# ---- seq_restoring_div ----
==> seq_restoring_div/met2.png <==
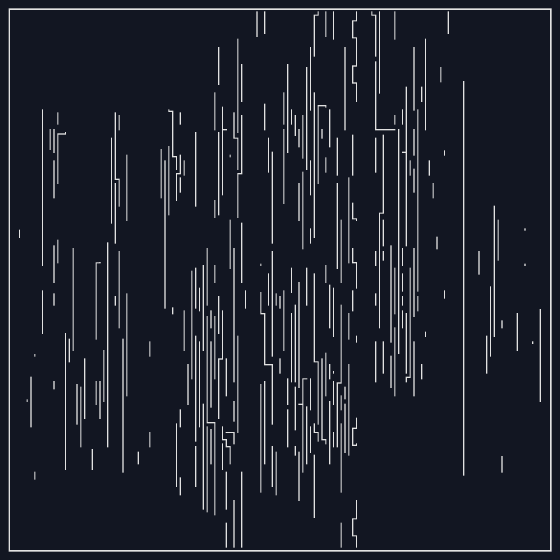

### config.mk
export PLATFORM = sky130hd
export DESIGN_NAME = seq_restoring_div
export DESIGN_NICKNAME = d
export VERILOG_FILES = /design/src/rtl/seq_restoring_div.sv
export SDC_FILE = /design/constraint.sdc
export NUM_CORES = 1
export LEC_CHECK = 0
export CAP_MARGIN = 20
export CORE_MARGIN = 1.5
export CORE_UTILIZATION = 35
export CTS_CLUSTER_SIZE = 20
export DETAILED_ROUTE_END_ITERATION = 6
export PLACE_DENSITY = 0.57
export SYNTH_ARGS = -nofsm -noshare
export SYNTH_HDL_FRONTEND = slang
export SYNTH_SLANG_ARGS = --single-unit
### constraint.sdc
create_clock -name clk -period 2.5 [get_ports clk]
set_clock_uncertainty 0.15 [all_clocks]
set_input_delay 0.25 -clock clk [delete_from_list [all_inputs] [get_ports clk]]
set_output_delay 0.25 -clock clk [all_outputs]
set_load 0.01 [all_outputs]
### src/rtl/seq_restoring_div.sv
// Sequential restoring divider: DW-bit dividend / VW-bit divisor, one quotient bit per clock.
// Optional result self-check is compiled in with `define DIV_SELFCHECK_EN.
module seq_restoring_div #(
  parameter int unsigned DW = 8,
  parameter int unsigned VW = 4
) (
  input  logic          clk,
  input  logic          rst_n,
  input  logic          in_valid,
  output logic          in_ready,
  input  logic [DW-1:0] dividend,
  input  logic [VW-1:0] divisor,
  output logic          out_valid,
  input  logic          out_ready,
  output logic [DW-1:0] quotient,
  output logic [VW-1:0] remainder,
  output logic          div_by_zero,
  output logic          chk_err
);

  localparam int unsigned CW = (DW > 1) ? $clog2(DW) : 1;

  typedef enum logic [1:0] {
    S_IDLE = 2'd0,
    S_CALC = 2'd1,
    S_DONE = 2'd2
  } state_t;

  state_t         r_state;
  state_t         w_state_next;
  logic           w_in_ready;
  logic           w_out_valid;
  logic [DW-1:0]  r_q;
  logic [VW-1:0]  r_r;
  logic [VW-1:0]  r_d;
  logic [CW-1:0]  r_cnt;
  logic           r_dbz;
  logic           w_accept;
  logic           w_last;
  logic [VW:0]    w_t;
  logic           w_ge;
  logic [VW-1:0]  w_r_step;
  logic [DW-1:0]  w_q_step;

  // State register
  always_ff @(posedge clk or negedge rst_n) begin
    if (!rst_n) r_state <= S_IDLE;
    else        r_state <= w_state_next;
  end

  // Next-state logic
  always_comb begin
    w_state_next = r_state;
    case (r_state)
      S_IDLE: if (in_valid) w_state_next = (divisor == '0) ? S_DONE : S_CALC;
      S_CALC: if (r_cnt == '0) w_state_next = S_DONE;
      S_DONE: if (out_ready) w_state_next = S_IDLE;
      default: w_state_next = S_IDLE;
    endcase
  end

  // Handshake outputs decoded from the state register
  always_comb begin
    w_in_ready  = 1'b0;
    w_out_valid = 1'b0;
    case (r_state)
      S_IDLE:  w_in_ready  = 1'b1;
      S_DONE:  w_out_valid = 1'b1;
      default: ;
    endcase
  end

  assign in_ready    = w_in_ready;
  assign out_valid   = w_out_valid;
  assign quotient    = r_q;
  assign remainder   = r_r;
  assign div_by_zero = r_dbz;

  assign w_accept = (r_state == S_IDLE) && in_valid;
  assign w_last   = (r_state == S_CALC) && (r_cnt == '0);

  // One restoring step; the partial remainder stays below D so VW bits hold it
  assign w_t      = {r_r, r_q[DW-1]};
  assign w_ge     = (w_t >= {1'b0, r_d});
  assign w_r_step = w_ge ? VW'(w_t - {1'b0, r_d}) : w_t[VW-1:0];
  assign w_q_step = (r_q << 1) | DW'(w_ge);

  always_ff @(posedge clk or negedge rst_n) begin
    if (!rst_n) begin
      r_q   <= '0;
      r_r   <= '0;
      r_d   <= '0;
      r_cnt <= '0;
      r_dbz <= 1'b0;
    end else if (w_accept) begin
      r_d   <= divisor;
      r_cnt <= CW'(DW - 1);
      r_dbz <= (divisor == '0);
      if (divisor == '0) begin
        r_q <= '1;
        r_r <= dividend[VW-1:0];
      end else begin
        r_q <= dividend;
        r_r <= '0;
      end
    end else if (r_state == S_CALC) begin
      r_q <= w_q_step;
      r_r <= w_r_step;
      if (r_cnt != '0) r_cnt <= r_cnt - CW'(1);
    end
  end

`ifdef DIV_SELFCHECK_EN
  localparam int unsigned PW = DW + VW;

  logic [DW-1:0] r_dvd;
  logic [PW-1:0] w_recon;
  logic          w_chk;
  logic          r_chk;

  // Reconstruct the dividend from the result about to be presented
  assign w_recon = (PW'(w_q_step) * PW'(r_d)) + PW'(w_r_step);
  assign w_chk   = (w_recon != PW'(r_dvd)) || (w_r_step >= r_d);

  always_ff @(posedge clk or negedge rst_n) begin
    if (!rst_n) begin
      r_dvd <= '0;
      r_chk <= 1'b0;
    end else if (w_accept) begin
      r_dvd <= dividend;
      r_chk <= 1'b0;
    end else if (w_last) begin
      r_chk <= w_chk;
    end else if ((r_state == S_DONE) && out_ready) begin
      r_chk <= 1'b0;
    end
  end

  assign chk_err = r_chk;
`else
  assign chk_err = 1'b0;
`endif

endmodule
# ---- am25ls2548_ws_flat ----
[config.mk]
export PLATFORM = sky130hd
export DESIGN_NAME = am25ls2548_ws_flat
export DESIGN_NICKNAME = d
export VERILOG_FILES = /design/src/rtl/am25ls2548_ws_pkg.sv /design/src/rtl/am25ls2548_ws_if.sv /design/src/rtl/am25ls2548_wsreg.sv /design/src/rtl/am25ls2548_ws.sv /design/src/flat_wrapper.sv
export SDC_FILE = /design/constraint.sdc
export NUM_CORES = 1
export LEC_CHECK = 0
export CAP_MARGIN = 20
export CELL_PAD_IN_SITES_DETAIL_PLACEMENT = 0
export CELL_PAD_IN_SITES_GLOBAL_PLACEMENT = 1
export CORE_UTILIZATION = 42
export CTS_CLUSTER_SIZE = 8
export DETAILED_ROUTE_END_ITERATION = 6
export PLACE_DENSITY = 0.83
export SYNTH_ARGS = -nofsm -noshare
export SYNTH_HDL_FRONTEND = slang
export SYNTH_SLANG_ARGS = --single-unit
[constraint.sdc]
create_clock -name clk -period 2.4 [get_ports clk]
set_input_delay 0.72 -clock clk [delete_from_list [all_inputs] [get_ports clk]]
set_output_delay 0.72 -clock clk [all_outputs]
set_load 0.05 [all_outputs]
[src/rtl/am25ls2548_ws_pkg.sv]
// Shared types and helpers for the am25ls2548_ws chip-select decoder with wait states.
// Holds the FSM state encodings and the enable/strobe qualifiers used by the top level.
package am25ls2548_ws_pkg;

  localparam int DEF_SELW  = 3;
  localparam int DEF_WSW   = 2;
  localparam int DEF_WSRST = 0;

  typedef enum logic [1:0] {
    IDLE = 2'd0,
    WAIT = 2'd1,
    ACK  = 2'd2
  } state_t;

  function automatic logic bus_en(input logic e1_, input logic e2_, input logic e3, input logic e4);
    return !e1_ && !e2_ && e3 && e4;
  endfunction

  // Both strobes low together behave as one strobe.
  function automatic logic bus_strb(input logic rd_, input logic wr_);
    return !rd_ || !wr_;
  endfunction

endpackage

[src/rtl/am25ls2548_ws_if.sv]
// Bus between the microprogrammed sequencer (master) and the chip-select decoder (slave).
interface am25ls2548_ws_if
  import am25ls2548_ws_pkg::*;
  #(parameter int SELW = DEF_SELW,
    parameter int WSW  = DEF_WSW);

  logic [SELW-1:0]       a;
  logic                  e1_;
  logic                  e2_;
  logic                  e3;
  logic                  e4;
  logic                  rd_;
  logic                  wr_;
  logic                  ld_;
  logic [WSW-1:0]        wsin;
  logic [(1<<SELW)-1:0]  y_;
  logic                  ack_;
  logic                  busy;

  modport master (
    output a, e1_, e2_, e3, e4, rd_, wr_, ld_, wsin,
    input  y_, ack_, busy
  );

  modport slave (
    input  a, e1_, e2_, e3, e4, rd_, wr_, ld_, wsin,
    output y_, ack_, busy
  );

endinterface

[src/rtl/am25ls2548_wsreg.sv]
// Per-channel wait-state register file: one synchronous write port, one combinational read port.
module am25ls2548_wsreg
  import am25ls2548_ws_pkg::*;
  #(parameter int SELW  = DEF_SELW,
    parameter int WSW   = DEF_WSW,
    parameter int WSRST = DEF_WSRST)
  (
    input  logic            clk,
    input  logic            rst_,
    input  logic            we,
    input  logic [SELW-1:0] waddr,
    input  logic [WSW-1:0]  wdata,
    input  logic [SELW-1:0] raddr,
    output logic [WSW-1:0]  rdata
  );

  localparam int NCH = 1 << SELW;

  logic [WSW-1:0] mem [NCH];

  always_ff @(posedge clk or negedge rst_) begin
    if (!rst_) begin
      for (int i = 0; i < NCH; i++) mem[i] <= WSW'(WSRST);
    end else if (we) begin
      mem[waddr] <= wdata;
    end
  end

  assign rdata = mem[raddr];

endmodule

[src/rtl/am25ls2548_ws.sv]
// Clocked chip-select decoder: one active-low select per channel during an enabled strobe,
// with ack_ delayed by a run-time loadable per-channel wait-state count.
module am25ls2548_ws
  import am25ls2548_ws_pkg::*;
  #(parameter int SELW  = DEF_SELW,
    parameter int WSW   = DEF_WSW,
    parameter int WSRST = DEF_WSRST)
  (
    input  logic            clk,
    input  logic            rst_,
    am25ls2548_ws_if.slave  bus
  );

  localparam int NCH = 1 << SELW;

  state_t          state, nxt_state;
  logic [SELW-1:0] sel, nxt_sel;
  logic [WSW-1:0]  cnt, nxt_cnt;
  logic            strb_prev;
  logic [NCH-1:0]  y_q, nxt_y;
  logic            ack_q, nxt_ack;
  logic            busy_q, nxt_busy;
  logic [WSW-1:0]  rdata;
  logic            we;
  logic            en;
  logic            strb;

  assign en   = bus_en(bus.e1_, bus.e2_, bus.e3, bus.e4);
  assign strb = bus_strb(bus.rd_, bus.wr_);

  am25ls2548_wsreg #(.SELW(SELW), .WSW(WSW), .WSRST(WSRST)) u_wsreg (
    .clk   (clk),
    .rst_  (rst_),
    .we    (we),
    .waddr (bus.a),
    .wdata (bus.wsin),
    .raddr (bus.a),
    .rdata (rdata)
  );

  always_ff @(posedge clk or negedge rst_) begin
    if (!rst_) begin
      state     <= IDLE;
      sel       <= '0;
      cnt       <= '0;
      strb_prev <= 1'b1;
      y_q       <= '1;
      ack_q     <= 1'b1;
      busy_q    <= 1'b0;
    end else begin
      state     <= nxt_state;
      sel       <= nxt_sel;
      cnt       <= nxt_cnt;
      strb_prev <= strb;
      y_q       <= nxt_y;
      ack_q     <= nxt_ack;
      busy_q    <= nxt_busy;
    end
  end

  // Outputs are decoded from the next state so they register on the same edge as the state.
  always_comb begin
    nxt_state = state;
    nxt_sel   = sel;
    nxt_cnt   = cnt;
    we        = 1'b0;
    case (state)
      IDLE: begin
        if (en && strb && !strb_prev) begin
          nxt_sel   = bus.a;
          nxt_cnt   = rdata;
          nxt_state = (rdata != '0) ? WAIT : ACK;
        end else if (en && !strb && !bus.ld_) begin
          we = 1'b1;
        end
      end
      WAIT: begin
        if (!(en && strb)) nxt_state = IDLE;
        else if (cnt > WSW'(1)) nxt_cnt = cnt - WSW'(1);
        else nxt_state = ACK;
      end
      ACK: begin
        if (!(en && strb)) nxt_state = IDLE;
      end
      default: nxt_state = IDLE;
    endcase

    nxt_y = '1;
    if (nxt_state != IDLE) nxt_y[nxt_sel] = 1'b0;
    nxt_ack  = (nxt_state != ACK);
    nxt_busy = (nxt_state != IDLE);
  end

  assign bus.y_   = y_q;
  assign bus.ack_ = ack_q;
  assign bus.busy = busy_q;

endmodule

[src/flat_wrapper.sv]
// flat-port wrapper written by rule: the top's interface ports become plain ports
module am25ls2548_ws_flat import am25ls2548_ws_pkg::*;
#(parameter int SELW  = DEF_SELW,
    parameter int WSW   = DEF_WSW,
    parameter int WSRST = DEF_WSRST)
  (clk, rst_, bus_a, bus_e1_, bus_e2_, bus_e3, bus_e4, bus_rd_, bus_wr_, bus_ld_, bus_wsin, bus_y_, bus_ack_, bus_busy);
  am25ls2548_ws_if #(.SELW(SELW), .WSW(WSW)) bus_i ();
  input  logic clk;
  input  logic rst_;
  input wire logic [$bits(bus_i.a)-1:0] bus_a;
  input wire logic [$bits(bus_i.e1_)-1:0] bus_e1_;
  input wire logic [$bits(bus_i.e2_)-1:0] bus_e2_;
  input wire logic [$bits(bus_i.e3)-1:0] bus_e3;
  input wire logic [$bits(bus_i.e4)-1:0] bus_e4;
  input wire logic [$bits(bus_i.rd_)-1:0] bus_rd_;
  input wire logic [$bits(bus_i.wr_)-1:0] bus_wr_;
  input wire logic [$bits(bus_i.ld_)-1:0] bus_ld_;
  input wire logic [$bits(bus_i.wsin)-1:0] bus_wsin;
  output wire logic [$bits(bus_i.y_)-1:0] bus_y_;
  output wire logic [$bits(bus_i.ack_)-1:0] bus_ack_;
  output wire logic [$bits(bus_i.busy)-1:0] bus_busy;
  assign bus_i.a = bus_a;
  assign bus_i.e1_ = bus_e1_;
  assign bus_i.e2_ = bus_e2_;
  assign bus_i.e3 = bus_e3;
  assign bus_i.e4 = bus_e4;
  assign bus_i.rd_ = bus_rd_;
  assign bus_i.wr_ = bus_wr_;
  assign bus_i.ld_ = bus_ld_;
  assign bus_i.wsin = bus_wsin;
  assign bus_y_ = bus_i.y_;
  assign bus_ack_ = bus_i.ack_;
  assign bus_busy = bus_i.busy;
  am25ls2548_ws #(.SELW(SELW), .WSW(WSW), .WSRST(WSRST)) u_core (.clk(clk), .rst_(rst_), .bus(bus_i));
endmodule
# ---- sync_fifo_wr_arbiter ----
## src/rtl/sync_fifo_arb_pkg.sv

```systemverilog
// Shared types and helpers for the sync_fifo_wr_arbiter slice.
package sync_fifo_arb_pkg;

    typedef enum logic [0:0] {
        ARB_IDLE   = 1'b0,
        ARB_LOCKED = 1'b1
    } arb_state_t;

    localparam int unsigned ARB_MAX_REQ = 16;

    // Index width for n requesters; never below one bit.
    function automatic int unsigned arb_idx_width(input int unsigned n);
        return (n < 2) ? 1 : int'($clog2(n));
    endfunction

endpackage

```

## src/rtl/sync_fifo_arb_rr_pick.sv

```systemverilog
// Combinational rotate-priority picker: first set request at or above ptr_i, wrapping.
module sync_fifo_arb_rr_pick
    import sync_fifo_arb_pkg::*;
#(
    parameter int unsigned NUM_REQ   = 4,
    parameter int unsigned IDX_WIDTH = arb_idx_width(NUM_REQ)
) (
    input  logic [NUM_REQ-1:0]   req_i,
    input  logic [IDX_WIDTH-1:0] ptr_i,
    output logic [NUM_REQ-1:0]   onehot_o,
    output logic [IDX_WIDTH-1:0] idx_o,
    output logic                 any_o
);

    logic [IDX_WIDTH:0]   sum;
    logic [IDX_WIDTH-1:0] cand;

    always_comb begin
        onehot_o = '0;
        idx_o    = '0;
        any_o    = 1'b0;
        sum      = '0;
        cand     = '0;
        for (int i = 0; i < NUM_REQ; i++) begin
            // Explicit wrap keeps non-power-of-two NUM_REQ in range.
            sum = {1'b0, ptr_i} + (IDX_WIDTH + 1)'(i);
            if (sum >= (IDX_WIDTH + 1)'(NUM_REQ)) begin
                sum = sum - (IDX_WIDTH + 1)'(NUM_REQ);
            end
            cand = sum[IDX_WIDTH-1:0];
            if (!any_o && req_i[cand]) begin
                any_o          = 1'b1;
                idx_o          = cand;
                onehot_o[cand] = 1'b1;
            end
        end
    end

endmodule

```

## src/rtl/sync_fifo_wr_arbiter.sv

```systemverilog
// Round-robin arbiter sharing one sync FIFO write port between NUM_REQ producers.
// Define SYNC_FIFO_ARB_PKT_LOCK_EN to hold the grant for a whole packet (req_last_h_i).
module sync_fifo_wr_arbiter
    import sync_fifo_arb_pkg::*;
#(
    parameter int unsigned NUM_REQ    = 4,
    parameter int unsigned DATA_WIDTH = 16,
    parameter int unsigned IDX_WIDTH  = arb_idx_width(NUM_REQ)
) (
    input  logic                          clk_i,
    input  logic                          reset_h_i,
    input  logic [NUM_REQ-1:0]            req_valid_h_i,
    input  logic [NUM_REQ*DATA_WIDTH-1:0] req_data_i,
    input  logic [NUM_REQ-1:0]            req_last_h_i,
    output logic [NUM_REQ-1:0]            req_ready_h_o,
    output logic                          fifo_write_en_h_o,
    output logic [DATA_WIDTH-1:0]         fifo_write_data_o,
    input  logic                          fifo_full_h_i,
    output logic [IDX_WIDTH-1:0]          grant_idx_o,
    output logic                          locked_h_o
);

    logic [IDX_WIDTH-1:0] rr_ptr_q, rr_ptr_d;
    logic [IDX_WIDTH-1:0] grant_idx_q, grant_idx_d;
    logic [IDX_WIDTH-1:0] pick_idx, win_idx;
    logic [NUM_REQ-1:0]   unused_pick_onehot;
    logic                 pick_any, win_valid, xfer;

    sync_fifo_arb_rr_pick #(
        .NUM_REQ   (NUM_REQ),
        .IDX_WIDTH (IDX_WIDTH)
    ) u_pick (
        .req_i    (req_valid_h_i),
        .ptr_i    (rr_ptr_q),
        .onehot_o (unused_pick_onehot),
        .idx_o    (pick_idx),
        .any_o    (pick_any)
    );

`ifdef SYNC_FIFO_ARB_PKT_LOCK_EN
    arb_state_t           state_q, state_d;
    logic [IDX_WIDTH-1:0] owner_q, owner_d;

    // A locked owner keeps the port even while its valid is low.
    always_comb begin
        win_valid = pick_any;
        win_idx   = pick_idx;
        if (state_q == ARB_LOCKED) begin
            win_valid = 1'b1;
            win_idx   = owner_q;
        end
    end

    always_comb begin
        state_d = state_q;
        owner_d = owner_q;
        if (xfer) begin
            if (state_q == ARB_IDLE && !req_last_h_i[win_idx]) begin
                state_d = ARB_LOCKED;
                owner_d = win_idx;
            end else if (state_q == ARB_LOCKED && req_last_h_i[win_idx]) begin
                state_d = ARB_IDLE;
            end
        end
    end

    always_ff @(posedge clk_i) begin
        if (reset_h_i) begin
            state_q <= ARB_IDLE;
            owner_q <= '0;
        end else begin
            state_q <= state_d;
            owner_q <= owner_d;
        end
    end

    assign locked_h_o = (state_q == ARB_LOCKED);
`else
    logic unused_last;

    assign win_valid   = pick_any;
    assign win_idx     = pick_idx;
    assign locked_h_o  = 1'b0;
    assign unused_last = ^req_last_h_i;
`endif

    always_comb begin
        req_ready_h_o     = '0;
        fifo_write_data_o = '0;
        for (int k = 0; k < NUM_REQ; k++) begin
            if (!reset_h_i && win_valid && win_idx == IDX_WIDTH'(k)) begin
                req_ready_h_o[k]  = !fifo_full_h_i;
                fifo_write_data_o = req_data_i[k*DATA_WIDTH +: DATA_WIDTH];
            end
        end
    end

    assign fifo_write_en_h_o = |(req_valid_h_i & req_ready_h_o);
    assign xfer              = fifo_write_en_h_o;

    always_comb begin
        rr_ptr_d    = rr_ptr_q;
        grant_idx_d = grant_idx_q;
        if (xfer) begin
            grant_idx_d = win_idx;
            rr_ptr_d    = (win_idx == IDX_WIDTH'(NUM_REQ - 1)) ? '0
                                                                : win_idx + IDX_WIDTH'(1);
        end
    end

    always_ff @(posedge clk_i) begin
        if (reset_h_i) begin
            rr_ptr_q    <= '0;
            grant_idx_q <= '0;
        end else begin
            rr_ptr_q    <= rr_ptr_d;
            grant_idx_q <= grant_idx_d;
        end
    end

    assign grant_idx_o = grant_idx_q;

endmodule

```

## config.mk

```make
export PLATFORM = sky130hd
export DESIGN_NAME = sync_fifo_wr_arbiter
export DESIGN_NICKNAME = d
export VERILOG_FILES = /design/src/rtl/sync_fifo_arb_pkg.sv /design/src/rtl/sync_fifo_arb_rr_pick.sv /design/src/rtl/sync_fifo_wr_arbiter.sv
export SDC_FILE = /design/constraint.sdc
export NUM_CORES = 1
export LEC_CHECK = 0
export CAP_MARGIN = 20
export CORE_ASPECT_RATIO = 0.5
export CORE_MARGIN = 1.5
export CORE_UTILIZATION = 29
export DETAILED_ROUTE_END_ITERATION = 6
export GPL_ROUTABILITY_DRIVEN = 0
export MAX_ROUTING_LAYER = met4
export PLACE_DENSITY_LB_ADDON = 0.1
export SYNTH_ARGS = -nofsm -noshare
export SYNTH_HDL_FRONTEND = slang
export SYNTH_SLANG_ARGS = --single-unit
```

## constraint.sdc

```tcl
create_clock -name clk_i -period 4 [get_ports clk_i]
set_input_delay 0.8 -clock clk_i [delete_from_list [all_inputs] [get_ports clk_i]]
set_output_delay 0.8 -clock clk_i [all_outputs]
set_load 0.005 [all_outputs]
```

==> sync_fifo_wr_arbiter/met2.png <==
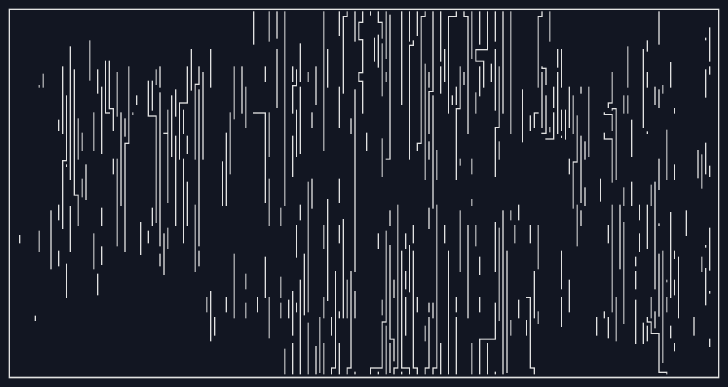
nets with wire on the layer: 264
wire length on this layer: 1,750 µm
longest straight run: 22.8 µm
main direction: vertical
share of all routed wire: 46%
via count: 1,404
Routed WL: 3.84 mm

==> sync_fifo_wr_arbiter/met3.png <==
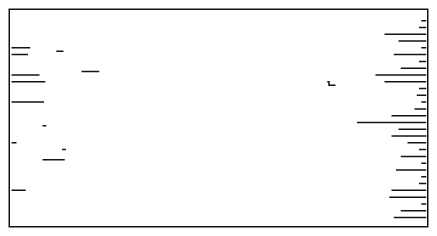
nets with wire on the layer: 40
longest straight run: 13.6 µm

==> run notes, sync_fifo_wr_arbiter <==
fresh numbers from the pnr run: Startpoint Class input pin, critical-path cell list dlygate4sd2_1, a21oi_1, o21a_1, o22ai_2, buf_4, ha_1, nor2b_2, buf_4, a221oi_1, a211o_1, a21oi_1, clkdlybuf4s50_1, clk latency of the worst-skew pair 0.22 ns, CTS sink cnt 4, total tool warning count 34, MUX area fraction 0.0213, CTS tree built, CP delay by family, top buffers and inverters, Root Buffer clkbuf_8, required time of the worst setup path 3.20 ns, Final setup violation count 0, DR iter-0 viols 71, H-tree Lvls 1, register area 80.1 µm², clk buf depth 2, M1 GR Usage 0.263, M3 GR Usage 0.0253, share of power burned in combinational logic 0.689, Init Core Util 0.309, NonClk Buf Share 0.522, worst hold path startpoint grant_idx_o[1], Area leader share 0.149, Worst R2R Start rr_ptr_q[1], CP Capture Point fifo_write_data_o[3], Critical Path AT 3.13 ns, Reg2Reg Capture Point grant_idx_o[1], logic area 769 µm², synthesized area 941 µm², Buffers, non-clock 114, invs w/o clock 19, chip area in the Yosys report 941 µm², post-route insts no fill 280, busiest grt layer met2, R2R depth 11, tap cells 40, peak fanout along the critical path 7, DRC 0, mi-comb count 100, Cells after Synth 139, Critical Path Sink Type output pin, Main logic family AND-OR/OR-AND gates, max incr delay on CP 0.53 ns, number of antenna violations at the first check in global routing 0, Power Density 197 mW/mm², cell type with the largest total area a211o_1, most frequent logic cell in the layout clkdlybuf4s50_1, register share after synthesis 0.0851, cycle use final 0.983, Final Hold Fails 0, VDD IR max 0.216 mV, Setup Buffers After CTS 4, status complete, no violations, crit path buf inv count 4, Clk pwr share 0.204, Worst Hold Class reg2reg, largest net degree at the start of global routing 35, Final Max Slew Viols 0
sync_fifo_wr_arbiter: per-stage QoR:
step / utilization / instance area [µm²] / hold slack [ns] / power [mW]
finish: 0.695 / 2120 / 0.480 / 0.417
global route: 0.695 / 2120 / 0.511 / 0.445
CTS: 0.673 / 2050 / 0.477 / 0.411
detailed placement: 0.649 / 1980 / 0.468 / 0.318
global placement: 0.649 / 1980 / 0.460 / 0.313
floorplan: - / 941 / 0.461 / 0.166
sync_fifo_wr_arbiter: registers in the layout, indices dropped and copies added, names as in the netlist:
register	flops
rr_ptr_q	2
grant_idx_o	2
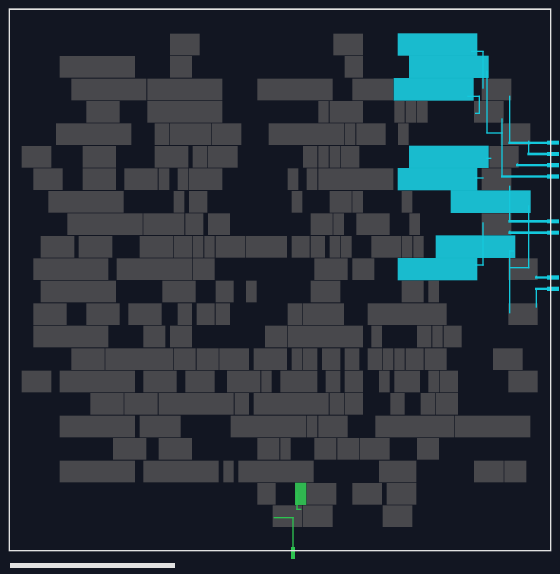
(am25ls2548_ws_flat/port_nets.png)
Bar = 20 µm.
[green] bus_rd_ | bits: 1 | direction: input | edge: bottom | end cells: 1 | buffers: 1 | wire: 8.40 µm
[cyan] bus_y_ | bits: 8 | direction: output | edge: right | end cells: 8 | buffers: 8 | wire: 91.4 µm
I/O Pins: 24
Buffers on Ports: 23

==> run notes, am25ls2548_ws_flat <==
fresh numbers from the pnr run: status complete, no violations, Clk pwr share 0.365, Tot Pwr 1.17 mW, Syn Nets 168, Top Layout Cells nand2_1, dfrtp_1, clkdlybuf4s50_1, P_comb 0.130 mW, Init Core Util 0.451, M3 GR Usage 0.0417, final hold slack 0.502 ns, VDD IR max 0.335 mV, area delta synth->final 25.2%, GR Layer Usage met2 0.325, sequential power 0.611 mW, Top Metal Used met4, Root Buffer clkbuf_8, required time of the worst setup path 1.68 ns, total tool warning count 26, post-route setup TNS 0 ns, WS Path Type reg2out, hold path cells 1, Worst R2R Start u_core.state[1], leakage 0.944 nW, Buffers, non-clock 33, Mapped Avg Cell Area 11.0 µm², Post-synth EDFFs 0, slew of the pin with the lowest slew margin 0.495 ns, FILL cells 352, Die Y-Extent 65.4 µm, Met1 Wirelength 1.40 mm, critical-path cell list clkdlybuf4s50_1, sw frac 0.236, Power Density 553 mW/mm²
## am25ls2548_ws_flat: sequential cells by signal, summed over array words and instances, names as in the netlist
signal and cells:
u_core.bus.ack_ 1, u_core.strb_prev 1, u_core.bus.y_ 8, u_core.state 2
u_core.sel 3, u_core.bus.busy 1, u_core.u_wsreg.mem 16, u_core.cnt 2
## am25ls2548_ws_flat: kinds of logic after synthesis
kind of cell             synth area share
multiplexers                        0.178
adder cells (fa/ha/maj)           0.00742
AND/OR/NAND/NOR                     0.188
buffers and inverters              0.0319
flip-flops                          0.512
AND-OR/OR-AND                      0.0831
==> seq_restoring_div/met3.png <==
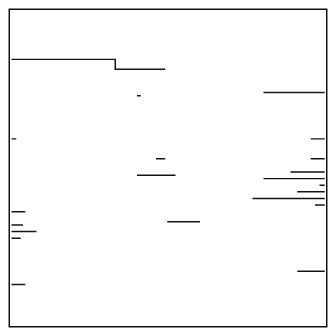
wire length on this layer: 128 µm
share of all routed wire: 4.2%
longest straight run: 21.2 µm
main direction: horizontal

About seq_restoring_div/met2.png:
share of all routed wire: 49%
wire length on this layer: 1,490 µm
main direction: vertical
longest straight run: 47.3 µm
nets with wire on the layer: 165
Routed WL: 3.04 mm
GR Layer Usage met2: 0.278
via count: 1,103

==> run notes, seq_restoring_div <==
fresh numbers from the pnr run: yosys adder share 0.0710, post-layout util 0.473, clk latency of the worst-skew pair 0.27 ns, Place WS 0.371 ns, status complete, no violations, share of power burned in combinational logic 0.557, Vias/cell 5.04, share of post-route cells with drive strength above 1 0.140, Startpoint Class register, DR WL/cell 13.9 µm, synth warn 0, max incr delay on CP 0.45 ns, vias in the first global route 1,160, CP most frequent cell o21ai_0, synthesized area 0.00134 mm², fin area 0.00173 mm², CTS sink cnt 22, WS Path Type reg2reg, most instantiated library cell after synthesis dfrtp_1, Top cells by area dfrtp_1, ha_1, nand2_1, o21ai_0, a31oi_1, CP Capture Point remainder[1], Most common reg cell dfrtp_1, slew of the pin with the lowest slew margin 0.497 ns, critical path's slowest cell dfrtp_1
[seq_restoring_div: area by class of cell]
class / count / area, µm² / area share
tap: 48 / 60.1 / 0.0347
sequential: 22 / 551 / 0.318
multi-input combinational: 102 / 689 / 0.398
inverter: 10 / 37.5 / 0.0217
clock buffer: 3 / 41.3 / 0.0238
clock inverter: 1 / 30.0 / 0.0173
timing repair buffer: 33 / 323 / 0.186
[seq_restoring_div: cell families after synthesis]
group / count (synthesis)
multiplexers: 5
AND-OR/OR-AND: 36
XOR/XNOR: 2
AND/OR/NAND/NOR: 51
other: 1
buffers and inverters: 18
adder cells (fa/ha/maj): 7
flip-flops: 22

==> gallery <==
Signal wires on met1.
Bar = 20 µm.
picture 1
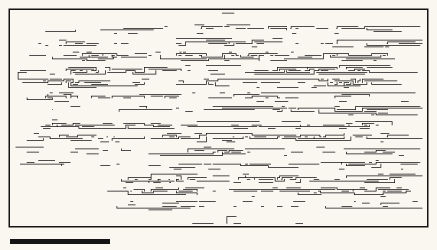
picture 2
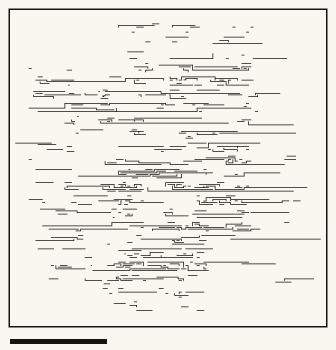
picture 3
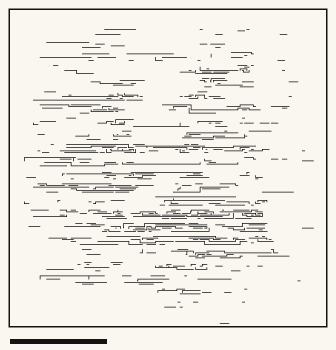
picture 1: sync_fifo_wr_arbiter
picture 3: am25ls2548_ws_flat
picture 2: seq_restoring_div
The one with the smallest die is picture 1.

Key to picture 1:
share of all routed wire: 49%
main direction: horizontal
wire length on this layer: 1,890 µm


# ---- octree_sram_arb ----
==> octree_sram_arb/met3.png <==
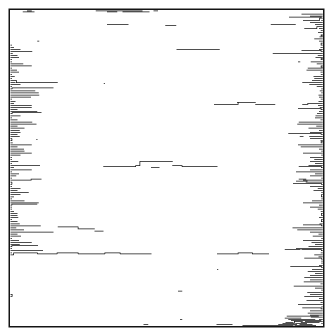

<file path="config.mk">
export PLATFORM = sky130hd
export DESIGN_NAME = octree_sram_arb
export DESIGN_NICKNAME = d
export VERILOG_FILES = /design/src/rtl/octree_sram_arb.sv
export SDC_FILE = /design/constraint.sdc
export NUM_CORES = 1
export LEC_CHECK = 0
export CAP_MARGIN = 20
export CORE_AREA = 2 2 203 205
export DETAILED_ROUTE_END_ITERATION = 16
export DIE_AREA = 0 0 205 207
export PLACE_DENSITY = 0.53
export SYNTH_ARGS = -nofsm -noshare
export SYNTH_HDL_FRONTEND = slang
export SYNTH_SLANG_ARGS = --single-unit
</file>
<file path="constraint.sdc">
create_clock -name clk -period 2.45 [get_ports clk]
set_clock_uncertainty 0.15 [all_clocks]
set_input_delay 0.3675 -clock clk [delete_from_list [all_inputs] [get_ports clk]]
set_output_delay 0.3675 -clock clk [all_outputs]
set_load 0.01 [all_outputs]
</file>
<file path="src/rtl/octree_sram_arb.sv">
// octree_sram_arb
// Two-port arbiter in front of a single-port SRAM. Port 0 is the octree
// updater, port 1 the searcher. A requester can hold the SRAM across several
// beats with rK_lock (e.g. a multi-word feature write). When both ports want
// the SRAM and nobody owns it, ownership alternates round-robin.
//
// Optional feature: define OCTREE_ARB_LOCK_TIMEOUT_EN to bound lock bursts to
// MAX_LOCK consecutive locked grants. A forced release pulses lock_err.
//
// Ports
//   clk, rst                 clock, synchronous active-high reset
//   rK_req/lock/we/addr/wdata request side of port K (K = 0, 1)
//   rK_gnt                   combinational grant, beat accepted this cycle
//   rK_rvalid                read data valid for port K
//   r_rdata                  shared read data (mem_sram_Q pass-through)
//   mem_sram_*               registered SRAM controls (CEN/GWEN active low)
//   lock_err                 one-cycle pulse on forced lock release
module octree_sram_arb #(
  parameter int unsigned DATA_BUS_WIDTH = 64,
  parameter int unsigned ADDR_BUS_WIDTH = 64,
  parameter int unsigned RD_LATENCY     = 1,
  parameter int unsigned MAX_LOCK       = 16
) (
  input  logic                      clk,
  input  logic                      rst,
  input  logic                      r0_req,
  input  logic                      r0_lock,
  input  logic                      r0_we,
  input  logic [ADDR_BUS_WIDTH-1:0] r0_addr,
  input  logic [DATA_BUS_WIDTH-1:0] r0_wdata,
  output logic                      r0_gnt,
  output logic                      r0_rvalid,
  input  logic                      r1_req,
  input  logic                      r1_lock,
  input  logic                      r1_we,
  input  logic [ADDR_BUS_WIDTH-1:0] r1_addr,
  input  logic [DATA_BUS_WIDTH-1:0] r1_wdata,
  output logic                      r1_gnt,
  output logic                      r1_rvalid,
  output logic [DATA_BUS_WIDTH-1:0] r_rdata,
  output logic                      mem_sram_CEN,
  output logic                      mem_sram_GWEN,
  output logic [ADDR_BUS_WIDTH-1:0] mem_sram_A,
  output logic [DATA_BUS_WIDTH-1:0] mem_sram_D,
  input  logic [DATA_BUS_WIDTH-1:0] mem_sram_Q,
  output logic                      lock_err
);

  if (RD_LATENCY < 1 || RD_LATENCY > 4 || MAX_LOCK < 1) begin : g_param_check
    $error("octree_sram_arb: RD_LATENCY must be 1..4 and MAX_LOCK at least 1");
  end

  typedef enum logic [1:0] {StIdle, StOwn0, StOwn1} state_e;

  state_e state_q, state_d;
  logic   last_gnt_q, last_gnt_d;

  logic                      acc;
  logic                      sel;
  logic                      sel_we;
  logic                      sel_lock;
  logic [ADDR_BUS_WIDTH-1:0] sel_addr;
  logic [DATA_BUS_WIDTH-1:0] sel_wdata;
  state_e                    sel_own;

  logic                      cen_q, gwen_q;
  logic [ADDR_BUS_WIDTH-1:0] a_q;
  logic [DATA_BUS_WIDTH-1:0] d_q;

  // Issue stage sits alongside CEN; the tag pipe then covers RD_LATENCY.
  logic                  issue_rd_q, issue_tag_q;
  logic [RD_LATENCY-1:0] pipe_vld_q, pipe_tag_q;

  // Grant: an owner that still requests keeps the SRAM; otherwise arbitrate
  // as if idle, which also gives immediate release when the owner drops req.
  always_comb begin
    r0_gnt = 1'b0;
    r1_gnt = 1'b0;
    if (!rst) begin
      if (state_q == StOwn0 && r0_req) begin
        r0_gnt = 1'b1;
      end else if (state_q == StOwn1 && r1_req) begin
        r1_gnt = 1'b1;
      end else if (r0_req && r1_req) begin
        r0_gnt = last_gnt_q;
        r1_gnt = ~last_gnt_q;
      end else begin
        r0_gnt = r0_req;
        r1_gnt = r1_req;
      end
    end
  end

  always_comb begin
    acc       = r0_gnt | r1_gnt;
    sel       = r1_gnt;
    sel_we    = sel ? r1_we    : r0_we;
    sel_lock  = sel ? r1_lock  : r0_lock;
    sel_addr  = sel ? r1_addr  : r0_addr;
    sel_wdata = sel ? r1_wdata : r0_wdata;
    sel_own   = sel ? StOwn1   : StOwn0;
  end

`ifdef OCTREE_ARB_LOCK_TIMEOUT_EN
  localparam int unsigned LockCntW = $clog2(MAX_LOCK + 1);

  logic [LockCntW-1:0] lock_cnt_q, lock_cnt_d;
  logic                lock_err_q;
  logic                force_rel;

  // Counts the locked beats of the current burst, the beat that opened it
  // included, so MAX_LOCK is the longest run of locked grants one port gets.
  always_comb begin
    lock_cnt_d = '0;
    force_rel  = 1'b0;
    if (acc && sel_lock) begin
      if (state_q == sel_own) begin
        lock_cnt_d = lock_cnt_q + LockCntW'(1);
      end else begin
        lock_cnt_d = LockCntW'(1);
      end
      if (lock_cnt_d == LockCntW'(MAX_LOCK)) begin
        force_rel  = 1'b1;
        lock_cnt_d = '0;
      end
    end
  end

  always_ff @(posedge clk) begin
    if (rst) begin
      lock_cnt_q <= '0;
      lock_err_q <= 1'b0;
    end else begin
      lock_cnt_q <= lock_cnt_d;
      lock_err_q <= force_rel;
    end
  end

  assign lock_err = lock_err_q;
`else
  assign lock_err = 1'b0;
`endif

  always_comb begin
    state_d    = StIdle;
    last_gnt_d = last_gnt_q;
    if (acc) begin
      last_gnt_d = sel;
      if (sel_lock) begin
        state_d = sel_own;
      end
    end
`ifdef OCTREE_ARB_LOCK_TIMEOUT_EN
    if (force_rel) begin
      state_d = StIdle;
    end
`endif
  end

  always_ff @(posedge clk) begin
    if (rst) begin
      state_q     <= StIdle;
      last_gnt_q  <= 1'b1;
      cen_q       <= 1'b1;
      gwen_q      <= 1'b1;
      a_q         <= '0;
      d_q         <= '0;
      issue_rd_q  <= 1'b0;
      issue_tag_q <= 1'b0;
      pipe_vld_q  <= '0;
      pipe_tag_q  <= '0;
    end else begin
      state_q    <= state_d;
      last_gnt_q <= last_gnt_d;
      cen_q      <= ~acc;
      gwen_q     <= acc ? ~sel_we : 1'b1;
      if (acc) begin
        a_q <= sel_addr;
        d_q <= sel_wdata;
      end
      issue_rd_q  <= acc & ~sel_we;
      issue_tag_q <= sel;
      for (int i = int'(RD_LATENCY) - 1; i > 0; i--) begin
        pipe_vld_q[i] <= pipe_vld_q[i-1];
        pipe_tag_q[i] <= pipe_tag_q[i-1];
      end
      pipe_vld_q[0] <= issue_rd_q;
      pipe_tag_q[0] <= issue_tag_q;
    end
  end

  assign mem_sram_CEN  = cen_q;
  assign mem_sram_GWEN = gwen_q;
  assign mem_sram_A    = a_q;
  assign mem_sram_D    = d_q;
  assign r_rdata       = mem_sram_Q;
  assign r0_rvalid     = pipe_vld_q[RD_LATENCY-1] & ~pipe_tag_q[RD_LATENCY-1];
  assign r1_rvalid     = pipe_vld_q[RD_LATENCY-1] &  pipe_tag_q[RD_LATENCY-1];

endmodule

</file>
# ---- seg_scan_ctrl_flat ----
**src/rtl/seg_scan_ctrl_if.sv**
```systemverilog
// Bus bundle for the multiplexed 7-segment scan controller.
// Master drives control/data, slave returns the display drive.
interface seg_scan_ctrl_if;
   logic        en;
   logic        wr;
   logic [15:0] wr_data;
   logic [3:0]  blank_mask;
   logic [6:0]  seg;
   logic [3:0]  an;
   logic        pend;
   logic        frame;

   modport master (
      output en, wr, wr_data, blank_mask,
      input  seg, an, pend, frame
   );

   modport slave (
      input  en, wr, wr_data, blank_mask,
      output seg, an, pend, frame
   );
endinterface

```
**src/rtl/seg_scan_ctrl.sv**
```systemverilog
// Four-digit 7-segment scan controller with guard blanking,
// shadow register and frame-aligned display update.
module seg_scan_ctrl #(
   parameter int unsigned DIV   = 50000,
   parameter int unsigned GUARD = 4
) (
   input logic           clk,
   input logic           reset,
   seg_scan_ctrl_if.slave bus
);

   typedef enum logic [1:0] {
      ST_IDLE,
      ST_GUARD,
      ST_DRIVE
   } state_t;

   localparam logic [15:0] C_GL = 16'(GUARD - 1);
   localparam logic [15:0] C_DL = 16'(DIV - 1);

   state_t      r_state, w_state_nx;
   logic [15:0] r_cnt, w_cnt_nx;
   logic [1:0]  r_dig, w_dig_nx;
   logic [15:0] r_disp, w_disp_nx;
   logic [15:0] r_shadow, w_shadow_nx;
   logic        r_pend, w_pend_nx;
   logic        r_frame, w_bound;
   logic [6:0]  r_seg, w_seg_nx;
   logic [3:0]  r_an, w_an_nx;
   logic [3:0]  w_nib;

   function automatic logic [6:0] f_dec(input logic [3:0] n);
      logic [6:0] s;
      s = 7'h7F;
      unique case (n)
         4'h0: s = 7'h40;
         4'h1: s = 7'h79;
         4'h2: s = 7'h24;
         4'h3: s = 7'h30;
         4'h4: s = 7'h19;
         4'h5: s = 7'h12;
         4'h6: s = 7'h02;
         4'h7: s = 7'h78;
         4'h8: s = 7'h00;
         4'h9: s = 7'h10;
         4'hA: s = 7'h08;
         4'hB: s = 7'h03;
         4'hC: s = 7'h46;
         4'hD: s = 7'h21;
         4'hE: s = 7'h06;
         4'hF: s = 7'h0E;
      endcase
      return s;
   endfunction

   always_comb begin
      w_state_nx = r_state;
      w_cnt_nx   = r_cnt;
      w_dig_nx   = r_dig;
      w_bound    = 1'b0;
      if (!bus.en) begin
         w_state_nx = ST_IDLE;
         w_cnt_nx   = '0;
         w_dig_nx   = '0;
      end else begin
         unique case (r_state)
            ST_IDLE: begin
               w_state_nx = ST_GUARD;
               w_cnt_nx   = '0;
               w_dig_nx   = '0;
               w_bound    = 1'b1;
            end
            ST_GUARD: begin
               w_cnt_nx = r_cnt + 16'd1;
               if (r_cnt == C_GL) w_state_nx = ST_DRIVE;
            end
            ST_DRIVE: begin
               if (r_cnt == C_DL) begin
                  w_cnt_nx   = '0;
                  w_dig_nx   = r_dig + 2'd1;
                  w_state_nx = ST_GUARD;
                  w_bound    = (r_dig == 2'd3);
               end else begin
                  w_cnt_nx = r_cnt + 16'd1;
               end
            end
            default: w_state_nx = ST_IDLE;
         endcase
      end
   end

   // A write landing on a frame boundary bypasses the shadow.
   always_comb begin
      w_disp_nx   = r_disp;
      w_shadow_nx = r_shadow;
      w_pend_nx   = r_pend;
      if (w_bound) begin
         if (bus.wr) begin
            w_disp_nx   = bus.wr_data;
            w_shadow_nx = bus.wr_data;
            w_pend_nx   = 1'b0;
         end else if (r_pend) begin
            w_disp_nx = r_shadow;
            w_pend_nx = 1'b0;
         end
      end else if (bus.wr) begin
         w_shadow_nx = bus.wr_data;
         w_pend_nx   = 1'b1;
      end
   end

   always_comb begin
      w_nib    = w_disp_nx[3:0];
      w_an_nx  = 4'hF;
      w_seg_nx = 7'h7F;
      unique case (w_dig_nx)
         2'd0: w_nib = w_disp_nx[3:0];
         2'd1: w_nib = w_disp_nx[7:4];
         2'd2: w_nib = w_disp_nx[11:8];
         2'd3: w_nib = w_disp_nx[15:12];
      endcase
      if (w_state_nx == ST_DRIVE && !bus.blank_mask[w_dig_nx]) begin
         w_an_nx  = ~(4'b0001 << w_dig_nx);
         w_seg_nx = f_dec(w_nib);
      end
   end

   always_ff @(posedge clk) begin
      if (reset) begin
         r_state  <= ST_IDLE;
         r_cnt    <= '0;
         r_dig    <= '0;
         r_disp   <= '0;
         r_shadow <= '0;
         r_pend   <= 1'b0;
         r_frame  <= 1'b0;
         r_an     <= 4'hF;
         r_seg    <= 7'h7F;
      end else begin
         r_state  <= w_state_nx;
         r_cnt    <= w_cnt_nx;
         r_dig    <= w_dig_nx;
         r_disp   <= w_disp_nx;
         r_shadow <= w_shadow_nx;
         r_pend   <= w_pend_nx;
         r_frame  <= w_bound;
         r_an     <= w_an_nx;
         r_seg    <= w_seg_nx;
      end
   end

   assign bus.seg   = r_seg;
   assign bus.an    = r_an;
   assign bus.pend  = r_pend;
   assign bus.frame = r_frame;

endmodule

```
**src/flat_wrapper.sv**
```systemverilog
// flat-port wrapper written by rule: the top's interface ports become plain ports
module seg_scan_ctrl_flat 
#(
   parameter int unsigned DIV   = 50000,
   parameter int unsigned GUARD = 4
)
  (clk, reset, bus_en, bus_wr, bus_wr_data, bus_blank_mask, bus_seg, bus_an, bus_pend, bus_frame);
  seg_scan_ctrl_if bus_i ();
  input logic clk;
  input logic reset;
  input wire logic [$bits(bus_i.en)-1:0] bus_en;
  input wire logic [$bits(bus_i.wr)-1:0] bus_wr;
  input wire logic [$bits(bus_i.wr_data)-1:0] bus_wr_data;
  input wire logic [$bits(bus_i.blank_mask)-1:0] bus_blank_mask;
  output wire logic [$bits(bus_i.seg)-1:0] bus_seg;
  output wire logic [$bits(bus_i.an)-1:0] bus_an;
  output wire logic [$bits(bus_i.pend)-1:0] bus_pend;
  output wire logic [$bits(bus_i.frame)-1:0] bus_frame;
  assign bus_i.en = bus_en;
  assign bus_i.wr = bus_wr;
  assign bus_i.wr_data = bus_wr_data;
  assign bus_i.blank_mask = bus_blank_mask;
  assign bus_seg = bus_i.seg;
  assign bus_an = bus_i.an;
  assign bus_pend = bus_i.pend;
  assign bus_frame = bus_i.frame;
  seg_scan_ctrl #(.DIV(DIV), .GUARD(GUARD)) u_core (.clk(clk), .reset(reset), .bus(bus_i));
endmodule
```
**config.mk**
```make
export PLATFORM = sky130hd
export DESIGN_NAME = seg_scan_ctrl_flat
export DESIGN_NICKNAME = d
export VERILOG_FILES = /design/src/rtl/seg_scan_ctrl_if.sv /design/src/rtl/seg_scan_ctrl.sv /design/src/flat_wrapper.sv
export SDC_FILE = /design/constraint.sdc
export NUM_CORES = 1
export LEC_CHECK = 0
export CAP_MARGIN = 40
export CORE_AREA = 2 2 86 88
export DETAILED_ROUTE_END_ITERATION = 6
export DIE_AREA = 0 0 88 90
export PLACE_DENSITY = 0.74
export RECOVER_POWER = 100
export SYNTH_ARGS = -nofsm -noshare
export SYNTH_HDL_FRONTEND = slang
export SYNTH_SLANG_ARGS = --single-unit
```
**constraint.sdc**
```tcl
create_clock -name clk -period 3.39 [get_ports clk]
set_input_delay 0.678 -clock clk [delete_from_list [all_inputs] [get_ports clk]]
set_output_delay 0.678 -clock clk [all_outputs]
set_load 0.05 [all_outputs]
```
# ---- interleaver_pingpong_ctrl ----
`config.mk`:
```
export PLATFORM = sky130hd
export DESIGN_NAME = interleaver_pingpong_ctrl
export DESIGN_NICKNAME = d
export VERILOG_FILES = /design/src/rtl/ilv_ctrl_pkg.sv /design/src/rtl/ilv_buf_tracker.sv /design/src/rtl/interleaver_pingpong_ctrl.sv
export SDC_FILE = /design/constraint.sdc
export NUM_CORES = 1
export LEC_CHECK = 0
export CELL_PAD_IN_SITES_DETAIL_PLACEMENT = 0
export CELL_PAD_IN_SITES_GLOBAL_PLACEMENT = 1
export CORE_MARGIN = 4
export CORE_UTILIZATION = 45
export CTS_CLUSTER_SIZE = 25
export DETAILED_ROUTE_END_ITERATION = 8
export PLACE_DENSITY_LB_ADDON = 0.05
export RECOVER_POWER = 25
export REMOVE_ABC_BUFFERS = 1
export SYNTH_ARGS = -nofsm -noshare
export SYNTH_HDL_FRONTEND = slang
export SYNTH_SLANG_ARGS = --single-unit
```
`constraint.sdc`:
```
create_clock -name clock -period 2.8 [get_ports clock]
set_input_delay 0.42 -clock clock [delete_from_list [all_inputs] [get_ports clock]]
set_output_delay 0.42 -clock clock [all_outputs]
set_load 0.02 [all_outputs]
```
`src/rtl/ilv_ctrl_pkg.sv`:
```
// Shared types and constants for the interleaver ping-pong controller.
package ilv_ctrl_pkg;

    localparam int unsigned BYTES_6144 = 768;
    localparam int unsigned BYTES_1056 = 132;
    localparam int unsigned CNT_W      = 10;

    typedef enum logic [1:0] {
        EMPTY,
        FILLING,
        FULL,
        BUSY
    } buf_state_e;

    typedef enum logic {
        R_IDLE,
        R_RUN
    } rd_state_e;

    // Number of bytes that make up one block of the given size
    function automatic logic [CNT_W-1:0] target_count(input logic k_size_6144);
        return k_size_6144 ? CNT_W'(BYTES_6144) : CNT_W'(BYTES_1056);
    endfunction

endpackage

```
`src/rtl/ilv_buf_tracker.sv`:
```
// Fill-state tracker for one external shift-register buffer: state,
// byte count, latched block size, shift-enable and clear pulses.
module ilv_buf_tracker
    import ilv_ctrl_pkg::*;
(
    input  logic       clock,
    input  logic       rst,
    input  logic       accept,
    input  logic       blk_start,
    input  logic       k_size,
    input  logic       start,
    input  logic       done,
    output buf_state_e state,
    output logic       fill_last,
    output logic       wr_en,
    output logic       clr,
    output logic       err,
    output logic       k_latched
);

    buf_state_e       state_next;
    logic [CNT_W-1:0] count;
    logic [CNT_W-1:0] count_next;
    logic             k_next;
    logic             wr_en_next;
    logic             clr_next;
    logic             err_next;

    // State, counter and pulse registers
    always_ff @(posedge clock or negedge rst) begin
        if (!rst) begin
            state     <= EMPTY;
            count     <= '0;
            k_latched <= 1'b0;
            wr_en     <= 1'b0;
            clr       <= 1'b0;
            err       <= 1'b0;
        end else begin
            state     <= state_next;
            count     <= count_next;
            k_latched <= k_next;
            wr_en     <= wr_en_next;
            clr       <= clr_next;
            err       <= err_next;
        end
    end

    // Next-state: release/claim by the read side, byte accounting on writes
    always_comb begin
        state_next = state;
        count_next = count;
        k_next     = k_latched;
        wr_en_next = 1'b0;
        clr_next   = 1'b0;
        err_next   = 1'b0;
        fill_last  = 1'b0;
        if (done) begin
            state_next = EMPTY;
            count_next = '0;
            clr_next   = 1'b1;
        end else if (start) begin
            state_next = BUSY;
        end else if (accept) begin
            case (state)
                EMPTY: begin
                    if (blk_start) begin
                        state_next = FILLING;
                        count_next = CNT_W'(1);
                        k_next     = k_size;
                        wr_en_next = 1'b1;
                    end else begin
                        err_next = 1'b1;
                    end
                end
                FILLING: begin
                    wr_en_next = 1'b1;
                    if (blk_start) begin
                        // Restart: this byte becomes byte 0 of the new block
                        err_next   = 1'b1;
                        clr_next   = 1'b1;
                        count_next = CNT_W'(1);
                        k_next     = k_size;
                    end else if (count == target_count(k_latched) - CNT_W'(1)) begin
                        fill_last  = 1'b1;
                        state_next = FULL;
                        count_next = '0;
                    end else begin
                        count_next = count + CNT_W'(1);
                    end
                end
                default: ;
            endcase
        end
    end

endmodule

```
`src/rtl/interleaver_pingpong_ctrl.sv`:
```
// Ping-pong controller steering bytes into buffer A/B and handing full
// buffers to the interleaver. Optional macro ILV_BLK_CNT_EN adds the
// blk_done_cnt output counting completed blocks.
module interleaver_pingpong_ctrl
    import ilv_ctrl_pkg::*;
(
    input  logic       clock,
    input  logic       rst,
    input  logic       blk_start,
    input  logic       k_size_6144,
    input  logic       byte_valid,
    input  logic [7:0] databyte_in,
    output logic       byte_ready,
    output logic [7:0] wr_byte,
    output logic       wr_en_a,
    output logic       wr_en_b,
    output logic       clr_a,
    output logic       clr_b,
    output logic       rd_sel,
    output logic       ilv_ready_in,
    output logic       ilv_k_size_6144,
    input  logic       process_complete,
    output logic [1:0] buf_full,
    output logic       blk_err
`ifdef ILV_BLK_CNT_EN
    ,
    output logic [15:0] blk_done_cnt
`endif
);

    buf_state_e state_a, state_b;
    logic       fill_last_a, fill_last_b;
    logic       err_a, err_b;
    logic       k_a, k_b;
    logic       live;
    logic       wr_ptr;
    logic       accept;
    buf_state_e ptr_state;

    rd_state_e  rd_state, rd_state_next;
    logic       rd_sel_next;
    logic       ready_next;
    logic       k_out_next;
    logic       rd_err, rd_err_next;
    logic       start_a, start_b, done_a, done_b;
    logic       blk_done;

    assign ptr_state  = wr_ptr ? state_b : state_a;
    assign byte_ready = live && (ptr_state == EMPTY || ptr_state == FILLING);
    assign accept     = byte_valid && byte_ready;
    assign buf_full   = {(state_b == FULL || state_b == BUSY),
                         (state_a == FULL || state_a == BUSY)};
    assign blk_err    = err_a | err_b | rd_err;

    ilv_buf_tracker u_buf_a (
        .clock     (clock),
        .rst       (rst),
        .accept    (accept && !wr_ptr),
        .blk_start (blk_start),
        .k_size    (k_size_6144),
        .start     (start_a),
        .done      (done_a),
        .state     (state_a),
        .fill_last (fill_last_a),
        .wr_en     (wr_en_a),
        .clr       (clr_a),
        .err       (err_a),
        .k_latched (k_a)
    );

    ilv_buf_tracker u_buf_b (
        .clock     (clock),
        .rst       (rst),
        .accept    (accept && wr_ptr),
        .blk_start (blk_start),
        .k_size    (k_size_6144),
        .start     (start_b),
        .done      (done_b),
        .state     (state_b),
        .fill_last (fill_last_b),
        .wr_en     (wr_en_b),
        .clr       (clr_b),
        .err       (err_b),
        .k_latched (k_b)
    );

    // Write side: data register, write pointer toggling on a completed block
    always_ff @(posedge clock or negedge rst) begin
        if (!rst) begin
            live    <= 1'b0;
            wr_ptr  <= 1'b0;
            wr_byte <= '0;
        end else begin
            live <= 1'b1;
            if (accept) begin
                wr_byte <= databyte_in;
            end
            if (fill_last_a || fill_last_b) begin
                wr_ptr <= ~wr_ptr;
            end
        end
    end

    // Read FSM state and registered interleaver-side outputs
    always_ff @(posedge clock or negedge rst) begin
        if (!rst) begin
            rd_state        <= R_IDLE;
            rd_sel          <= 1'b0;
            ilv_ready_in    <= 1'b0;
            ilv_k_size_6144 <= 1'b0;
            rd_err          <= 1'b0;
        end else begin
            rd_state        <= rd_state_next;
            rd_sel          <= rd_sel_next;
            ilv_ready_in    <= ready_next;
            ilv_k_size_6144 <= k_out_next;
            rd_err          <= rd_err_next;
        end
    end

    // Read FSM next-state: claim a FULL buffer (A preferred), release on completion
    always_comb begin
        rd_state_next = rd_state;
        rd_sel_next   = rd_sel;
        ready_next    = ilv_ready_in;
        k_out_next    = ilv_k_size_6144;
        rd_err_next   = 1'b0;
        start_a       = 1'b0;
        start_b       = 1'b0;
        done_a        = 1'b0;
        done_b        = 1'b0;
        blk_done      = 1'b0;
        case (rd_state)
            R_IDLE: begin
                rd_err_next = process_complete;
                if (state_a == FULL) begin
                    rd_state_next = R_RUN;
                    rd_sel_next   = 1'b0;
                    ready_next    = 1'b1;
                    k_out_next    = k_a;
                    start_a       = 1'b1;
                end else if (state_b == FULL) begin
                    rd_state_next = R_RUN;
                    rd_sel_next   = 1'b1;
                    ready_next    = 1'b1;
                    k_out_next    = k_b;
                    start_b       = 1'b1;
                end
            end
            R_RUN: begin
                if (process_complete) begin
                    rd_state_next = R_IDLE;
                    ready_next    = 1'b0;
                    done_a        = !rd_sel;
                    done_b        = rd_sel;
                    blk_done      = 1'b1;
                end
            end
            default: rd_state_next = R_IDLE;
        endcase
    end

`ifdef ILV_BLK_CNT_EN
    // Completed-block counter, wraps naturally at 16 bits
    always_ff @(posedge clock or negedge rst) begin
        if (!rst) begin
            blk_done_cnt <= '0;
        end else if (blk_done) begin
            blk_done_cnt <= blk_done_cnt + 16'd1;
        end
    end
`else
    logic unused_blk_done;
    assign unused_blk_done = blk_done;
`endif

endmodule
```

==> gallery <==
M2 wires.
shot_01.png
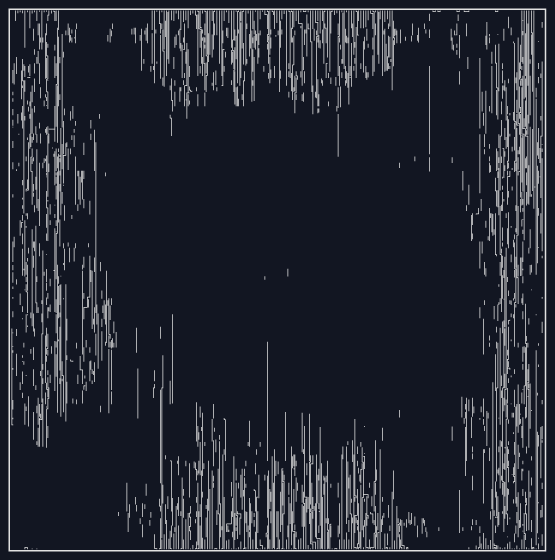
shot_02.png
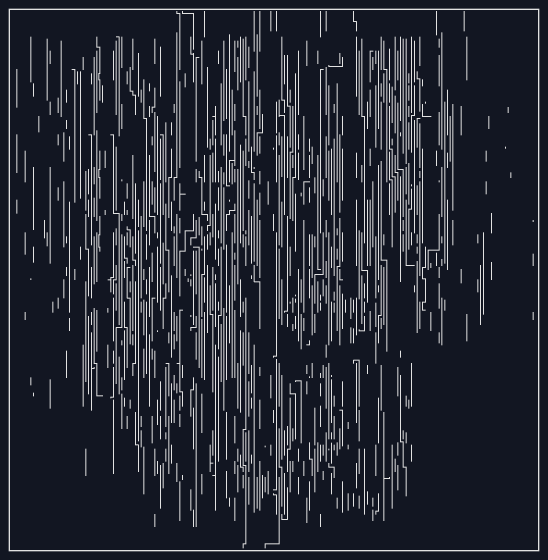
shot_03.png
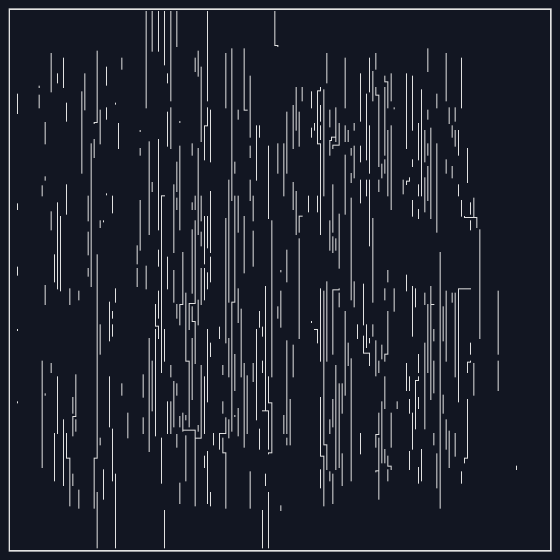
octree_sram_arb -> shot_01.png
interleaver_pingpong_ctrl -> shot_03.png
seg_scan_ctrl_flat -> shot_02.png

==> octree_sram_arb/met1.png <==
Bar = 50 µm.
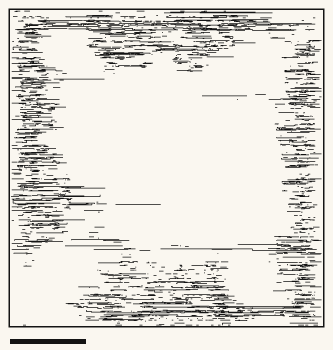
nets with wire on the layer: 1,109
longest straight run: 60.0 µm
share of all routed wire: 40%
wire length on this layer: 9,580 µm

==> octree_sram_arb/final_congestion.png <==
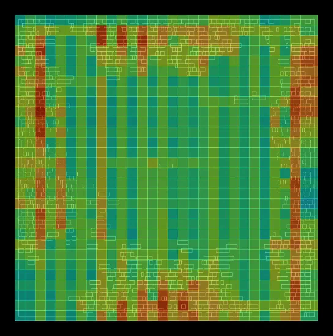
GR Layer Usage met2: 0.180
busiest grt layer: met2
DR WL/cell: 15.7 µm
all-layer global routing usage: 0.108

Notes on octree_sram_arb/met3.png above:
main direction: horizontal
share of all routed wire: 10%
longest straight run: 33.1 µm
wire length on this layer: 2,410 µm
nets with wire on the layer: 264
M3 GR Usage: 0.0444
Routed WL: 24.0 mm

==> run notes, octree_sram_arb <==
fresh numbers from the pnr run: invs w/o clock 3, Syn Nets 998, Cells after Synth 670, NonClk Buf Share 0.399, Synth async-reset ratio 0, Fmax 456 MHz, clk buf depth 2, status complete, no violations, area delta synth->final 81.3%, synth warn 0, Setup Buffers After CTS 0, Top Layout Cells clkdlybuf4s50_1, dfxtp_1, a22oi_1, nand2_1, o21ai_0, Worst Hold Class reg2reg, Worst Slack Setup Final 0.256 ns, most instantiated library cell after synthesis dfxtp_1, register area 0.00274 mm², Critical Path Sink Type output pin, total placed cells including tap cells 1,500, Critical Path AT 1.68 ns, post-route setup TNS 0 ns, Seq area share 0.257, Max-Cap Viols 0
octree_sram_arb: path summary, 6_finish.rpt:
path,from,endpoint,slack [ns]
setup / recovery,state_q[0],r0_gnt,0.26
hold reg to reg,issue_rd_q,pipe_vld_q,0.29
hold / removal,issue_rd_q,pipe_vld_q,0.29
setup reg to reg,state_q[1],mem_sram_D[31],0.55
octree_sram_arb: critical path, delay by kind of cell, from the launching register on:
kind	cells	cell delay [ns]
buf+inv	1	0.30
simple gates	2	0.27
flops	1	0.32
compound gates	2	0.36
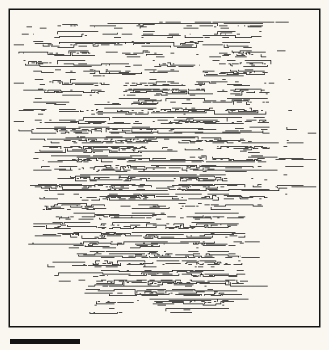
(seg_scan_ctrl_flat/met1.png)
Bar = 20 µm.
wire length on this layer: 4,340 µm
longest straight run: 33.6 µm
share of all routed wire: 46%
via count: 3,215
Routed WL: 9.41 mm
M1 GR Usage: 0.307

==> run notes, seg_scan_ctrl_flat <==
fresh numbers from the pnr run: GR Layer Usage met2 0.330, Clk pwr share 0.421, Reg clk slew, reported paths 0.08 ns, hold path cells 2, largest registers u_core.r_cnt (16), u_core.r_disp (16), u_core.r_shadow (16), H-tree Lvls 3, status complete, but fails checks, largest net degree at the start of global routing 35, Tot Pwr 1.93 mW, Layout Skew 0.00900 ns, sw frac 0.253, I/O Pins 37, peak fanout along the critical path 4, clk buf depth 2, FILL cells 524, synth warn 0, ANT cells 0, post-layout util 0.687, ys flops 65, WS Path Type reg2reg, Rel. slew slack 0.646, number of antenna violations at the first check in global routing 0, Final Hold Fails 0, Die Y-Extent 90 µm, Root Buffer clkbuf_8, aoi share 0.151, most instantiated library cell after synthesis dfxtp_1, HPWL Detailed 6.03 mm, DR WL/cell 16.4 µm, CP delay by family, top simple AND/OR/NAND/NOR gates, Critical Path Sink Type register, violated checks negative setup slack, register share after synthesis 0.375, Startpoint Class register, yosys xor share 0.0303, Routed met3 length 406 µm, chip area in the Yosys report 0.00347 mm², total placed cells including tap cells 532, required time of the worst setup path 3.63 ns, fin area 0.00483 mm², flop2flop setup slack -0.06 ns, Final setup violation count 4, Sequential Power Share 0.415, Final nets 507, Mapped Avg Cell Area 9.23 µm², Top Layout Cells dfxtp_1, buf_4, nor2_1, MUX area fraction 0.112, final hold slack 0.493 ns, Worst Hold Class reg2reg, Buffers on Ports 36, Met1 Wirelength 4.34 mm, CTS sink cnt 65, CTS tree built, Final Max Slew Viols 0, most frequent logic cell in the layout dfxtp_1, Tmin final 3.45 ns, post_cts resized 2, VDD IR max 0.332 mV, all-layer global routing usage 0.218, cell type with the largest total area dfxtp_1, hold_buf cts 0, share of post-route cells with drive strength above 1 0.278, Sw Pwr 0.490 mW, worst hold path startpoint u_core.r_shadow[12], Worst Slack Setup Final -0.0612 ns, crit path buf inv count 1, Area leader share 0.375, Post-synth top cells dfxtp_1, nor2_1, mux2i_1, Placer Congestion 0.872, Most common reg cell dfxtp_1
seg_scan_ctrl_flat: final cells by class:
class | count | area [µm²] | area share
Clock inverter | 7 | 118 | 0.0244
Inverter | 12 | 45.0 | 0.00933
Clock buffer | 9 | 124 | 0.0257
Tap cell | 99 | 124 | 0.0257
Timing Repair Buffer | 103 | 913 | 0.189
Multi-Input combinational cell | 279 | 2200 | 0.455
Sequential cell | 65 | 1310 | 0.270
==> interleaver_pingpong_ctrl/met3.png <==
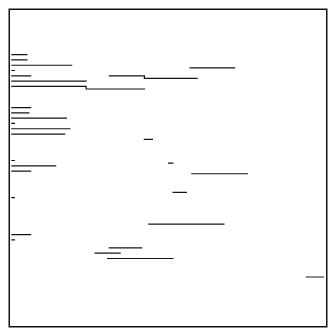
share of all routed wire: 5.2%
longest straight run: 19.3 µm
wire length on this layer: 269 µm
M3 GR Usage: 0.0521
Routed WL: 5.21 mm
via count: 1,899

==> run notes, interleaver_pingpong_ctrl <==
fresh numbers from the pnr run: Post-synth EDFFs 0, CP Capture Point u_buf_b.count[4], Cells after Synth 244, vias in the first global route 1,849, Tmin final 2.23 ns, most frequent logic cell in the layout dfrtp_1, total tool warning count 25, Reg clk slew, reported paths 0.09 ns, synthesized area 0.00241 mm², Root Buffer clkbuf_8, share of post-route cells with drive strength above 1 0.121, Vias/cell 5.43, Final Hold Fails 0, CP delay by family, top simple AND/OR/NAND/NOR gates, crit path buf inv count 1, Reg2Reg Capture Point u_buf_a.count[5], register area 0.00118 mm², I/O Pins 33, post_cts resized 0, Area leader share 0.488, MUX area fraction 0.0504, Worst Hold Class in2async, peak fanout along the critical path 8, Startpoint Class input pin, Final nets 295, Critical Path AT 2.45 ns, Main logic family simple AND/OR/NAND/NOR gates, DRC 0, Place WS 0.375 ns, post-route setup TNS 0 ns, most instantiated library cell after synthesis dfrtp_1, Init Core Util 0.469, status complete, no violations, cell type with the largest total area dfrtp_1, Num CTS Buffers 5, fin area 0.00288 mm², flop2flop setup slack 0.68 ns, clk latency of the worst-skew pair 0.30 ns, total placed cells including tap cells 342, Final Max Slew Viols 0, top power group registers, Sw Pwr 0.261 mW, Power Density 398 mW/mm², largest net degree at the start of global routing 28, Rel. slew slack 0.237, die area 0.00659 mm², area delta synth->final 19.5%, number of antenna violations at the first check in global routing 0, 1st-pass router iterations 4, Post-synth top cells dfrtp_1, nand2_1, nor2_1, Clk pwr share 0.350, cell internal pwr 0.885 mW, yosys adder share 0.0104, ys flops 47, max incr delay on CP 0.59 ns, ys cells 244, hold_buf cts 0, overflow left after global routing 0, register share after synthesis 0.488
interleaver_pingpong_ctrl: cell type report:
cell class	count	area share
Multi-Input combinational cell	177	0.396
Sequential cell	47	0.409
Clock inverter	1	0.00174
Tap cell	70	0.0304
Inverter	10	0.0130
Timing Repair Buffer	38	0.124
Clock buffer	7	0.0265
interleaver_pingpong_ctrl: metal layers:
layer	global-route usage	vias up	share of wire
li1	-	965	-
met5	0	-	0
met2	0.268	35	0.44
met1	0.249	893	0.50
met4	0.0456	0	0.011
met3	0.0521	6	0.051

# ---- lm07_reader_flat ----
==> lm07_reader_flat/port_nets.png <==
Bar = 20 µm.
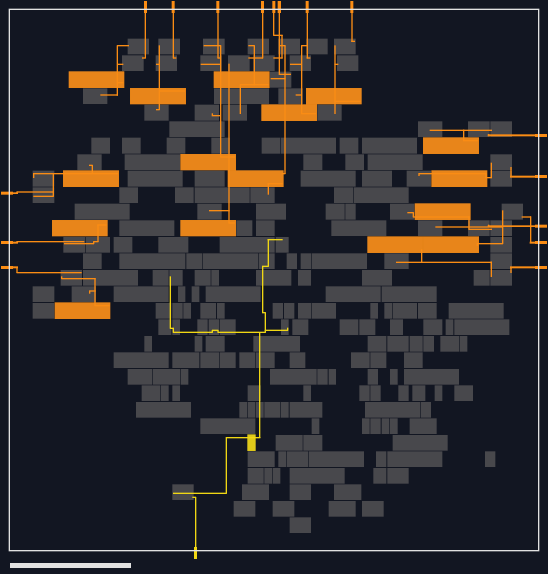

[src/rtl/lm07_reader_if.sv]
// Bus between the LM07 reader and its host/sensor side: request, serial pins, result word and status.
// fsm_state carries the reader's FSM encoding for observation.
interface lm07_reader_if #(
    parameter int NBITS = 16
);
    logic             start;
    logic             sio;
    logic             cs;
    logic             sclk;
    logic [NBITS-1:0] data_out;
    logic [12:0]      temp;
    logic             valid;
    logic             busy;
    logic [1:0]       fsm_state;

    // valid is a single-cycle strobe with no ready: the host must take data_out
    // in that cycle or read the held data_out later. start is honoured only while busy is low.
    modport master (
        output start, sio,
        input  cs, sclk, data_out, temp, valid, busy, fsm_state
    );

    modport slave (
        input  start, sio,
        output cs, sclk, data_out, temp, valid, busy, fsm_state
    );
endinterface

[src/rtl/lm07_reader.sv]
// LM07 serial temperature sensor reader: drops cs, clocks NBITS bits in MSB first, then publishes the word.
// Optional macro LM07_AUTO_POLL_EN adds a free-running poll that relaunches a read POLL_GAP idle cycles after each one.
module lm07_reader #(
    parameter int CLK_DIV  = 4,
    parameter int NBITS    = 16,
    parameter int POLL_GAP = 100
) (
    input logic         clk,
    input logic         reset,
    lm07_reader_if.slave bus
);
    typedef enum logic [1:0] {
        IDLE  = 2'd0,
        SETUP = 2'd1,
        SHIFT = 2'd2,
        DONE  = 2'd3
    } state_t;

    localparam int BW = $clog2(NBITS + 1);

    state_t           state, state_n;
    logic [7:0]       hcnt, hcnt_n;
    logic [BW-1:0]    bcnt, bcnt_n;
    logic             sclk_q, sclk_n;
    logic [NBITS-1:0] shreg, shreg_n;
    logic [NBITS-1:0] data_q, data_n;
    logic             launch;
    logic             last_half;

    assign last_half = (hcnt == 8'(CLK_DIV - 1));

`ifdef LM07_AUTO_POLL_EN
    localparam int GW = (POLL_GAP < 1) ? 1 : $clog2(POLL_GAP + 1);

    logic [GW-1:0] gap, gap_n;

    // Launching on the cycle the counter reads 1 makes the idle run exactly POLL_GAP cycles.
    assign launch = bus.start || (gap <= GW'(1));

    always_comb begin
        gap_n = gap;
        if (state == IDLE) begin
            if (launch) gap_n = GW'(POLL_GAP);
            else        gap_n = gap - GW'(1);
        end else if (state == DONE) begin
            gap_n = GW'(POLL_GAP);
        end
    end

    always_ff @(posedge clk or negedge reset) begin
        if (!reset) gap <= GW'(POLL_GAP);
        else        gap <= gap_n;
    end
`else
    localparam int unused_poll_gap = POLL_GAP;

    assign launch = bus.start;
`endif

    always_ff @(posedge clk or negedge reset) begin
        if (!reset) begin
            state  <= IDLE;
            hcnt   <= '0;
            bcnt   <= '0;
            sclk_q <= 1'b0;
            shreg  <= '0;
            data_q <= '0;
        end else begin
            state  <= state_n;
            hcnt   <= hcnt_n;
            bcnt   <= bcnt_n;
            sclk_q <= sclk_n;
            shreg  <= shreg_n;
            data_q <= data_n;
        end
    end

    always_comb begin
        state_n = state;
        hcnt_n  = hcnt;
        bcnt_n  = bcnt;
        sclk_n  = sclk_q;
        shreg_n = shreg;
        data_n  = data_q;
        unique case (state)
            IDLE: begin
                hcnt_n = '0;
                bcnt_n = '0;
                sclk_n = 1'b0;
                if (launch) begin
                    shreg_n = '0;
                    state_n = SETUP;
                end
            end
            SETUP: begin
                if (last_half) begin
                    hcnt_n  = '0;
                    state_n = SHIFT;
                end else begin
                    hcnt_n = hcnt + 8'd1;
                end
            end
            SHIFT: begin
                if (last_half) begin
                    hcnt_n = '0;
                    sclk_n = ~sclk_q;
                    // End of a low phase: the sensor bit is captured as sclk rises.
                    if (!sclk_q) begin
                        shreg_n = {shreg[NBITS-2:0], bus.sio};
                        bcnt_n  = bcnt + BW'(1);
                    end else if (bcnt == BW'(NBITS)) begin
                        data_n  = shreg;
                        state_n = DONE;
                    end
                end else begin
                    hcnt_n = hcnt + 8'd1;
                end
            end
            DONE: begin
                sclk_n  = 1'b0;
                state_n = IDLE;
            end
            default: state_n = IDLE;
        endcase
    end

    // The temperature field sits in the top 13 bits of the 16-bit LM07 frame.
    assign bus.cs        = !((state == SETUP) || (state == SHIFT));
    assign bus.sclk      = sclk_q;
    assign bus.valid     = (state == DONE);
    assign bus.busy      = (state != IDLE);
    assign bus.data_out  = data_q;
    assign bus.temp      = data_q[15:3];
    assign bus.fsm_state = state;
endmodule

[src/flat_wrapper.sv]
// flat-port wrapper written by rule: the top's interface ports become plain ports
module lm07_reader_flat 
#(
    parameter int CLK_DIV  = 4,
    parameter int NBITS    = 16,
    parameter int POLL_GAP = 100
)
  (clk, reset, bus_start, bus_sio, bus_cs, bus_sclk, bus_data_out, bus_temp, bus_valid, bus_busy, bus_fsm_state);
  lm07_reader_if #(.NBITS(NBITS)) bus_i ();
  input logic clk;
  input logic reset;
  input wire logic [$bits(bus_i.start)-1:0] bus_start;
  input wire logic [$bits(bus_i.sio)-1:0] bus_sio;
  output wire logic [$bits(bus_i.cs)-1:0] bus_cs;
  output wire logic [$bits(bus_i.sclk)-1:0] bus_sclk;
  output wire logic [$bits(bus_i.data_out)-1:0] bus_data_out;
  output wire logic [$bits(bus_i.temp)-1:0] bus_temp;
  output wire logic [$bits(bus_i.valid)-1:0] bus_valid;
  output wire logic [$bits(bus_i.busy)-1:0] bus_busy;
  output wire logic [$bits(bus_i.fsm_state)-1:0] bus_fsm_state;
  assign bus_i.start = bus_start;
  assign bus_i.sio = bus_sio;
  assign bus_cs = bus_i.cs;
  assign bus_sclk = bus_i.sclk;
  assign bus_data_out = bus_i.data_out;
  assign bus_temp = bus_i.temp;
  assign bus_valid = bus_i.valid;
  assign bus_busy = bus_i.busy;
  assign bus_fsm_state = bus_i.fsm_state;
  lm07_reader #(.CLK_DIV(CLK_DIV), .NBITS(NBITS), .POLL_GAP(POLL_GAP)) u_core (.clk(clk), .reset(reset), .bus(bus_i));
endmodule
[config.mk]
export PLATFORM = sky130hd
export DESIGN_NAME = lm07_reader_flat
export DESIGN_NICKNAME = d
export VERILOG_FILES = /design/src/rtl/lm07_reader_if.sv /design/src/rtl/lm07_reader.sv /design/src/flat_wrapper.sv
export SDC_FILE = /design/constraint.sdc
export NUM_CORES = 1
export LEC_CHECK = 0
export CORE_AREA = 2 2 85 87
export DETAILED_ROUTE_END_ITERATION = 7
export DIE_AREA = 0 0 87 89
export PLACE_DENSITY = 0.58
export SLEW_MARGIN = 20
export SYNTH_ARGS = -nofsm -noshare
export SYNTH_HDL_FRONTEND = slang
export SYNTH_SLANG_ARGS = --single-unit
[constraint.sdc]
create_clock -name clk -period 2.5 [get_ports clk]
set_input_delay 0.5 -clock clk [delete_from_list [all_inputs] [get_ports clk]]
set_output_delay 0.5 -clock clk [all_outputs]
set_load 0.005 [all_outputs]
# ---- tsu_queue_mc ----
<file path="src/rtl/tsu_queue_mc.sv">
// rtl/tsu_queue_mc.sv - multi-channel timestamp capture queue with a shared register-side read port
// Each channel is a circular FIFO of {tag, time}; pops are registered for 1-cycle read latency.
module tsu_queue_mc #(
  parameter int CH       = 2,
  parameter int DEPTH    = 16,
  parameter int TS_W     = 64,
  parameter int OVF_MODE = 0
) (
  input  logic                 clk,
  input  logic                 rst,
  input  logic [TS_W-1:0]      rtc_time_in,
  input  logic [CH-1:0]        cap_valid_in,
  input  logic [16*CH-1:0]     cap_tag_in,
  input  logic [2:0]           rd_ch_in,
  input  logic                 rd_en_in,
  output logic [TS_W+15:0]     rd_data_out,
  output logic                 rd_valid_out,
  output logic [8*CH-1:0]      stat_out,
  input  logic [CH-1:0]        ovf_clr_in,
  input  logic [CH-1:0]        irq_en_in,
  output logic                 irq_out
);

  localparam int AW = $clog2(DEPTH);
  localparam int CW = AW + 1;
  localparam int EW = TS_W + 16;

  logic [EW-1:0] mem_q [CH][DEPTH];
  logic [EW-1:0] wdata [CH];
  logic [AW-1:0] wp_q [CH];
  logic [AW-1:0] wp_d [CH];
  logic [AW-1:0] rp_q [CH];
  logic [AW-1:0] rp_d [CH];
  logic [CW-1:0] cnt_q [CH];
  logic [CW-1:0] cnt_d [CH];
  logic [CH-1:0] ovf_q, ovf_d, we, pop;
  logic [EW-1:0] rd_data_q, rd_data_d;
  logic          rd_valid_q, rd_valid_d;
  logic          irq_q, irq_d;
  logic          full;

  always_comb begin
    rd_data_d  = rd_data_q;
    rd_valid_d = 1'b0;
    irq_d      = 1'b0;
    ovf_d      = ovf_q;
    we         = '0;
    pop        = '0;
    full       = 1'b0;
    for (int i = 0; i < CH; i++) begin
      wp_d[i]  = wp_q[i];
      rp_d[i]  = rp_q[i];
      cnt_d[i] = cnt_q[i];
      wdata[i] = {cap_tag_in[16*i +: 16], rtc_time_in};
      pop[i]   = rd_en_in && (32'(rd_ch_in) == i) && (cnt_q[i] != '0);
      full     = (cnt_q[i] == CW'(DEPTH));
      if (ovf_clr_in[i]) ovf_d[i] = 1'b0;
      if (pop[i]) begin
        rd_data_d  = mem_q[i][rp_q[i]];
        rd_valid_d = 1'b1;
        rp_d[i]    = rp_q[i] + AW'(1);
      end
      // A pop in the same cycle frees the slot, so a full channel still accepts the push.
      if (cap_valid_in[i]) begin
        if (pop[i] || !full) begin
          we[i]   = 1'b1;
          wp_d[i] = wp_q[i] + AW'(1);
          if (!pop[i]) cnt_d[i] = cnt_q[i] + CW'(1);
        end else begin
          ovf_d[i] = 1'b1;
          if (OVF_MODE == 1) begin
            we[i]   = 1'b1;
            wp_d[i] = wp_q[i] + AW'(1);
            rp_d[i] = rp_q[i] + AW'(1);
          end
        end
      end else if (pop[i]) begin
        cnt_d[i] = cnt_q[i] - CW'(1);
      end
      irq_d = irq_d | (irq_en_in[i] && (cnt_d[i] != '0));
    end
  end

  always_ff @(posedge clk or negedge rst) begin
    if (!rst) begin
      for (int i = 0; i < CH; i++) begin
        wp_q[i]  <= '0;
        rp_q[i]  <= '0;
        cnt_q[i] <= '0;
      end
      ovf_q      <= '0;
      rd_data_q  <= '0;
      rd_valid_q <= 1'b0;
      irq_q      <= 1'b0;
    end else begin
      for (int i = 0; i < CH; i++) begin
        wp_q[i]  <= wp_d[i];
        rp_q[i]  <= rp_d[i];
        cnt_q[i] <= cnt_d[i];
      end
      ovf_q      <= ovf_d;
      rd_data_q  <= rd_data_d;
      rd_valid_q <= rd_valid_d;
      irq_q      <= irq_d;
    end
  end

  // Storage is deliberately left out of reset; the pointers define what is valid.
  always_ff @(posedge clk) begin
    for (int i = 0; i < CH; i++) begin
      if (we[i]) mem_q[i][wp_q[i]] <= wdata[i];
    end
  end

  always_comb begin
    stat_out = '0;
    for (int i = 0; i < CH; i++) begin
      stat_out[8*i +: 8] = {ovf_q[i], 1'b0, 6'(cnt_q[i])};
    end
  end

  assign rd_data_out  = rd_data_q;
  assign rd_valid_out = rd_valid_q;
  assign irq_out      = irq_q;

endmodule

</file>
<file path="config.mk">
export PLATFORM = sky130hd
export DESIGN_NAME = tsu_queue_mc
export DESIGN_NICKNAME = d
export VERILOG_FILES = /design/src/rtl/tsu_queue_mc.sv
export SDC_FILE = /design/constraint.sdc
export NUM_CORES = 2
export LEC_CHECK = 0
export CORE_ASPECT_RATIO = 1.25
export CORE_UTILIZATION = 30
export CTS_BUF_LIST = sky130_fd_sc_hd__clkbuf_8
export CTS_CLUSTER_DIAMETER = 150
export DETAILED_ROUTE_END_ITERATION = 10
export MAX_ROUTING_LAYER = met4
export PLACE_DENSITY = 0.42
export SLEW_MARGIN = 20
export SYNTH_ARGS = -nofsm -noshare
export SYNTH_HDL_FRONTEND = slang
export SYNTH_SLANG_ARGS = --single-unit
</file>
<file path="constraint.sdc">
create_clock -name clk -period 10.6 [get_ports clk]
set_clock_uncertainty 0.05 [all_clocks]
set_input_delay 1.59 -clock clk [delete_from_list [all_inputs] [get_ports clk]]
set_output_delay 1.59 -clock clk [all_outputs]
set_load 0.1 [all_outputs]
</file>
==> tsu_queue_mc/met4.png <==
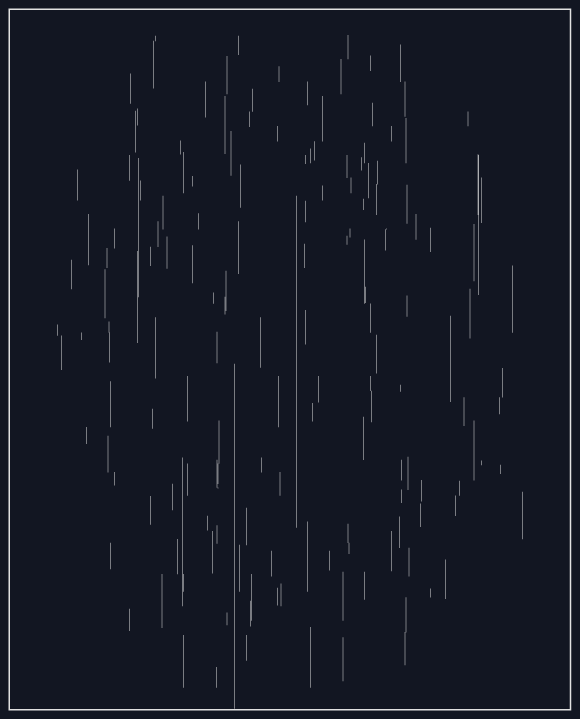
nets with wire on the layer: 62
wire length on this layer: 5,370 µm
share of all routed wire: 1.9%
main direction: vertical
longest straight run: 322 µm
via count: 47,800
Routed WL: 287 mm

==> run notes, tsu_queue_mc <==
fresh numbers from the pnr run: Simple Share, Synth 0.0125, cell internal pwr 20.5 mW, GR Layer Usage met2 0.280, sequential power 13.4 mW, DRC 0, Worst Slack Setup Final 5.57 ns, Unique masters post-synth 59, Power Density 260 mW/mm², Reg2Reg Capture Point mem_q[0][2187], HPWL Detailed 155 mm, hold path endpoint rd_data_out[77], synth warn 0, Routed met3 length 12.1 mm, WS Path Type in2reg, register share after synthesis 0.782, CP most frequent cell buf_4, status complete, no violations, Critical Path Sink Type register, Final nets 4,992, Final setup violation count 0, all-layer global routing usage 0.172, share of post-route cells with drive strength above 1 0.274, final hold slack 0.465 ns, Init Core Util 0.302, total placed cells including tap cells 8,875, cycle use final 0.475, Buffers on Ports 201, Setup Buffers After CTS 0
## tsu_queue_mc: area by class of cell
| cell class | instances | area (µm²) |
|---|---|---|
| fillers | 31500 | 219000 |
| flip-flops and latches | 2670 | 79700 |
| multi-input cells | 1390 | 21100 |
| clock buffers | 469 | 6450 |
| well taps | 4440 | 5560 |
| repair buffers | 358 | 3290 |
| clock inverters | 317 | 1480 |
| inverters | 18 | 67.6 |
| diodes | 6 | 15.0 |
## tsu_queue_mc: registers in the layout, summed over array words and instances, names as in the netlist
name          flops
ovf_q             2
rd_data_out      80
stat_out         10
rp_q              8
mem_q          2560
irq_out           1
rd_valid_out      1
wp_q              8
==> lm07_reader_flat/met2.png <==
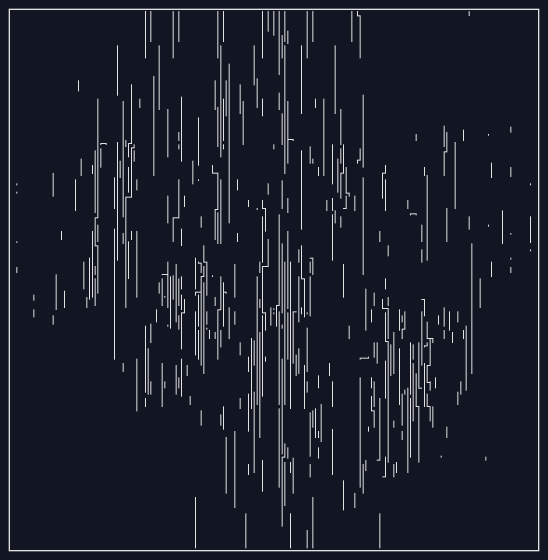
nets with wire on the layer: 210
longest straight run: 26.2 µm
wire length on this layer: 1,890 µm
share of all routed wire: 44%
main direction: vertical
via count: 1,587
GR Layer Usage met2: 0.179
Routed WL: 4.27 mm

==> lm07_reader_flat/met3.png <==
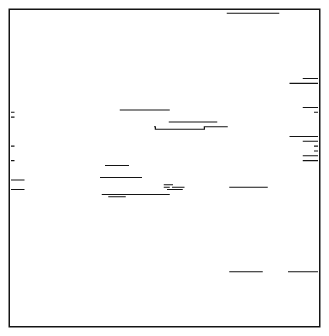
longest straight run: 18.9 µm
share of all routed wire: 4.5%
main direction: horizontal
nets with wire on the layer: 29
wire length on this layer: 192 µm

Notes on lm07_reader_flat/port_nets.png above:
[orange] bus_data_out | bits: 16 | direction: output | edge: 8 top, 5 right, 3 left | end cells: 16 | buffers: 16 | wire: 435 µm
[yellow] bus_busy | bits: 1 | direction: output | edge: bottom | end cells: 1 | buffers: 1 | wire: 98.1 µm

==> run notes, lm07_reader_flat <==
fresh numbers from the pnr run: status complete, no violations, hold_buf cts 0, Main logic family simple AND/OR/NAND/NOR gates, Buffers on Ports 38, post-layout util 0.422, peak fanout along the critical path 6, placed instance area 0.00272 mm², share of post-route cells with drive strength above 1 0.183, ANT cells 0, DIE WIDTH 87 µm, post-route insts no fill 310, post-route setup TNS 0 ns, first-pass GRT wire length 7.27 mm, ys flops 48, overflow left after global routing 0, CP startpoint u_core.bus.fsm_state[0], Top Layout Cells dfrtp_1, clkdlybuf4s50_1, mux2_2, synth warn 0, Worst Slack Setup Final 0.151 ns, Syn Nets 207, DR WL/cell 13.8 µm, Placer Congestion 0.850, Fmax 426 MHz, Reg2Reg Capture Point u_core.bcnt[4], Unique masters post-synth 37, Critical Path Sink Type output pin, Final Hold Fails 0, Worst Hold Class in2async, WS Path Type reg2out, Power Density 788 mW/mm², 1st-pass router iterations 4, ys cells 195, most frequent logic cell in the layout dfrtp_1, required time of the worst setup path 2.00 ns, critical path's slowest cell clkdlybuf4s50_1, Post-synth EDFFs 0, CP Capture Point bus_busy, Reg clk slew, reported paths 0.08 ns, HPWL Detailed 3.12 mm, Core Box Area 0.00672 mm², critical-path cell list inv_1, ha_1, inv_1, clkdlybuf4s50_1, yosys xor share 0.0189, Buffers, non-clock 45, Root Buffer clkbuf_8, Critical Path AT 1.85 ns, final hold slack 0.202 ns, Final Max Slew Viols 0, slew of the pin with the lowest slew margin 0.631 ns, Most common reg cell dfrtp_1, clock buffers 5, leakage 1.28 nW, tap cells 80, number of antenna violations at the first check in global routing 0, Die Y-Extent 89 µm, CTS sink cnt 48, Routed met3 length 191 µm, Final nets 241, fin area 0.00283 mm², Vias/cell 5.12, R2R depth 5, Place WS 0.211 ns, Rel. slew slack 0.576, M1 GR Usage 0.173, Met1 Wirelength 2.16 mm, MUX area fraction 0.0913, invs w/o clock 7
-- lm07_reader_flat: power by group --
group	internal, mW	leakage [nW]	switching, mW
clock network	0.296	0.0541	0.253
registers	0.846	0.663	0.0943
logic	0.319	0.563	0.425
-- lm07_reader_flat: flip-flops by register name (all words and copies together) (netlist names) --
register and count:
u_core.bcnt 5, u_core.bus.data_out 16, u_core.bus.fsm_state 2, u_core.bus.sclk 1, u_core.hcnt 8, u_core.shreg 16

==> gallery <==
Signal wires on met1.
image #1
Bar = 20 µm.
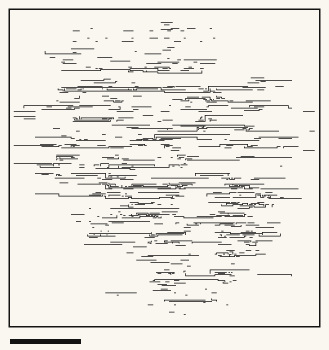
image #2
Bar = 200 µm.
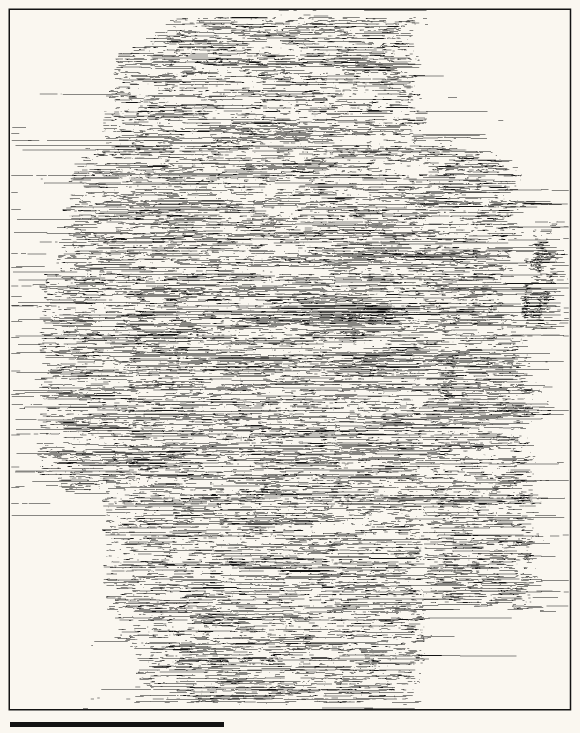
tsu_queue_mc is image #2.
lm07_reader_flat is image #1.


# ---- fp32_min_scan_ctrl_flat ----
==> fp32_min_scan_ctrl_flat/met4.png <==
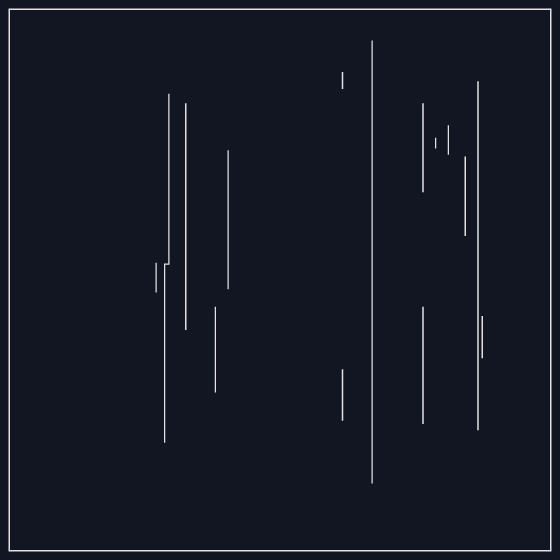

<file path="src/rtl/fp32_min_scan_ctrl_if.sv">
`default_nettype none
// +----------------------------------------------------------------------------+
// | fp32_min_scan_ctrl_if : stream-in / result-out bundle of the min-scan ctrl  |
// | Rev 1.0                                                                     |
// +----------------------------------------------------------------------------+
interface fp32_min_scan_ctrl_if #(
  parameter int IDX_W = 16
);
  logic             start;
  logic             in_valid;
  logic             in_ready;
  logic [31:0]      in_data;
  logic             in_last;
  logic             out_valid;
  logic             out_ready;
  logic [31:0]      out_min;
  logic [IDX_W-1:0] out_idx;
  logic [IDX_W-1:0] out_count;
  logic             out_ovf;
  logic             busy;

  modport master (
    output start, in_valid, in_data, in_last, out_ready,
    input  in_ready, out_valid, out_min, out_idx, out_count, out_ovf, busy
  );

  modport slave (
    input  start, in_valid, in_data, in_last, out_ready,
    output in_ready, out_valid, out_min, out_idx, out_count, out_ovf, busy
  );
endinterface
`default_nettype wire

</file>
<file path="src/rtl/fp32_min_scan_ctrl.sv">
`default_nettype none
// +----------------------------------------------------------------------------+
// | fp32_min_scan_ctrl : running fp32 minimum/position over a framed stream     |
// | Rev 1.0                                                                     |
// +----------------------------------------------------------------------------+

// Sign/magnitude field ordering; -0 sorts below +0, NaN/Inf are plain bit patterns.
module fp32_lessthan (
  input  wire logic [31:0] a,
  input  wire logic [31:0] b,
  output logic             lt
);
  always_comb begin
    lt = 1'b0;
    if (a[31] != b[31])
      lt = a[31];
    else if (a[31])
      lt = (a[30:0] > b[30:0]);
    else
      lt = (a[30:0] < b[30:0]);
  end
endmodule

module fp32_min_scan_ctrl #(
  parameter int IDX_W = 16
) (
  input wire logic             clk,
  input wire logic             rst,
  fp32_min_scan_ctrl_if.slave  bus
);
  localparam logic [1:0]       S_IDLE  = 2'd0;
  localparam logic [1:0]       S_SCAN  = 2'd1;
  localparam logic [1:0]       S_DONE  = 2'd2;
  localparam logic [IDX_W-1:0] CNT_MAX = '1;

  logic [1:0]       state;
  logic [1:0]       state_nxt;

  logic [31:0]      cur_min;
  logic [IDX_W-1:0] cur_idx;
  logic [IDX_W-1:0] cnt;
  logic             ovf;

  logic [31:0]      res_min;
  logic [IDX_W-1:0] res_idx;
  logic [IDX_W-1:0] res_count;
  logic             res_ovf;

  logic             beat;
  logic             lt;
  logic             first;
  logic             sat;
  logic [31:0]      min_nxt;
  logic [IDX_W-1:0] idx_nxt;
  logic [IDX_W-1:0] cnt_nxt;
  logic             ovf_nxt;

  fp32_lessthan u_lt (
    .a  (bus.in_data),
    .b  (cur_min),
    .lt (lt)
  );

  assign beat  = bus.in_valid & bus.in_ready;
  assign first = (cnt == '0);
  assign sat   = (cnt == CNT_MAX);

  // Once the counter has saturated, positions are no longer representable,
  // so the value keeps tracking but the index is frozen.
  always_comb begin
    min_nxt = cur_min;
    idx_nxt = cur_idx;
    if (first || lt)
      min_nxt = bus.in_data;
    if (first || (lt && !ovf))
      idx_nxt = cnt;
    cnt_nxt = sat ? cnt : cnt + 1'b1;
    ovf_nxt = ovf | sat;
  end

  always_ff @(posedge clk) begin
    if (rst)
      state <= S_IDLE;
    else
      state <= state_nxt;
  end

  always_comb begin
    state_nxt = state;
    case (state)
      S_IDLE:  if (bus.start)              state_nxt = S_SCAN;
      S_SCAN:  if (beat && bus.in_last)    state_nxt = S_DONE;
      S_DONE:  if (bus.out_ready)          state_nxt = S_IDLE;
      default:                             state_nxt = S_IDLE;
    endcase
  end

  always_comb begin
    bus.in_ready  = (state == S_SCAN);
    bus.out_valid = (state == S_DONE);
    bus.busy      = (state == S_SCAN) || (state == S_DONE);
  end

  always_ff @(posedge clk) begin
    if (rst) begin
      cur_min   <= '0;
      cur_idx   <= '0;
      cnt       <= '0;
      ovf       <= 1'b0;
      res_min   <= '0;
      res_idx   <= '0;
      res_count <= '0;
      res_ovf   <= 1'b0;
    end else if ((state == S_IDLE) && bus.start) begin
      cnt <= '0;
      ovf <= 1'b0;
    end else if (beat) begin
      cur_min <= min_nxt;
      cur_idx <= idx_nxt;
      cnt     <= cnt_nxt;
      ovf     <= ovf_nxt;
      if (bus.in_last) begin
        res_min   <= min_nxt;
        res_idx   <= idx_nxt;
        res_count <= cnt_nxt;
        res_ovf   <= ovf_nxt;
      end
    end
  end

  assign bus.out_min   = res_min;
  assign bus.out_idx   = res_idx;
  assign bus.out_count = res_count;
  assign bus.out_ovf   = res_ovf;
endmodule
`default_nettype wire

</file>
<file path="src/flat_wrapper.sv">
// flat-port wrapper written by rule: the top's interface ports become plain ports
module fp32_min_scan_ctrl_flat 
#(
  parameter int IDX_W = 16
)
  (clk, rst, bus_start, bus_in_valid, bus_in_data, bus_in_last, bus_out_ready, bus_in_ready, bus_out_valid, bus_out_min, bus_out_idx, bus_out_count, bus_out_ovf, bus_busy);
  fp32_min_scan_ctrl_if #(.IDX_W(IDX_W)) bus_i ();
  input wire logic clk;
  input wire logic rst;
  input wire logic [$bits(bus_i.start)-1:0] bus_start;
  input wire logic [$bits(bus_i.in_valid)-1:0] bus_in_valid;
  input wire logic [$bits(bus_i.in_data)-1:0] bus_in_data;
  input wire logic [$bits(bus_i.in_last)-1:0] bus_in_last;
  input wire logic [$bits(bus_i.out_ready)-1:0] bus_out_ready;
  output wire logic [$bits(bus_i.in_ready)-1:0] bus_in_ready;
  output wire logic [$bits(bus_i.out_valid)-1:0] bus_out_valid;
  output wire logic [$bits(bus_i.out_min)-1:0] bus_out_min;
  output wire logic [$bits(bus_i.out_idx)-1:0] bus_out_idx;
  output wire logic [$bits(bus_i.out_count)-1:0] bus_out_count;
  output wire logic [$bits(bus_i.out_ovf)-1:0] bus_out_ovf;
  output wire logic [$bits(bus_i.busy)-1:0] bus_busy;
  assign bus_i.start = bus_start;
  assign bus_i.in_valid = bus_in_valid;
  assign bus_i.in_data = bus_in_data;
  assign bus_i.in_last = bus_in_last;
  assign bus_i.out_ready = bus_out_ready;
  assign bus_in_ready = bus_i.in_ready;
  assign bus_out_valid = bus_i.out_valid;
  assign bus_out_min = bus_i.out_min;
  assign bus_out_idx = bus_i.out_idx;
  assign bus_out_count = bus_i.out_count;
  assign bus_out_ovf = bus_i.out_ovf;
  assign bus_busy = bus_i.busy;
  fp32_min_scan_ctrl #(.IDX_W(IDX_W)) u_core (.clk(clk), .rst(rst), .bus(bus_i));
endmodule
</file>
<file path="config.mk">
export PLATFORM = sky130hd
export DESIGN_NAME = fp32_min_scan_ctrl_flat
export DESIGN_NICKNAME = d
export VERILOG_FILES = /design/src/rtl/fp32_min_scan_ctrl_if.sv /design/src/rtl/fp32_min_scan_ctrl.sv /design/src/flat_wrapper.sv
export SDC_FILE = /design/constraint.sdc
export NUM_CORES = 1
export LEC_CHECK = 0
export ABC_AREA = 1
export CORE_MARGIN = 2
export CORE_UTILIZATION = 55
export DETAILED_ROUTE_END_ITERATION = 10
export PLACE_DENSITY = 0.93
export RECOVER_POWER = 100
export REMOVE_ABC_BUFFERS = 1
export SLEW_MARGIN = 20
export SYNTH_ARGS = -nofsm -noshare
export SYNTH_HDL_FRONTEND = slang
export SYNTH_SLANG_ARGS = --single-unit
export TNS_END_PERCENT = 10
</file>
<file path="constraint.sdc">
create_clock -name clk -period 2.8 [get_ports clk]
set_input_delay 0.42 -clock clk [delete_from_list [all_inputs] [get_ports clk]]
set_output_delay 0.42 -clock clk [all_outputs]
set_load 0.02 [all_outputs]
</file>
# ---- max7219_settings ----
===== src/rtl/max7219_settings.sv =====
// MAX7219 register sequencer: turns a digit write or a full config request into
// single register writes for a downstream serial driver. Macro MAX7219_DISPLAY_TEST_EN adds the 0xF write.
module max7219_settings (
    input  logic       i_clk,
    input  logic       i_reset,
    input  logic       i_stb,
    output logic       o_busy,
    output logic       o_ack,
    input  logic [2:0] i_digit,
    input  logic [7:0] i_segment,
    input  logic       i_write_config,
    input  logic [7:0] i_decode_mode,
    input  logic [3:0] i_intensity,
    input  logic [2:0] i_scan_limit,
    input  logic       i_enable,
    input  logic       i_display_test,
    input  logic       i_next,
    output logic       o_write,
    output logic [3:0] o_addr,
    output logic [7:0] o_data
);

    typedef enum logic [1:0] {IDLE, ISSUE, WAIT} state_t;

`ifdef MAX7219_DISPLAY_TEST_EN
    localparam logic [2:0] LAST_CFG_STEP = 3'd4;
`else
    localparam logic [2:0] LAST_CFG_STEP = 3'd3;
`endif

    state_t     state_reg;
    logic [2:0] step_reg;
    logic       cfg_reg;
    logic [7:0] decode_reg;
    logic [3:0] intensity_reg;
    logic [2:0] scan_reg;
    logic       enable_reg;
    logic       test_reg;
    logic       busy_reg;
    logic       ack_reg;
    logic       write_reg;
    logic [3:0] addr_reg;
    logic [7:0] data_reg;
    logic [2:0] last_step;

`ifndef MAX7219_DISPLAY_TEST_EN
    wire unused_display_test = i_display_test;
`endif

    // Config step index -> MAX7219 register address.
    function automatic logic [3:0] cfg_addr(input logic [2:0] step);
        case (step)
            3'd0:    cfg_addr = 4'h9;
            3'd1:    cfg_addr = 4'hA;
            3'd2:    cfg_addr = 4'hB;
            3'd3:    cfg_addr = 4'hC;
            default: cfg_addr = 4'hF;
        endcase
    endfunction

    function automatic logic [7:0] cfg_data(
        input logic [2:0] step,
        input logic [7:0] decode,
        input logic [3:0] intensity,
        input logic [2:0] scan,
        input logic       enable,
        input logic       test
    );
        case (step)
            3'd0:    cfg_data = decode;
            3'd1:    cfg_data = {4'h0, intensity};
            3'd2:    cfg_data = {5'h0, scan};
            3'd3:    cfg_data = {7'h0, enable};
            default: cfg_data = {7'h0, test};
        endcase
    endfunction

    assign last_step = cfg_reg ? LAST_CFG_STEP : 3'd0;

    always_ff @(posedge i_clk or posedge i_reset) begin
        if (i_reset) begin
            state_reg     <= IDLE;
            step_reg      <= 3'd0;
            cfg_reg       <= 1'b0;
            decode_reg    <= 8'h00;
            intensity_reg <= 4'h0;
            scan_reg      <= 3'd0;
            enable_reg    <= 1'b0;
            test_reg      <= 1'b0;
            busy_reg      <= 1'b0;
            ack_reg       <= 1'b0;
            write_reg     <= 1'b0;
            addr_reg      <= 4'h0;
            data_reg      <= 8'h00;
        end else begin
            case (state_reg)
                IDLE: begin
                    write_reg <= 1'b0;
                    if (i_stb) begin
                        cfg_reg       <= i_write_config;
                        decode_reg    <= i_decode_mode;
                        intensity_reg <= i_intensity;
                        scan_reg      <= i_scan_limit;
                        enable_reg    <= i_enable;
`ifdef MAX7219_DISPLAY_TEST_EN
                        test_reg      <= i_display_test;
`else
                        test_reg      <= 1'b0;
`endif
                        step_reg      <= 3'd0;
                        busy_reg      <= 1'b1;
                        ack_reg       <= 1'b0;
                        // First write's address/data are loaded now so they are
                        // stable for the whole operation, not just from ISSUE on.
                        if (i_write_config) begin
                            addr_reg <= 4'h9;
                            data_reg <= i_decode_mode;
                        end else begin
                            addr_reg <= {1'b0, i_digit} + 4'd1;
                            data_reg <= i_segment;
                        end
                        state_reg <= ISSUE;
                    end
                end
                ISSUE: begin
                    write_reg <= 1'b1;
                    state_reg <= WAIT;
                end
                WAIT: begin
                    write_reg <= 1'b0;
                    if (i_next) begin
                        if (step_reg == last_step) begin
                            busy_reg  <= 1'b0;
                            ack_reg   <= 1'b1;
                            state_reg <= IDLE;
                        end else begin
                            step_reg  <= step_reg + 3'd1;
                            addr_reg  <= cfg_addr(step_reg + 3'd1);
                            data_reg  <= cfg_data(step_reg + 3'd1, decode_reg, intensity_reg,
                                                  scan_reg, enable_reg, test_reg);
                            state_reg <= ISSUE;
                        end
                    end
                end
                default: begin
                    write_reg <= 1'b0;
                    busy_reg  <= 1'b0;
                    state_reg <= IDLE;
                end
            endcase
        end
    end

    assign o_busy  = busy_reg;
    assign o_ack   = ack_reg;
    assign o_write = write_reg;
    assign o_addr  = addr_reg;
    assign o_data  = data_reg;

endmodule


===== config.mk =====
export PLATFORM = sky130hd
export DESIGN_NAME = max7219_settings
export DESIGN_NICKNAME = d
export VERILOG_FILES = /design/src/rtl/max7219_settings.sv
export SDC_FILE = /design/constraint.sdc
export NUM_CORES = 1
export LEC_CHECK = 0
export CAP_MARGIN = 10
export CORE_ASPECT_RATIO = 0.8
export CORE_MARGIN = 10
export CORE_UTILIZATION = 54
export CTS_BUF_LIST = sky130_fd_sc_hd__clkbuf_2
export DETAILED_ROUTE_END_ITERATION = 10
export GPL_TIMING_DRIVEN = 1
export HOLD_SLACK_MARGIN = 0.03
export PLACE_DENSITY = 0.87
export SKIP_LAST_GASP = 1
export SYNTH_ARGS = -nofsm -noshare
export SYNTH_HDL_FRONTEND = slang
export SYNTH_SLANG_ARGS = --single-unit

===== constraint.sdc =====
create_clock -name i_clk -period 3 [get_ports i_clk]
set_input_delay 0.3 -clock i_clk [delete_from_list [all_inputs] [get_ports i_clk]]
set_output_delay 0.3 -clock i_clk [all_outputs]
set_load 0.02 [all_outputs]

# ---- setpoint_ctrl ----
`src/rtl/thermostat_pkg.sv`:
```
// Shared thermostat FSM state type and default setpoint constants, also used
// by sseg_display users.
package thermostat_pkg;

  typedef enum logic [1:0] {
    IDLE = 2'd0,
    HEAT = 2'd1,
    COOL = 2'd2
  } therm_state_t;

  localparam int SP_MIN_DEF   = 10;
  localparam int SP_MAX_DEF   = 35;
  localparam int SP_RESET_DEF = 22;
  localparam int HYST_DEF     = 1;

  // Zero-extend so that temperature sums and compares cannot wrap at 255.
  function automatic logic [8:0] widen9(input logic [7:0] v);
    return {1'b0, v};
  endfunction

endpackage

```
`src/rtl/btn_debounce.sv`:
```
// Two-flop synchronizer, level debouncer and one-cycle press pulse for one button.
// Auto-repeat is present only when SETPOINT_AUTOREPEAT_EN is defined.
module btn_debounce #(
  parameter int DEBOUNCE_CYCLES = 1000000,
  parameter int REPEAT_CYCLES   = 25000000
) (
  input  logic i_clk,
  input  logic i_reset,
  input  logic i_btn,
  output logic o_pulse
);

  localparam int DB_W = $clog2(DEBOUNCE_CYCLES + 1);
  localparam logic [DB_W-1:0] DB_LAST = DB_W'(DEBOUNCE_CYCLES - 1);

  logic            r_sync1;
  logic            r_sync2;
  logic            r_level;
  logic            r_level_d;
  logic [DB_W-1:0] r_db_cnt;
  logic            w_rise;

  always_ff @(posedge i_clk) begin
    if (i_reset) begin
      r_sync1   <= 1'b0;
      r_sync2   <= 1'b0;
      r_level   <= 1'b0;
      r_level_d <= 1'b0;
      r_db_cnt  <= '0;
    end else begin
      r_sync1   <= i_btn;
      r_sync2   <= r_sync1;
      r_level_d <= r_level;
      // Any sample that agrees with the accepted level restarts the count.
      if (r_sync2 == r_level) begin
        r_db_cnt <= '0;
      end else if (r_db_cnt == DB_LAST) begin
        r_level  <= r_sync2;
        r_db_cnt <= '0;
      end else begin
        r_db_cnt <= r_db_cnt + DB_W'(1);
      end
    end
  end

  assign w_rise = r_level & ~r_level_d;

`ifdef SETPOINT_AUTOREPEAT_EN
  localparam int RP_W = $clog2(REPEAT_CYCLES + 1);
  localparam logic [RP_W-1:0] RP_LAST = RP_W'(REPEAT_CYCLES - 1);

  logic [RP_W-1:0] r_rep_cnt;
  logic            w_repeat;

  assign w_repeat = r_level & r_level_d & (r_rep_cnt == RP_LAST);

  always_ff @(posedge i_clk) begin
    if (i_reset) begin
      r_rep_cnt <= '0;
    end else if (w_rise || w_repeat || !r_level) begin
      r_rep_cnt <= '0;
    end else begin
      r_rep_cnt <= r_rep_cnt + RP_W'(1);
    end
  end

  assign o_pulse = w_rise | w_repeat;
`else
  assign o_pulse = w_rise;
`endif

endmodule

```
`src/rtl/setpoint_ctrl.sv`:
```
// Thermostat setpoint controller: debounced up/down buttons move the setpoint,
// a hysteretic IDLE/HEAT/COOL FSM drives the heater and cooler. Option: SETPOINT_AUTOREPEAT_EN.
module setpoint_ctrl
  import thermostat_pkg::*;
#(
  parameter int DEBOUNCE_CYCLES = 1000000,
  parameter int SP_MIN          = SP_MIN_DEF,
  parameter int SP_MAX          = SP_MAX_DEF,
  parameter int SP_RESET        = SP_RESET_DEF,
  parameter int HYST            = HYST_DEF,
  parameter int REPEAT_CYCLES   = 25000000
) (
  input  logic       clk,
  input  logic       reset,
  input  logic       btn_up,
  input  logic       btn_down,
  input  logic [7:0] CurrentTemp,
  output logic [7:0] ChangedTemp,
  output logic       heat_on,
  output logic       cool_on
);

  localparam logic [7:0] SP_MIN8   = 8'(SP_MIN);
  localparam logic [7:0] SP_MAX8   = 8'(SP_MAX);
  localparam logic [7:0] SP_RESET8 = 8'(SP_RESET);
  localparam logic [8:0] HYST9     = 9'(HYST);

  logic         w_up;
  logic         w_dn;
  logic [7:0]   r_sp;
  logic [8:0]   w_cur9;
  logic [8:0]   w_sp9;
  therm_state_t r_state;
  therm_state_t w_next;
  logic         r_heat;
  logic         r_cool;

  btn_debounce #(
    .DEBOUNCE_CYCLES(DEBOUNCE_CYCLES),
    .REPEAT_CYCLES  (REPEAT_CYCLES)
  ) u_db_up (
    .i_clk  (clk),
    .i_reset(reset),
    .i_btn  (btn_up),
    .o_pulse(w_up)
  );

  btn_debounce #(
    .DEBOUNCE_CYCLES(DEBOUNCE_CYCLES),
    .REPEAT_CYCLES  (REPEAT_CYCLES)
  ) u_db_dn (
    .i_clk  (clk),
    .i_reset(reset),
    .i_btn  (btn_down),
    .o_pulse(w_dn)
  );

  always_ff @(posedge clk) begin
    if (reset) begin
      r_sp <= SP_RESET8;
    end else if (w_up && !w_dn && (r_sp < SP_MAX8)) begin
      r_sp <= r_sp + 8'd1;
    end else if (w_dn && !w_up && (r_sp > SP_MIN8)) begin
      r_sp <= r_sp - 8'd1;
    end
  end

  assign w_cur9 = widen9(CurrentTemp);
  assign w_sp9  = widen9(r_sp);

  // HEAT and COOL always pass through IDLE, so the outputs never overlap.
  always_comb begin
    w_next = r_state;
    case (r_state)
      IDLE: begin
        if (w_cur9 + HYST9 < w_sp9) begin
          w_next = HEAT;
        end else if (w_cur9 > w_sp9 + HYST9) begin
          w_next = COOL;
        end
      end
      HEAT: if (w_cur9 >= w_sp9) w_next = IDLE;
      COOL: if (w_cur9 <= w_sp9) w_next = IDLE;
      default: w_next = IDLE;
    endcase
  end

  always_ff @(posedge clk) begin
    if (reset) begin
      r_state <= IDLE;
      r_heat  <= 1'b0;
      r_cool  <= 1'b0;
    end else begin
      r_state <= w_next;
      r_heat  <= (w_next == HEAT);
      r_cool  <= (w_next == COOL);
    end
  end

  assign ChangedTemp = r_sp;
  assign heat_on     = r_heat;
  assign cool_on     = r_cool;

endmodule
```
`config.mk`:
```
export PLATFORM = sky130hd
export DESIGN_NAME = setpoint_ctrl
export DESIGN_NICKNAME = d
export VERILOG_FILES = /design/src/rtl/thermostat_pkg.sv /design/src/rtl/btn_debounce.sv /design/src/rtl/setpoint_ctrl.sv
export SDC_FILE = /design/constraint.sdc
export NUM_CORES = 1
export LEC_CHECK = 0
export CAP_MARGIN = 20
export CORE_MARGIN = 3
export CORE_UTILIZATION = 50
export DETAILED_ROUTE_END_ITERATION = 8
export PLACE_DENSITY = 0.69
export RECOVER_POWER = 50
export SYNTH_ARGS = -nofsm -noshare
export SYNTH_HDL_FRONTEND = slang
export SYNTH_SLANG_ARGS = --single-unit
```
`constraint.sdc`:
```
create_clock -name clk -period 6.7 [get_ports clk]
set_clock_uncertainty 0.2 [all_clocks]
set_input_delay 2.01 -clock clk [delete_from_list [all_inputs] [get_ports clk]]
set_output_delay 2.01 -clock clk [all_outputs]
set_load 0.05 [all_outputs]
```
==> fp32_min_scan_ctrl_flat/met2.png <==
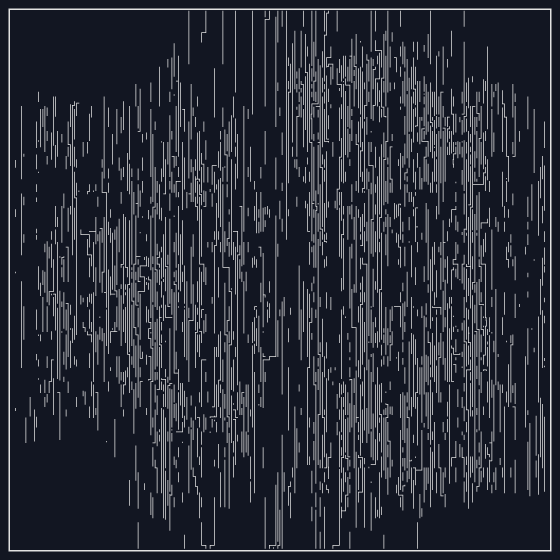
wire length on this layer: 8,680 µm
share of all routed wire: 48%
nets with wire on the layer: 989
main direction: vertical
GR Layer Usage met2: 0.440
via count: 7,105

## Picture notes: fp32_min_scan_ctrl_flat/met4.png
share of all routed wire: 2.5%
wire length on this layer: 444 µm
nets with wire on the layer: 14
longest straight run: 95.9 µm
main direction: vertical
Routed WL: 18.0 mm

==> run notes, fp32_min_scan_ctrl_flat <==
fresh numbers from the pnr run: status complete, no violations, total placed cells including tap cells 1,329, share of post-route cells with drive strength above 1 0.0471, cell type taking the most area multi-input combinational cells, ANT cells 0, Clk pwr share 0.304, R2R depth 9, flop2flop setup slack 0.33 ns, Main logic family simple AND/OR/NAND/NOR gates, slew of the pin with the lowest slew margin 0.925 ns, FILL cells 959, HPWL Detailed 11.7 mm, CP most frequent cell nand2_1, Buffers on Ports 105, fin area 0.00882 mm², Clock-cell share 0.0640, Sw Pwr 2.67 mW, hold path cells 4, mi-comb count 716, Max-Cap Viols 0, Critical Path Sink Type register, area delta synth->final 24.9%, synth warn 0, share of power burned in combinational logic 0.360, ys flops 132, register share after synthesis 0.374, Core Box Area 0.0126 mm², Buffers, non-clock 126, critical-path cell list clkdlybuf4s50_1, ha_1, nand2_1, nor2_1, nand3_1, nor3_2, nand2_1, nand2_1, nand2_1, nand2_1, nand3_4, nand2_2, nand2_1, nand3_1, nand2_1, inv_1, Startpoint Class input pin, Unique masters post-synth 28, sw frac 0.381, register area 0.00264 mm², Final Max Slew Viols 0, cell internal pwr 4.33 mW, I/O Pins 106, Power Density 794 mW/mm², DR iter-0 viols 714, Worst R2R Start u_core.state[1], post_cts resized 0, Num CTS Buffers 17, worst hold path startpoint rst, tap cells 172, DRC 0, Seq area share 0.300, Simple Share, Synth 0.333
fp32_min_scan_ctrl_flat: routing by layer:
layer | vias to the layer above | track usage | part of all wire
li1 | 3565 | - | -
met1 | 3200 | 0.329 | 0.43
met2 | 300 | 0.440 | 0.48
met3 | 40 | 0.0545 | 0.065
met4 | 0 | 0.103 | 0.025
met5 | - | 0 | 0
fp32_min_scan_ctrl_flat: metrics by stage:
stage / util / power, mW
final: 0.701 / 7.00
after global routing: 0.701 / 7.42
after CTS: 0.704 / 7.06
after detailed placement: 0.660 / 4.92
after global placement: 0.660 / 4.83
after floorplan: - / 3.98
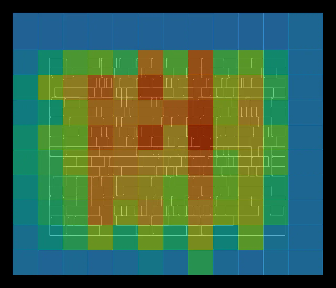
(max7219_settings/final_congestion.png)
M3 GR Usage: 0.0737
busiest grt layer: met2
all-layer global routing usage: 0.144

==> run notes, max7219_settings <==
fresh numbers from the pnr run: vias in the first global route 1,459, Fmax 481 MHz, overflow left after global routing 0, critical path's slowest cell or4_1, sequential power 0.889 mW, max incr delay on CP 0.59 ns, Core Box Area 0.00318 mm², RSZ-0062 raised after global routing no, hold_buf cts 0, met2 routed WL 2.11 mm, ANT cells 0, FILL cells 216, Top Metal Used met4, post-layout util 0.747, status complete, no violations, DRC 0, cell type taking the most area sequential cells, WS Path Type reg2reg, critical-path cell list inv_1, ha_1, or4_1, nand3_1, a2bb2oi_1, nor2_1, ys flops 37, Vias/cell 5.68, Place WS 0.714 ns, Simple Share, Synth 0.122, mi-comb count 115, aoi share 0.133, H-tree Lvls 2, Routed met3 length 294 µm, tap cells 40, area delta synth->final 28.5%, Seq area share 0.390, Routed WL 4.32 mm, Clk pwr share 0.102, flop2flop setup slack 0.92 ns, Startpoint Class register, crit path buf inv count 1, yosys xor share 0.0142, Rel. slew slack 0.473, post-route insts no fill 253, top power group combinational logic, Placer Congestion 0.822, Init Core Util 0.582, Tot Pwr 2.20 mW, Post-synth top cells dfrtp_1, nor2_1, mux2_2, Syn Nets 204, clk buf depth 2, Final setup violation count 0, Reg clk slew, reported paths 0.20 ns, HPWL Detailed 3.26 mm, Post-synth EDFFs 0, cycle use final 0.693, Root Buffer clkbuf_2, via count 1,438, Critical Path AT 2.40 ns
==> max7219_settings: layout by cell type, fill, tap and decap left out, types with 2 or more instances in the layout <==
master,synthesis,final
a21oi_1,5,5
a222oi_1,2,2
a2bb2oi_1,3,3
a31oi_1,6,6
buf_4,1,2
clkbuf_2,0,5
clkdlybuf4s50_1,0,46
clkinv_2,0,2
dfrtp_1,37,37
ha_1,6,6
inv_1,4,4
mux2_2,18,18
mux2i_1,8,8
nand2_1,6,6
nand3_1,4,4
nand3b_1,2,2
nor2_1,23,23
o21ai_0,5,5
o21ai_1,2,2
xnor2_1,2,2
==> setpoint_ctrl/port_nets.png <==
Bar = 20 µm.
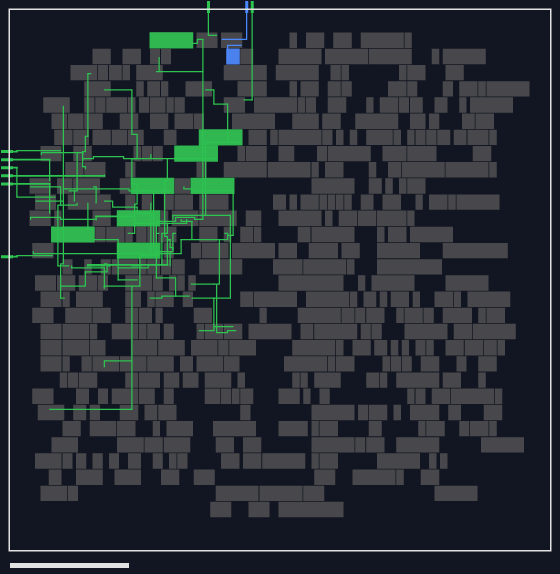
[blue] btn_down | bits: 1 | direction: input | edge: top | end cells: 1 | buffers: 1 | wire: 13.5 µm
[green] ChangedTemp | bits: 8 | direction: output | edge: 6 left, 2 top | end cells: 8 | buffers: 8 | wire: 707 µm
I/O Pins: 22
Buffers on Ports: 21

==> run notes, setpoint_ctrl <==
fresh numbers from the pnr run: status complete, no violations, hold_buf cts 0, Fmax 232 MHz, Placer Congestion 0.794, CTS sink cnt 60, Final Hold Fails 0, RSZ-0062 raised after global routing no, ANT nets after route 0, hold path cells 1, busiest grt layer met2, Top cells by area dfxtp_1, ha_1, xor2_1, nor2_1, xnor2_1, clock group total power 0.418 mW, Reg clk slew, reported paths 0.07 ns, share of power burned in combinational logic 0.058, critical-path cell list clkdlybuf4s50_1, and3_1, nand3_1, or2_2, xnor2_1, ha_1, a21oi_1, o21ai_0, a41oi_1, o32ai_1, Mapped Avg Cell Area 8.83 µm², critical path's slowest cell clkdlybuf4s50_1, Worst Slack Setup Final 2.39 ns, Final nets 477, Startpoint Class input pin, 1st-pass router iterations 4, DRC 0, all-layer global routing usage 0.175, sw frac 0.199, synth warn 0, Routed met3 length 218 µm, area delta synth->final 13.8%, hold path endpoint u_db_up.r_sync2, share of post-route cells with drive strength above 1 0.0554, Comb/total area 0.550, Sw Pwr 0.165 mW, cell internal pwr 0.665 mW, post-layout util 0.595, CP Capture Point cool_on, final hold slack 0.257 ns, top power group clock, Cells after Synth 407, Setup Buffers After CTS 0, most frequent logic cell in the layout dfxtp_1, leakage 1.48 nW, Tmin final 4.31 ns, mi-comb count 322, die area 0.00824 mm², cell type with the largest total area dfxtp_1, Met1 Wirelength 3.29 mm, Final setup violation count 0, Critical Path Sink Type register, Final Max Slew Viols 0
## setpoint_ctrl: cell families (layout without fill, tap and decap cells)
group | after synthesis | after routing | synth area share
buffers and inverters | 25 | 51 | 0.0355
muxes | 3 | 3 | 0.00836
AOI/OAI and AO/OA | 56 | 56 | 0.113
xor gates and xnor gates | 50 | 50 | 0.122
and+or+nand+nor | 177 | 177 | 0.260
DFF | 60 | 60 | 0.334
adders and majority gates | 36 | 36 | 0.127
## setpoint_ctrl: flip-flops by register name (all words and copies together) (netlist names), 2 cells and up
signal / flops
ChangedTemp: 8
r_state: 2
u_db_dn.r_db_cnt: 20
u_db_up.r_db_cnt: 20


==> layout pictures side by side <==
Met3 routing.
Plate I
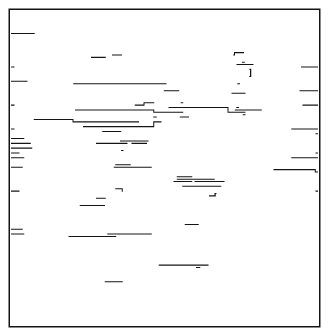
Plate II
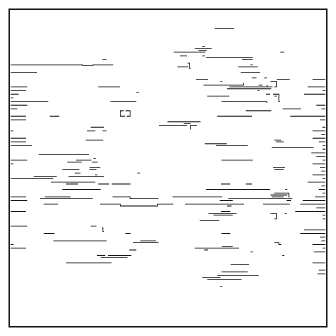
Plate III
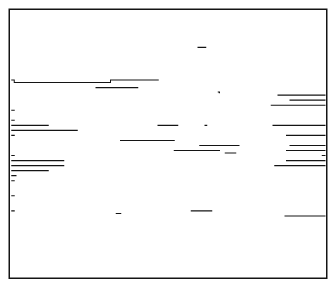
Plate IV
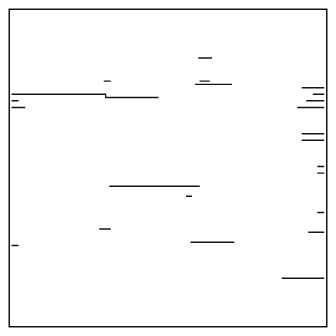
Plate V
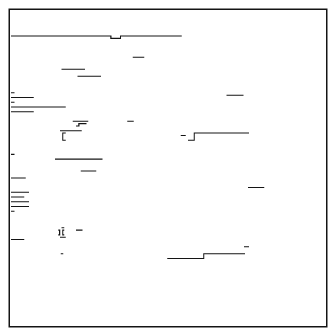
Plate VI
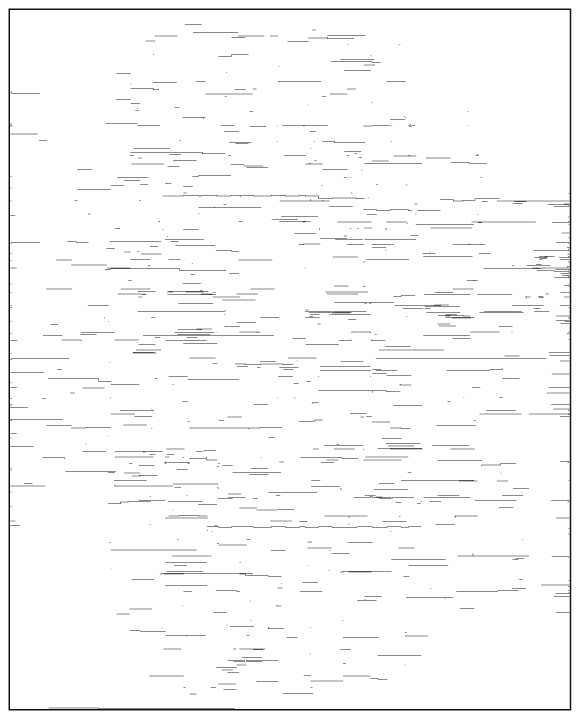
fp32_min_scan_ctrl_flat -> Plate II
seg_scan_ctrl_flat -> Plate I
tsu_queue_mc -> Plate VI
am25ls2548_ws_flat -> Plate IV
max7219_settings -> Plate III
setpoint_ctrl -> Plate V

Key to Plate II:
longest straight run: 26.4 µm
share of all routed wire: 6.5%


==> screenshots <==
Wires at chosen ports, followed through buffers.
Bar = 20 µm.
panel A
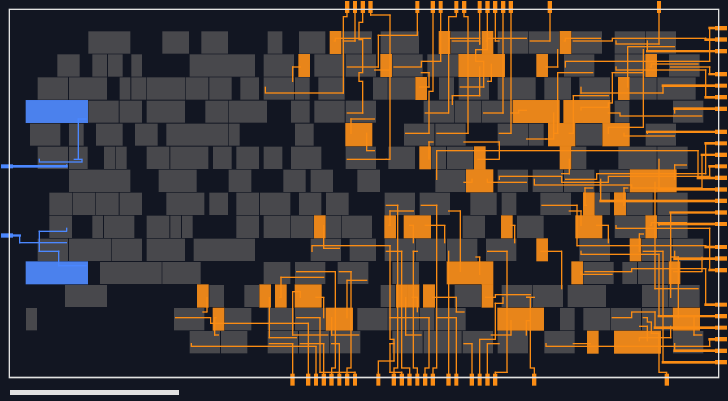
panel B
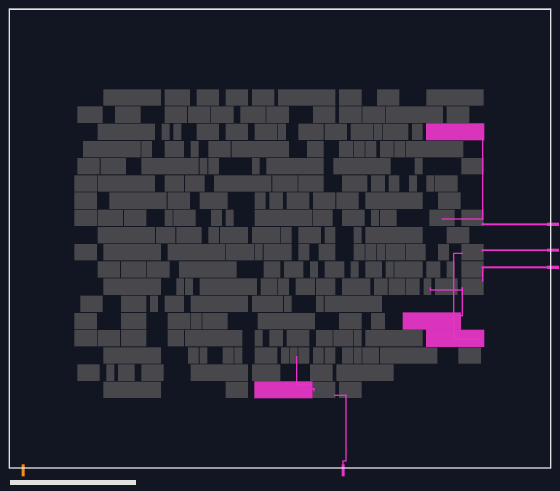
panel C
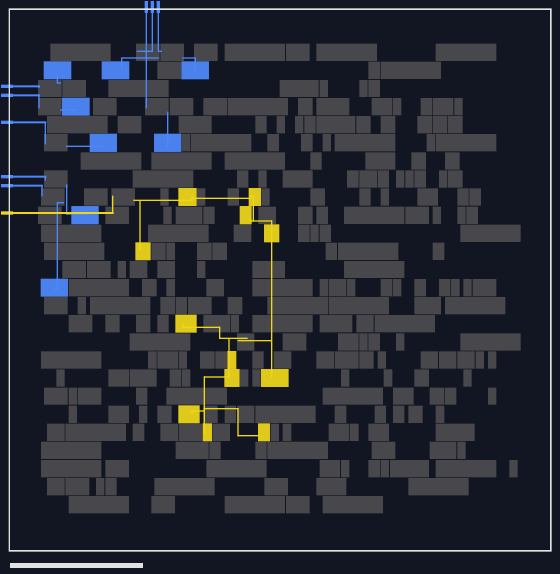
panel D
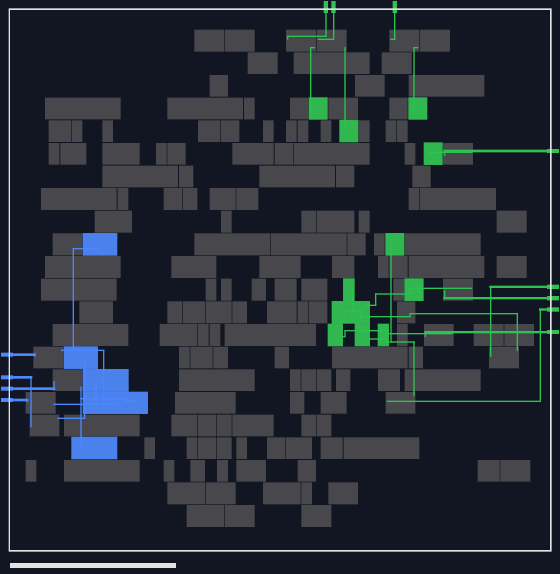
max7219_settings: panel B
seq_restoring_div: panel D
sync_fifo_wr_arbiter: panel A
interleaver_pingpong_ctrl: panel C
Of these, fewest cells: panel D
Of these, most cells: panel C

No activity file was given, so power comes from the tool's default toggle rates.
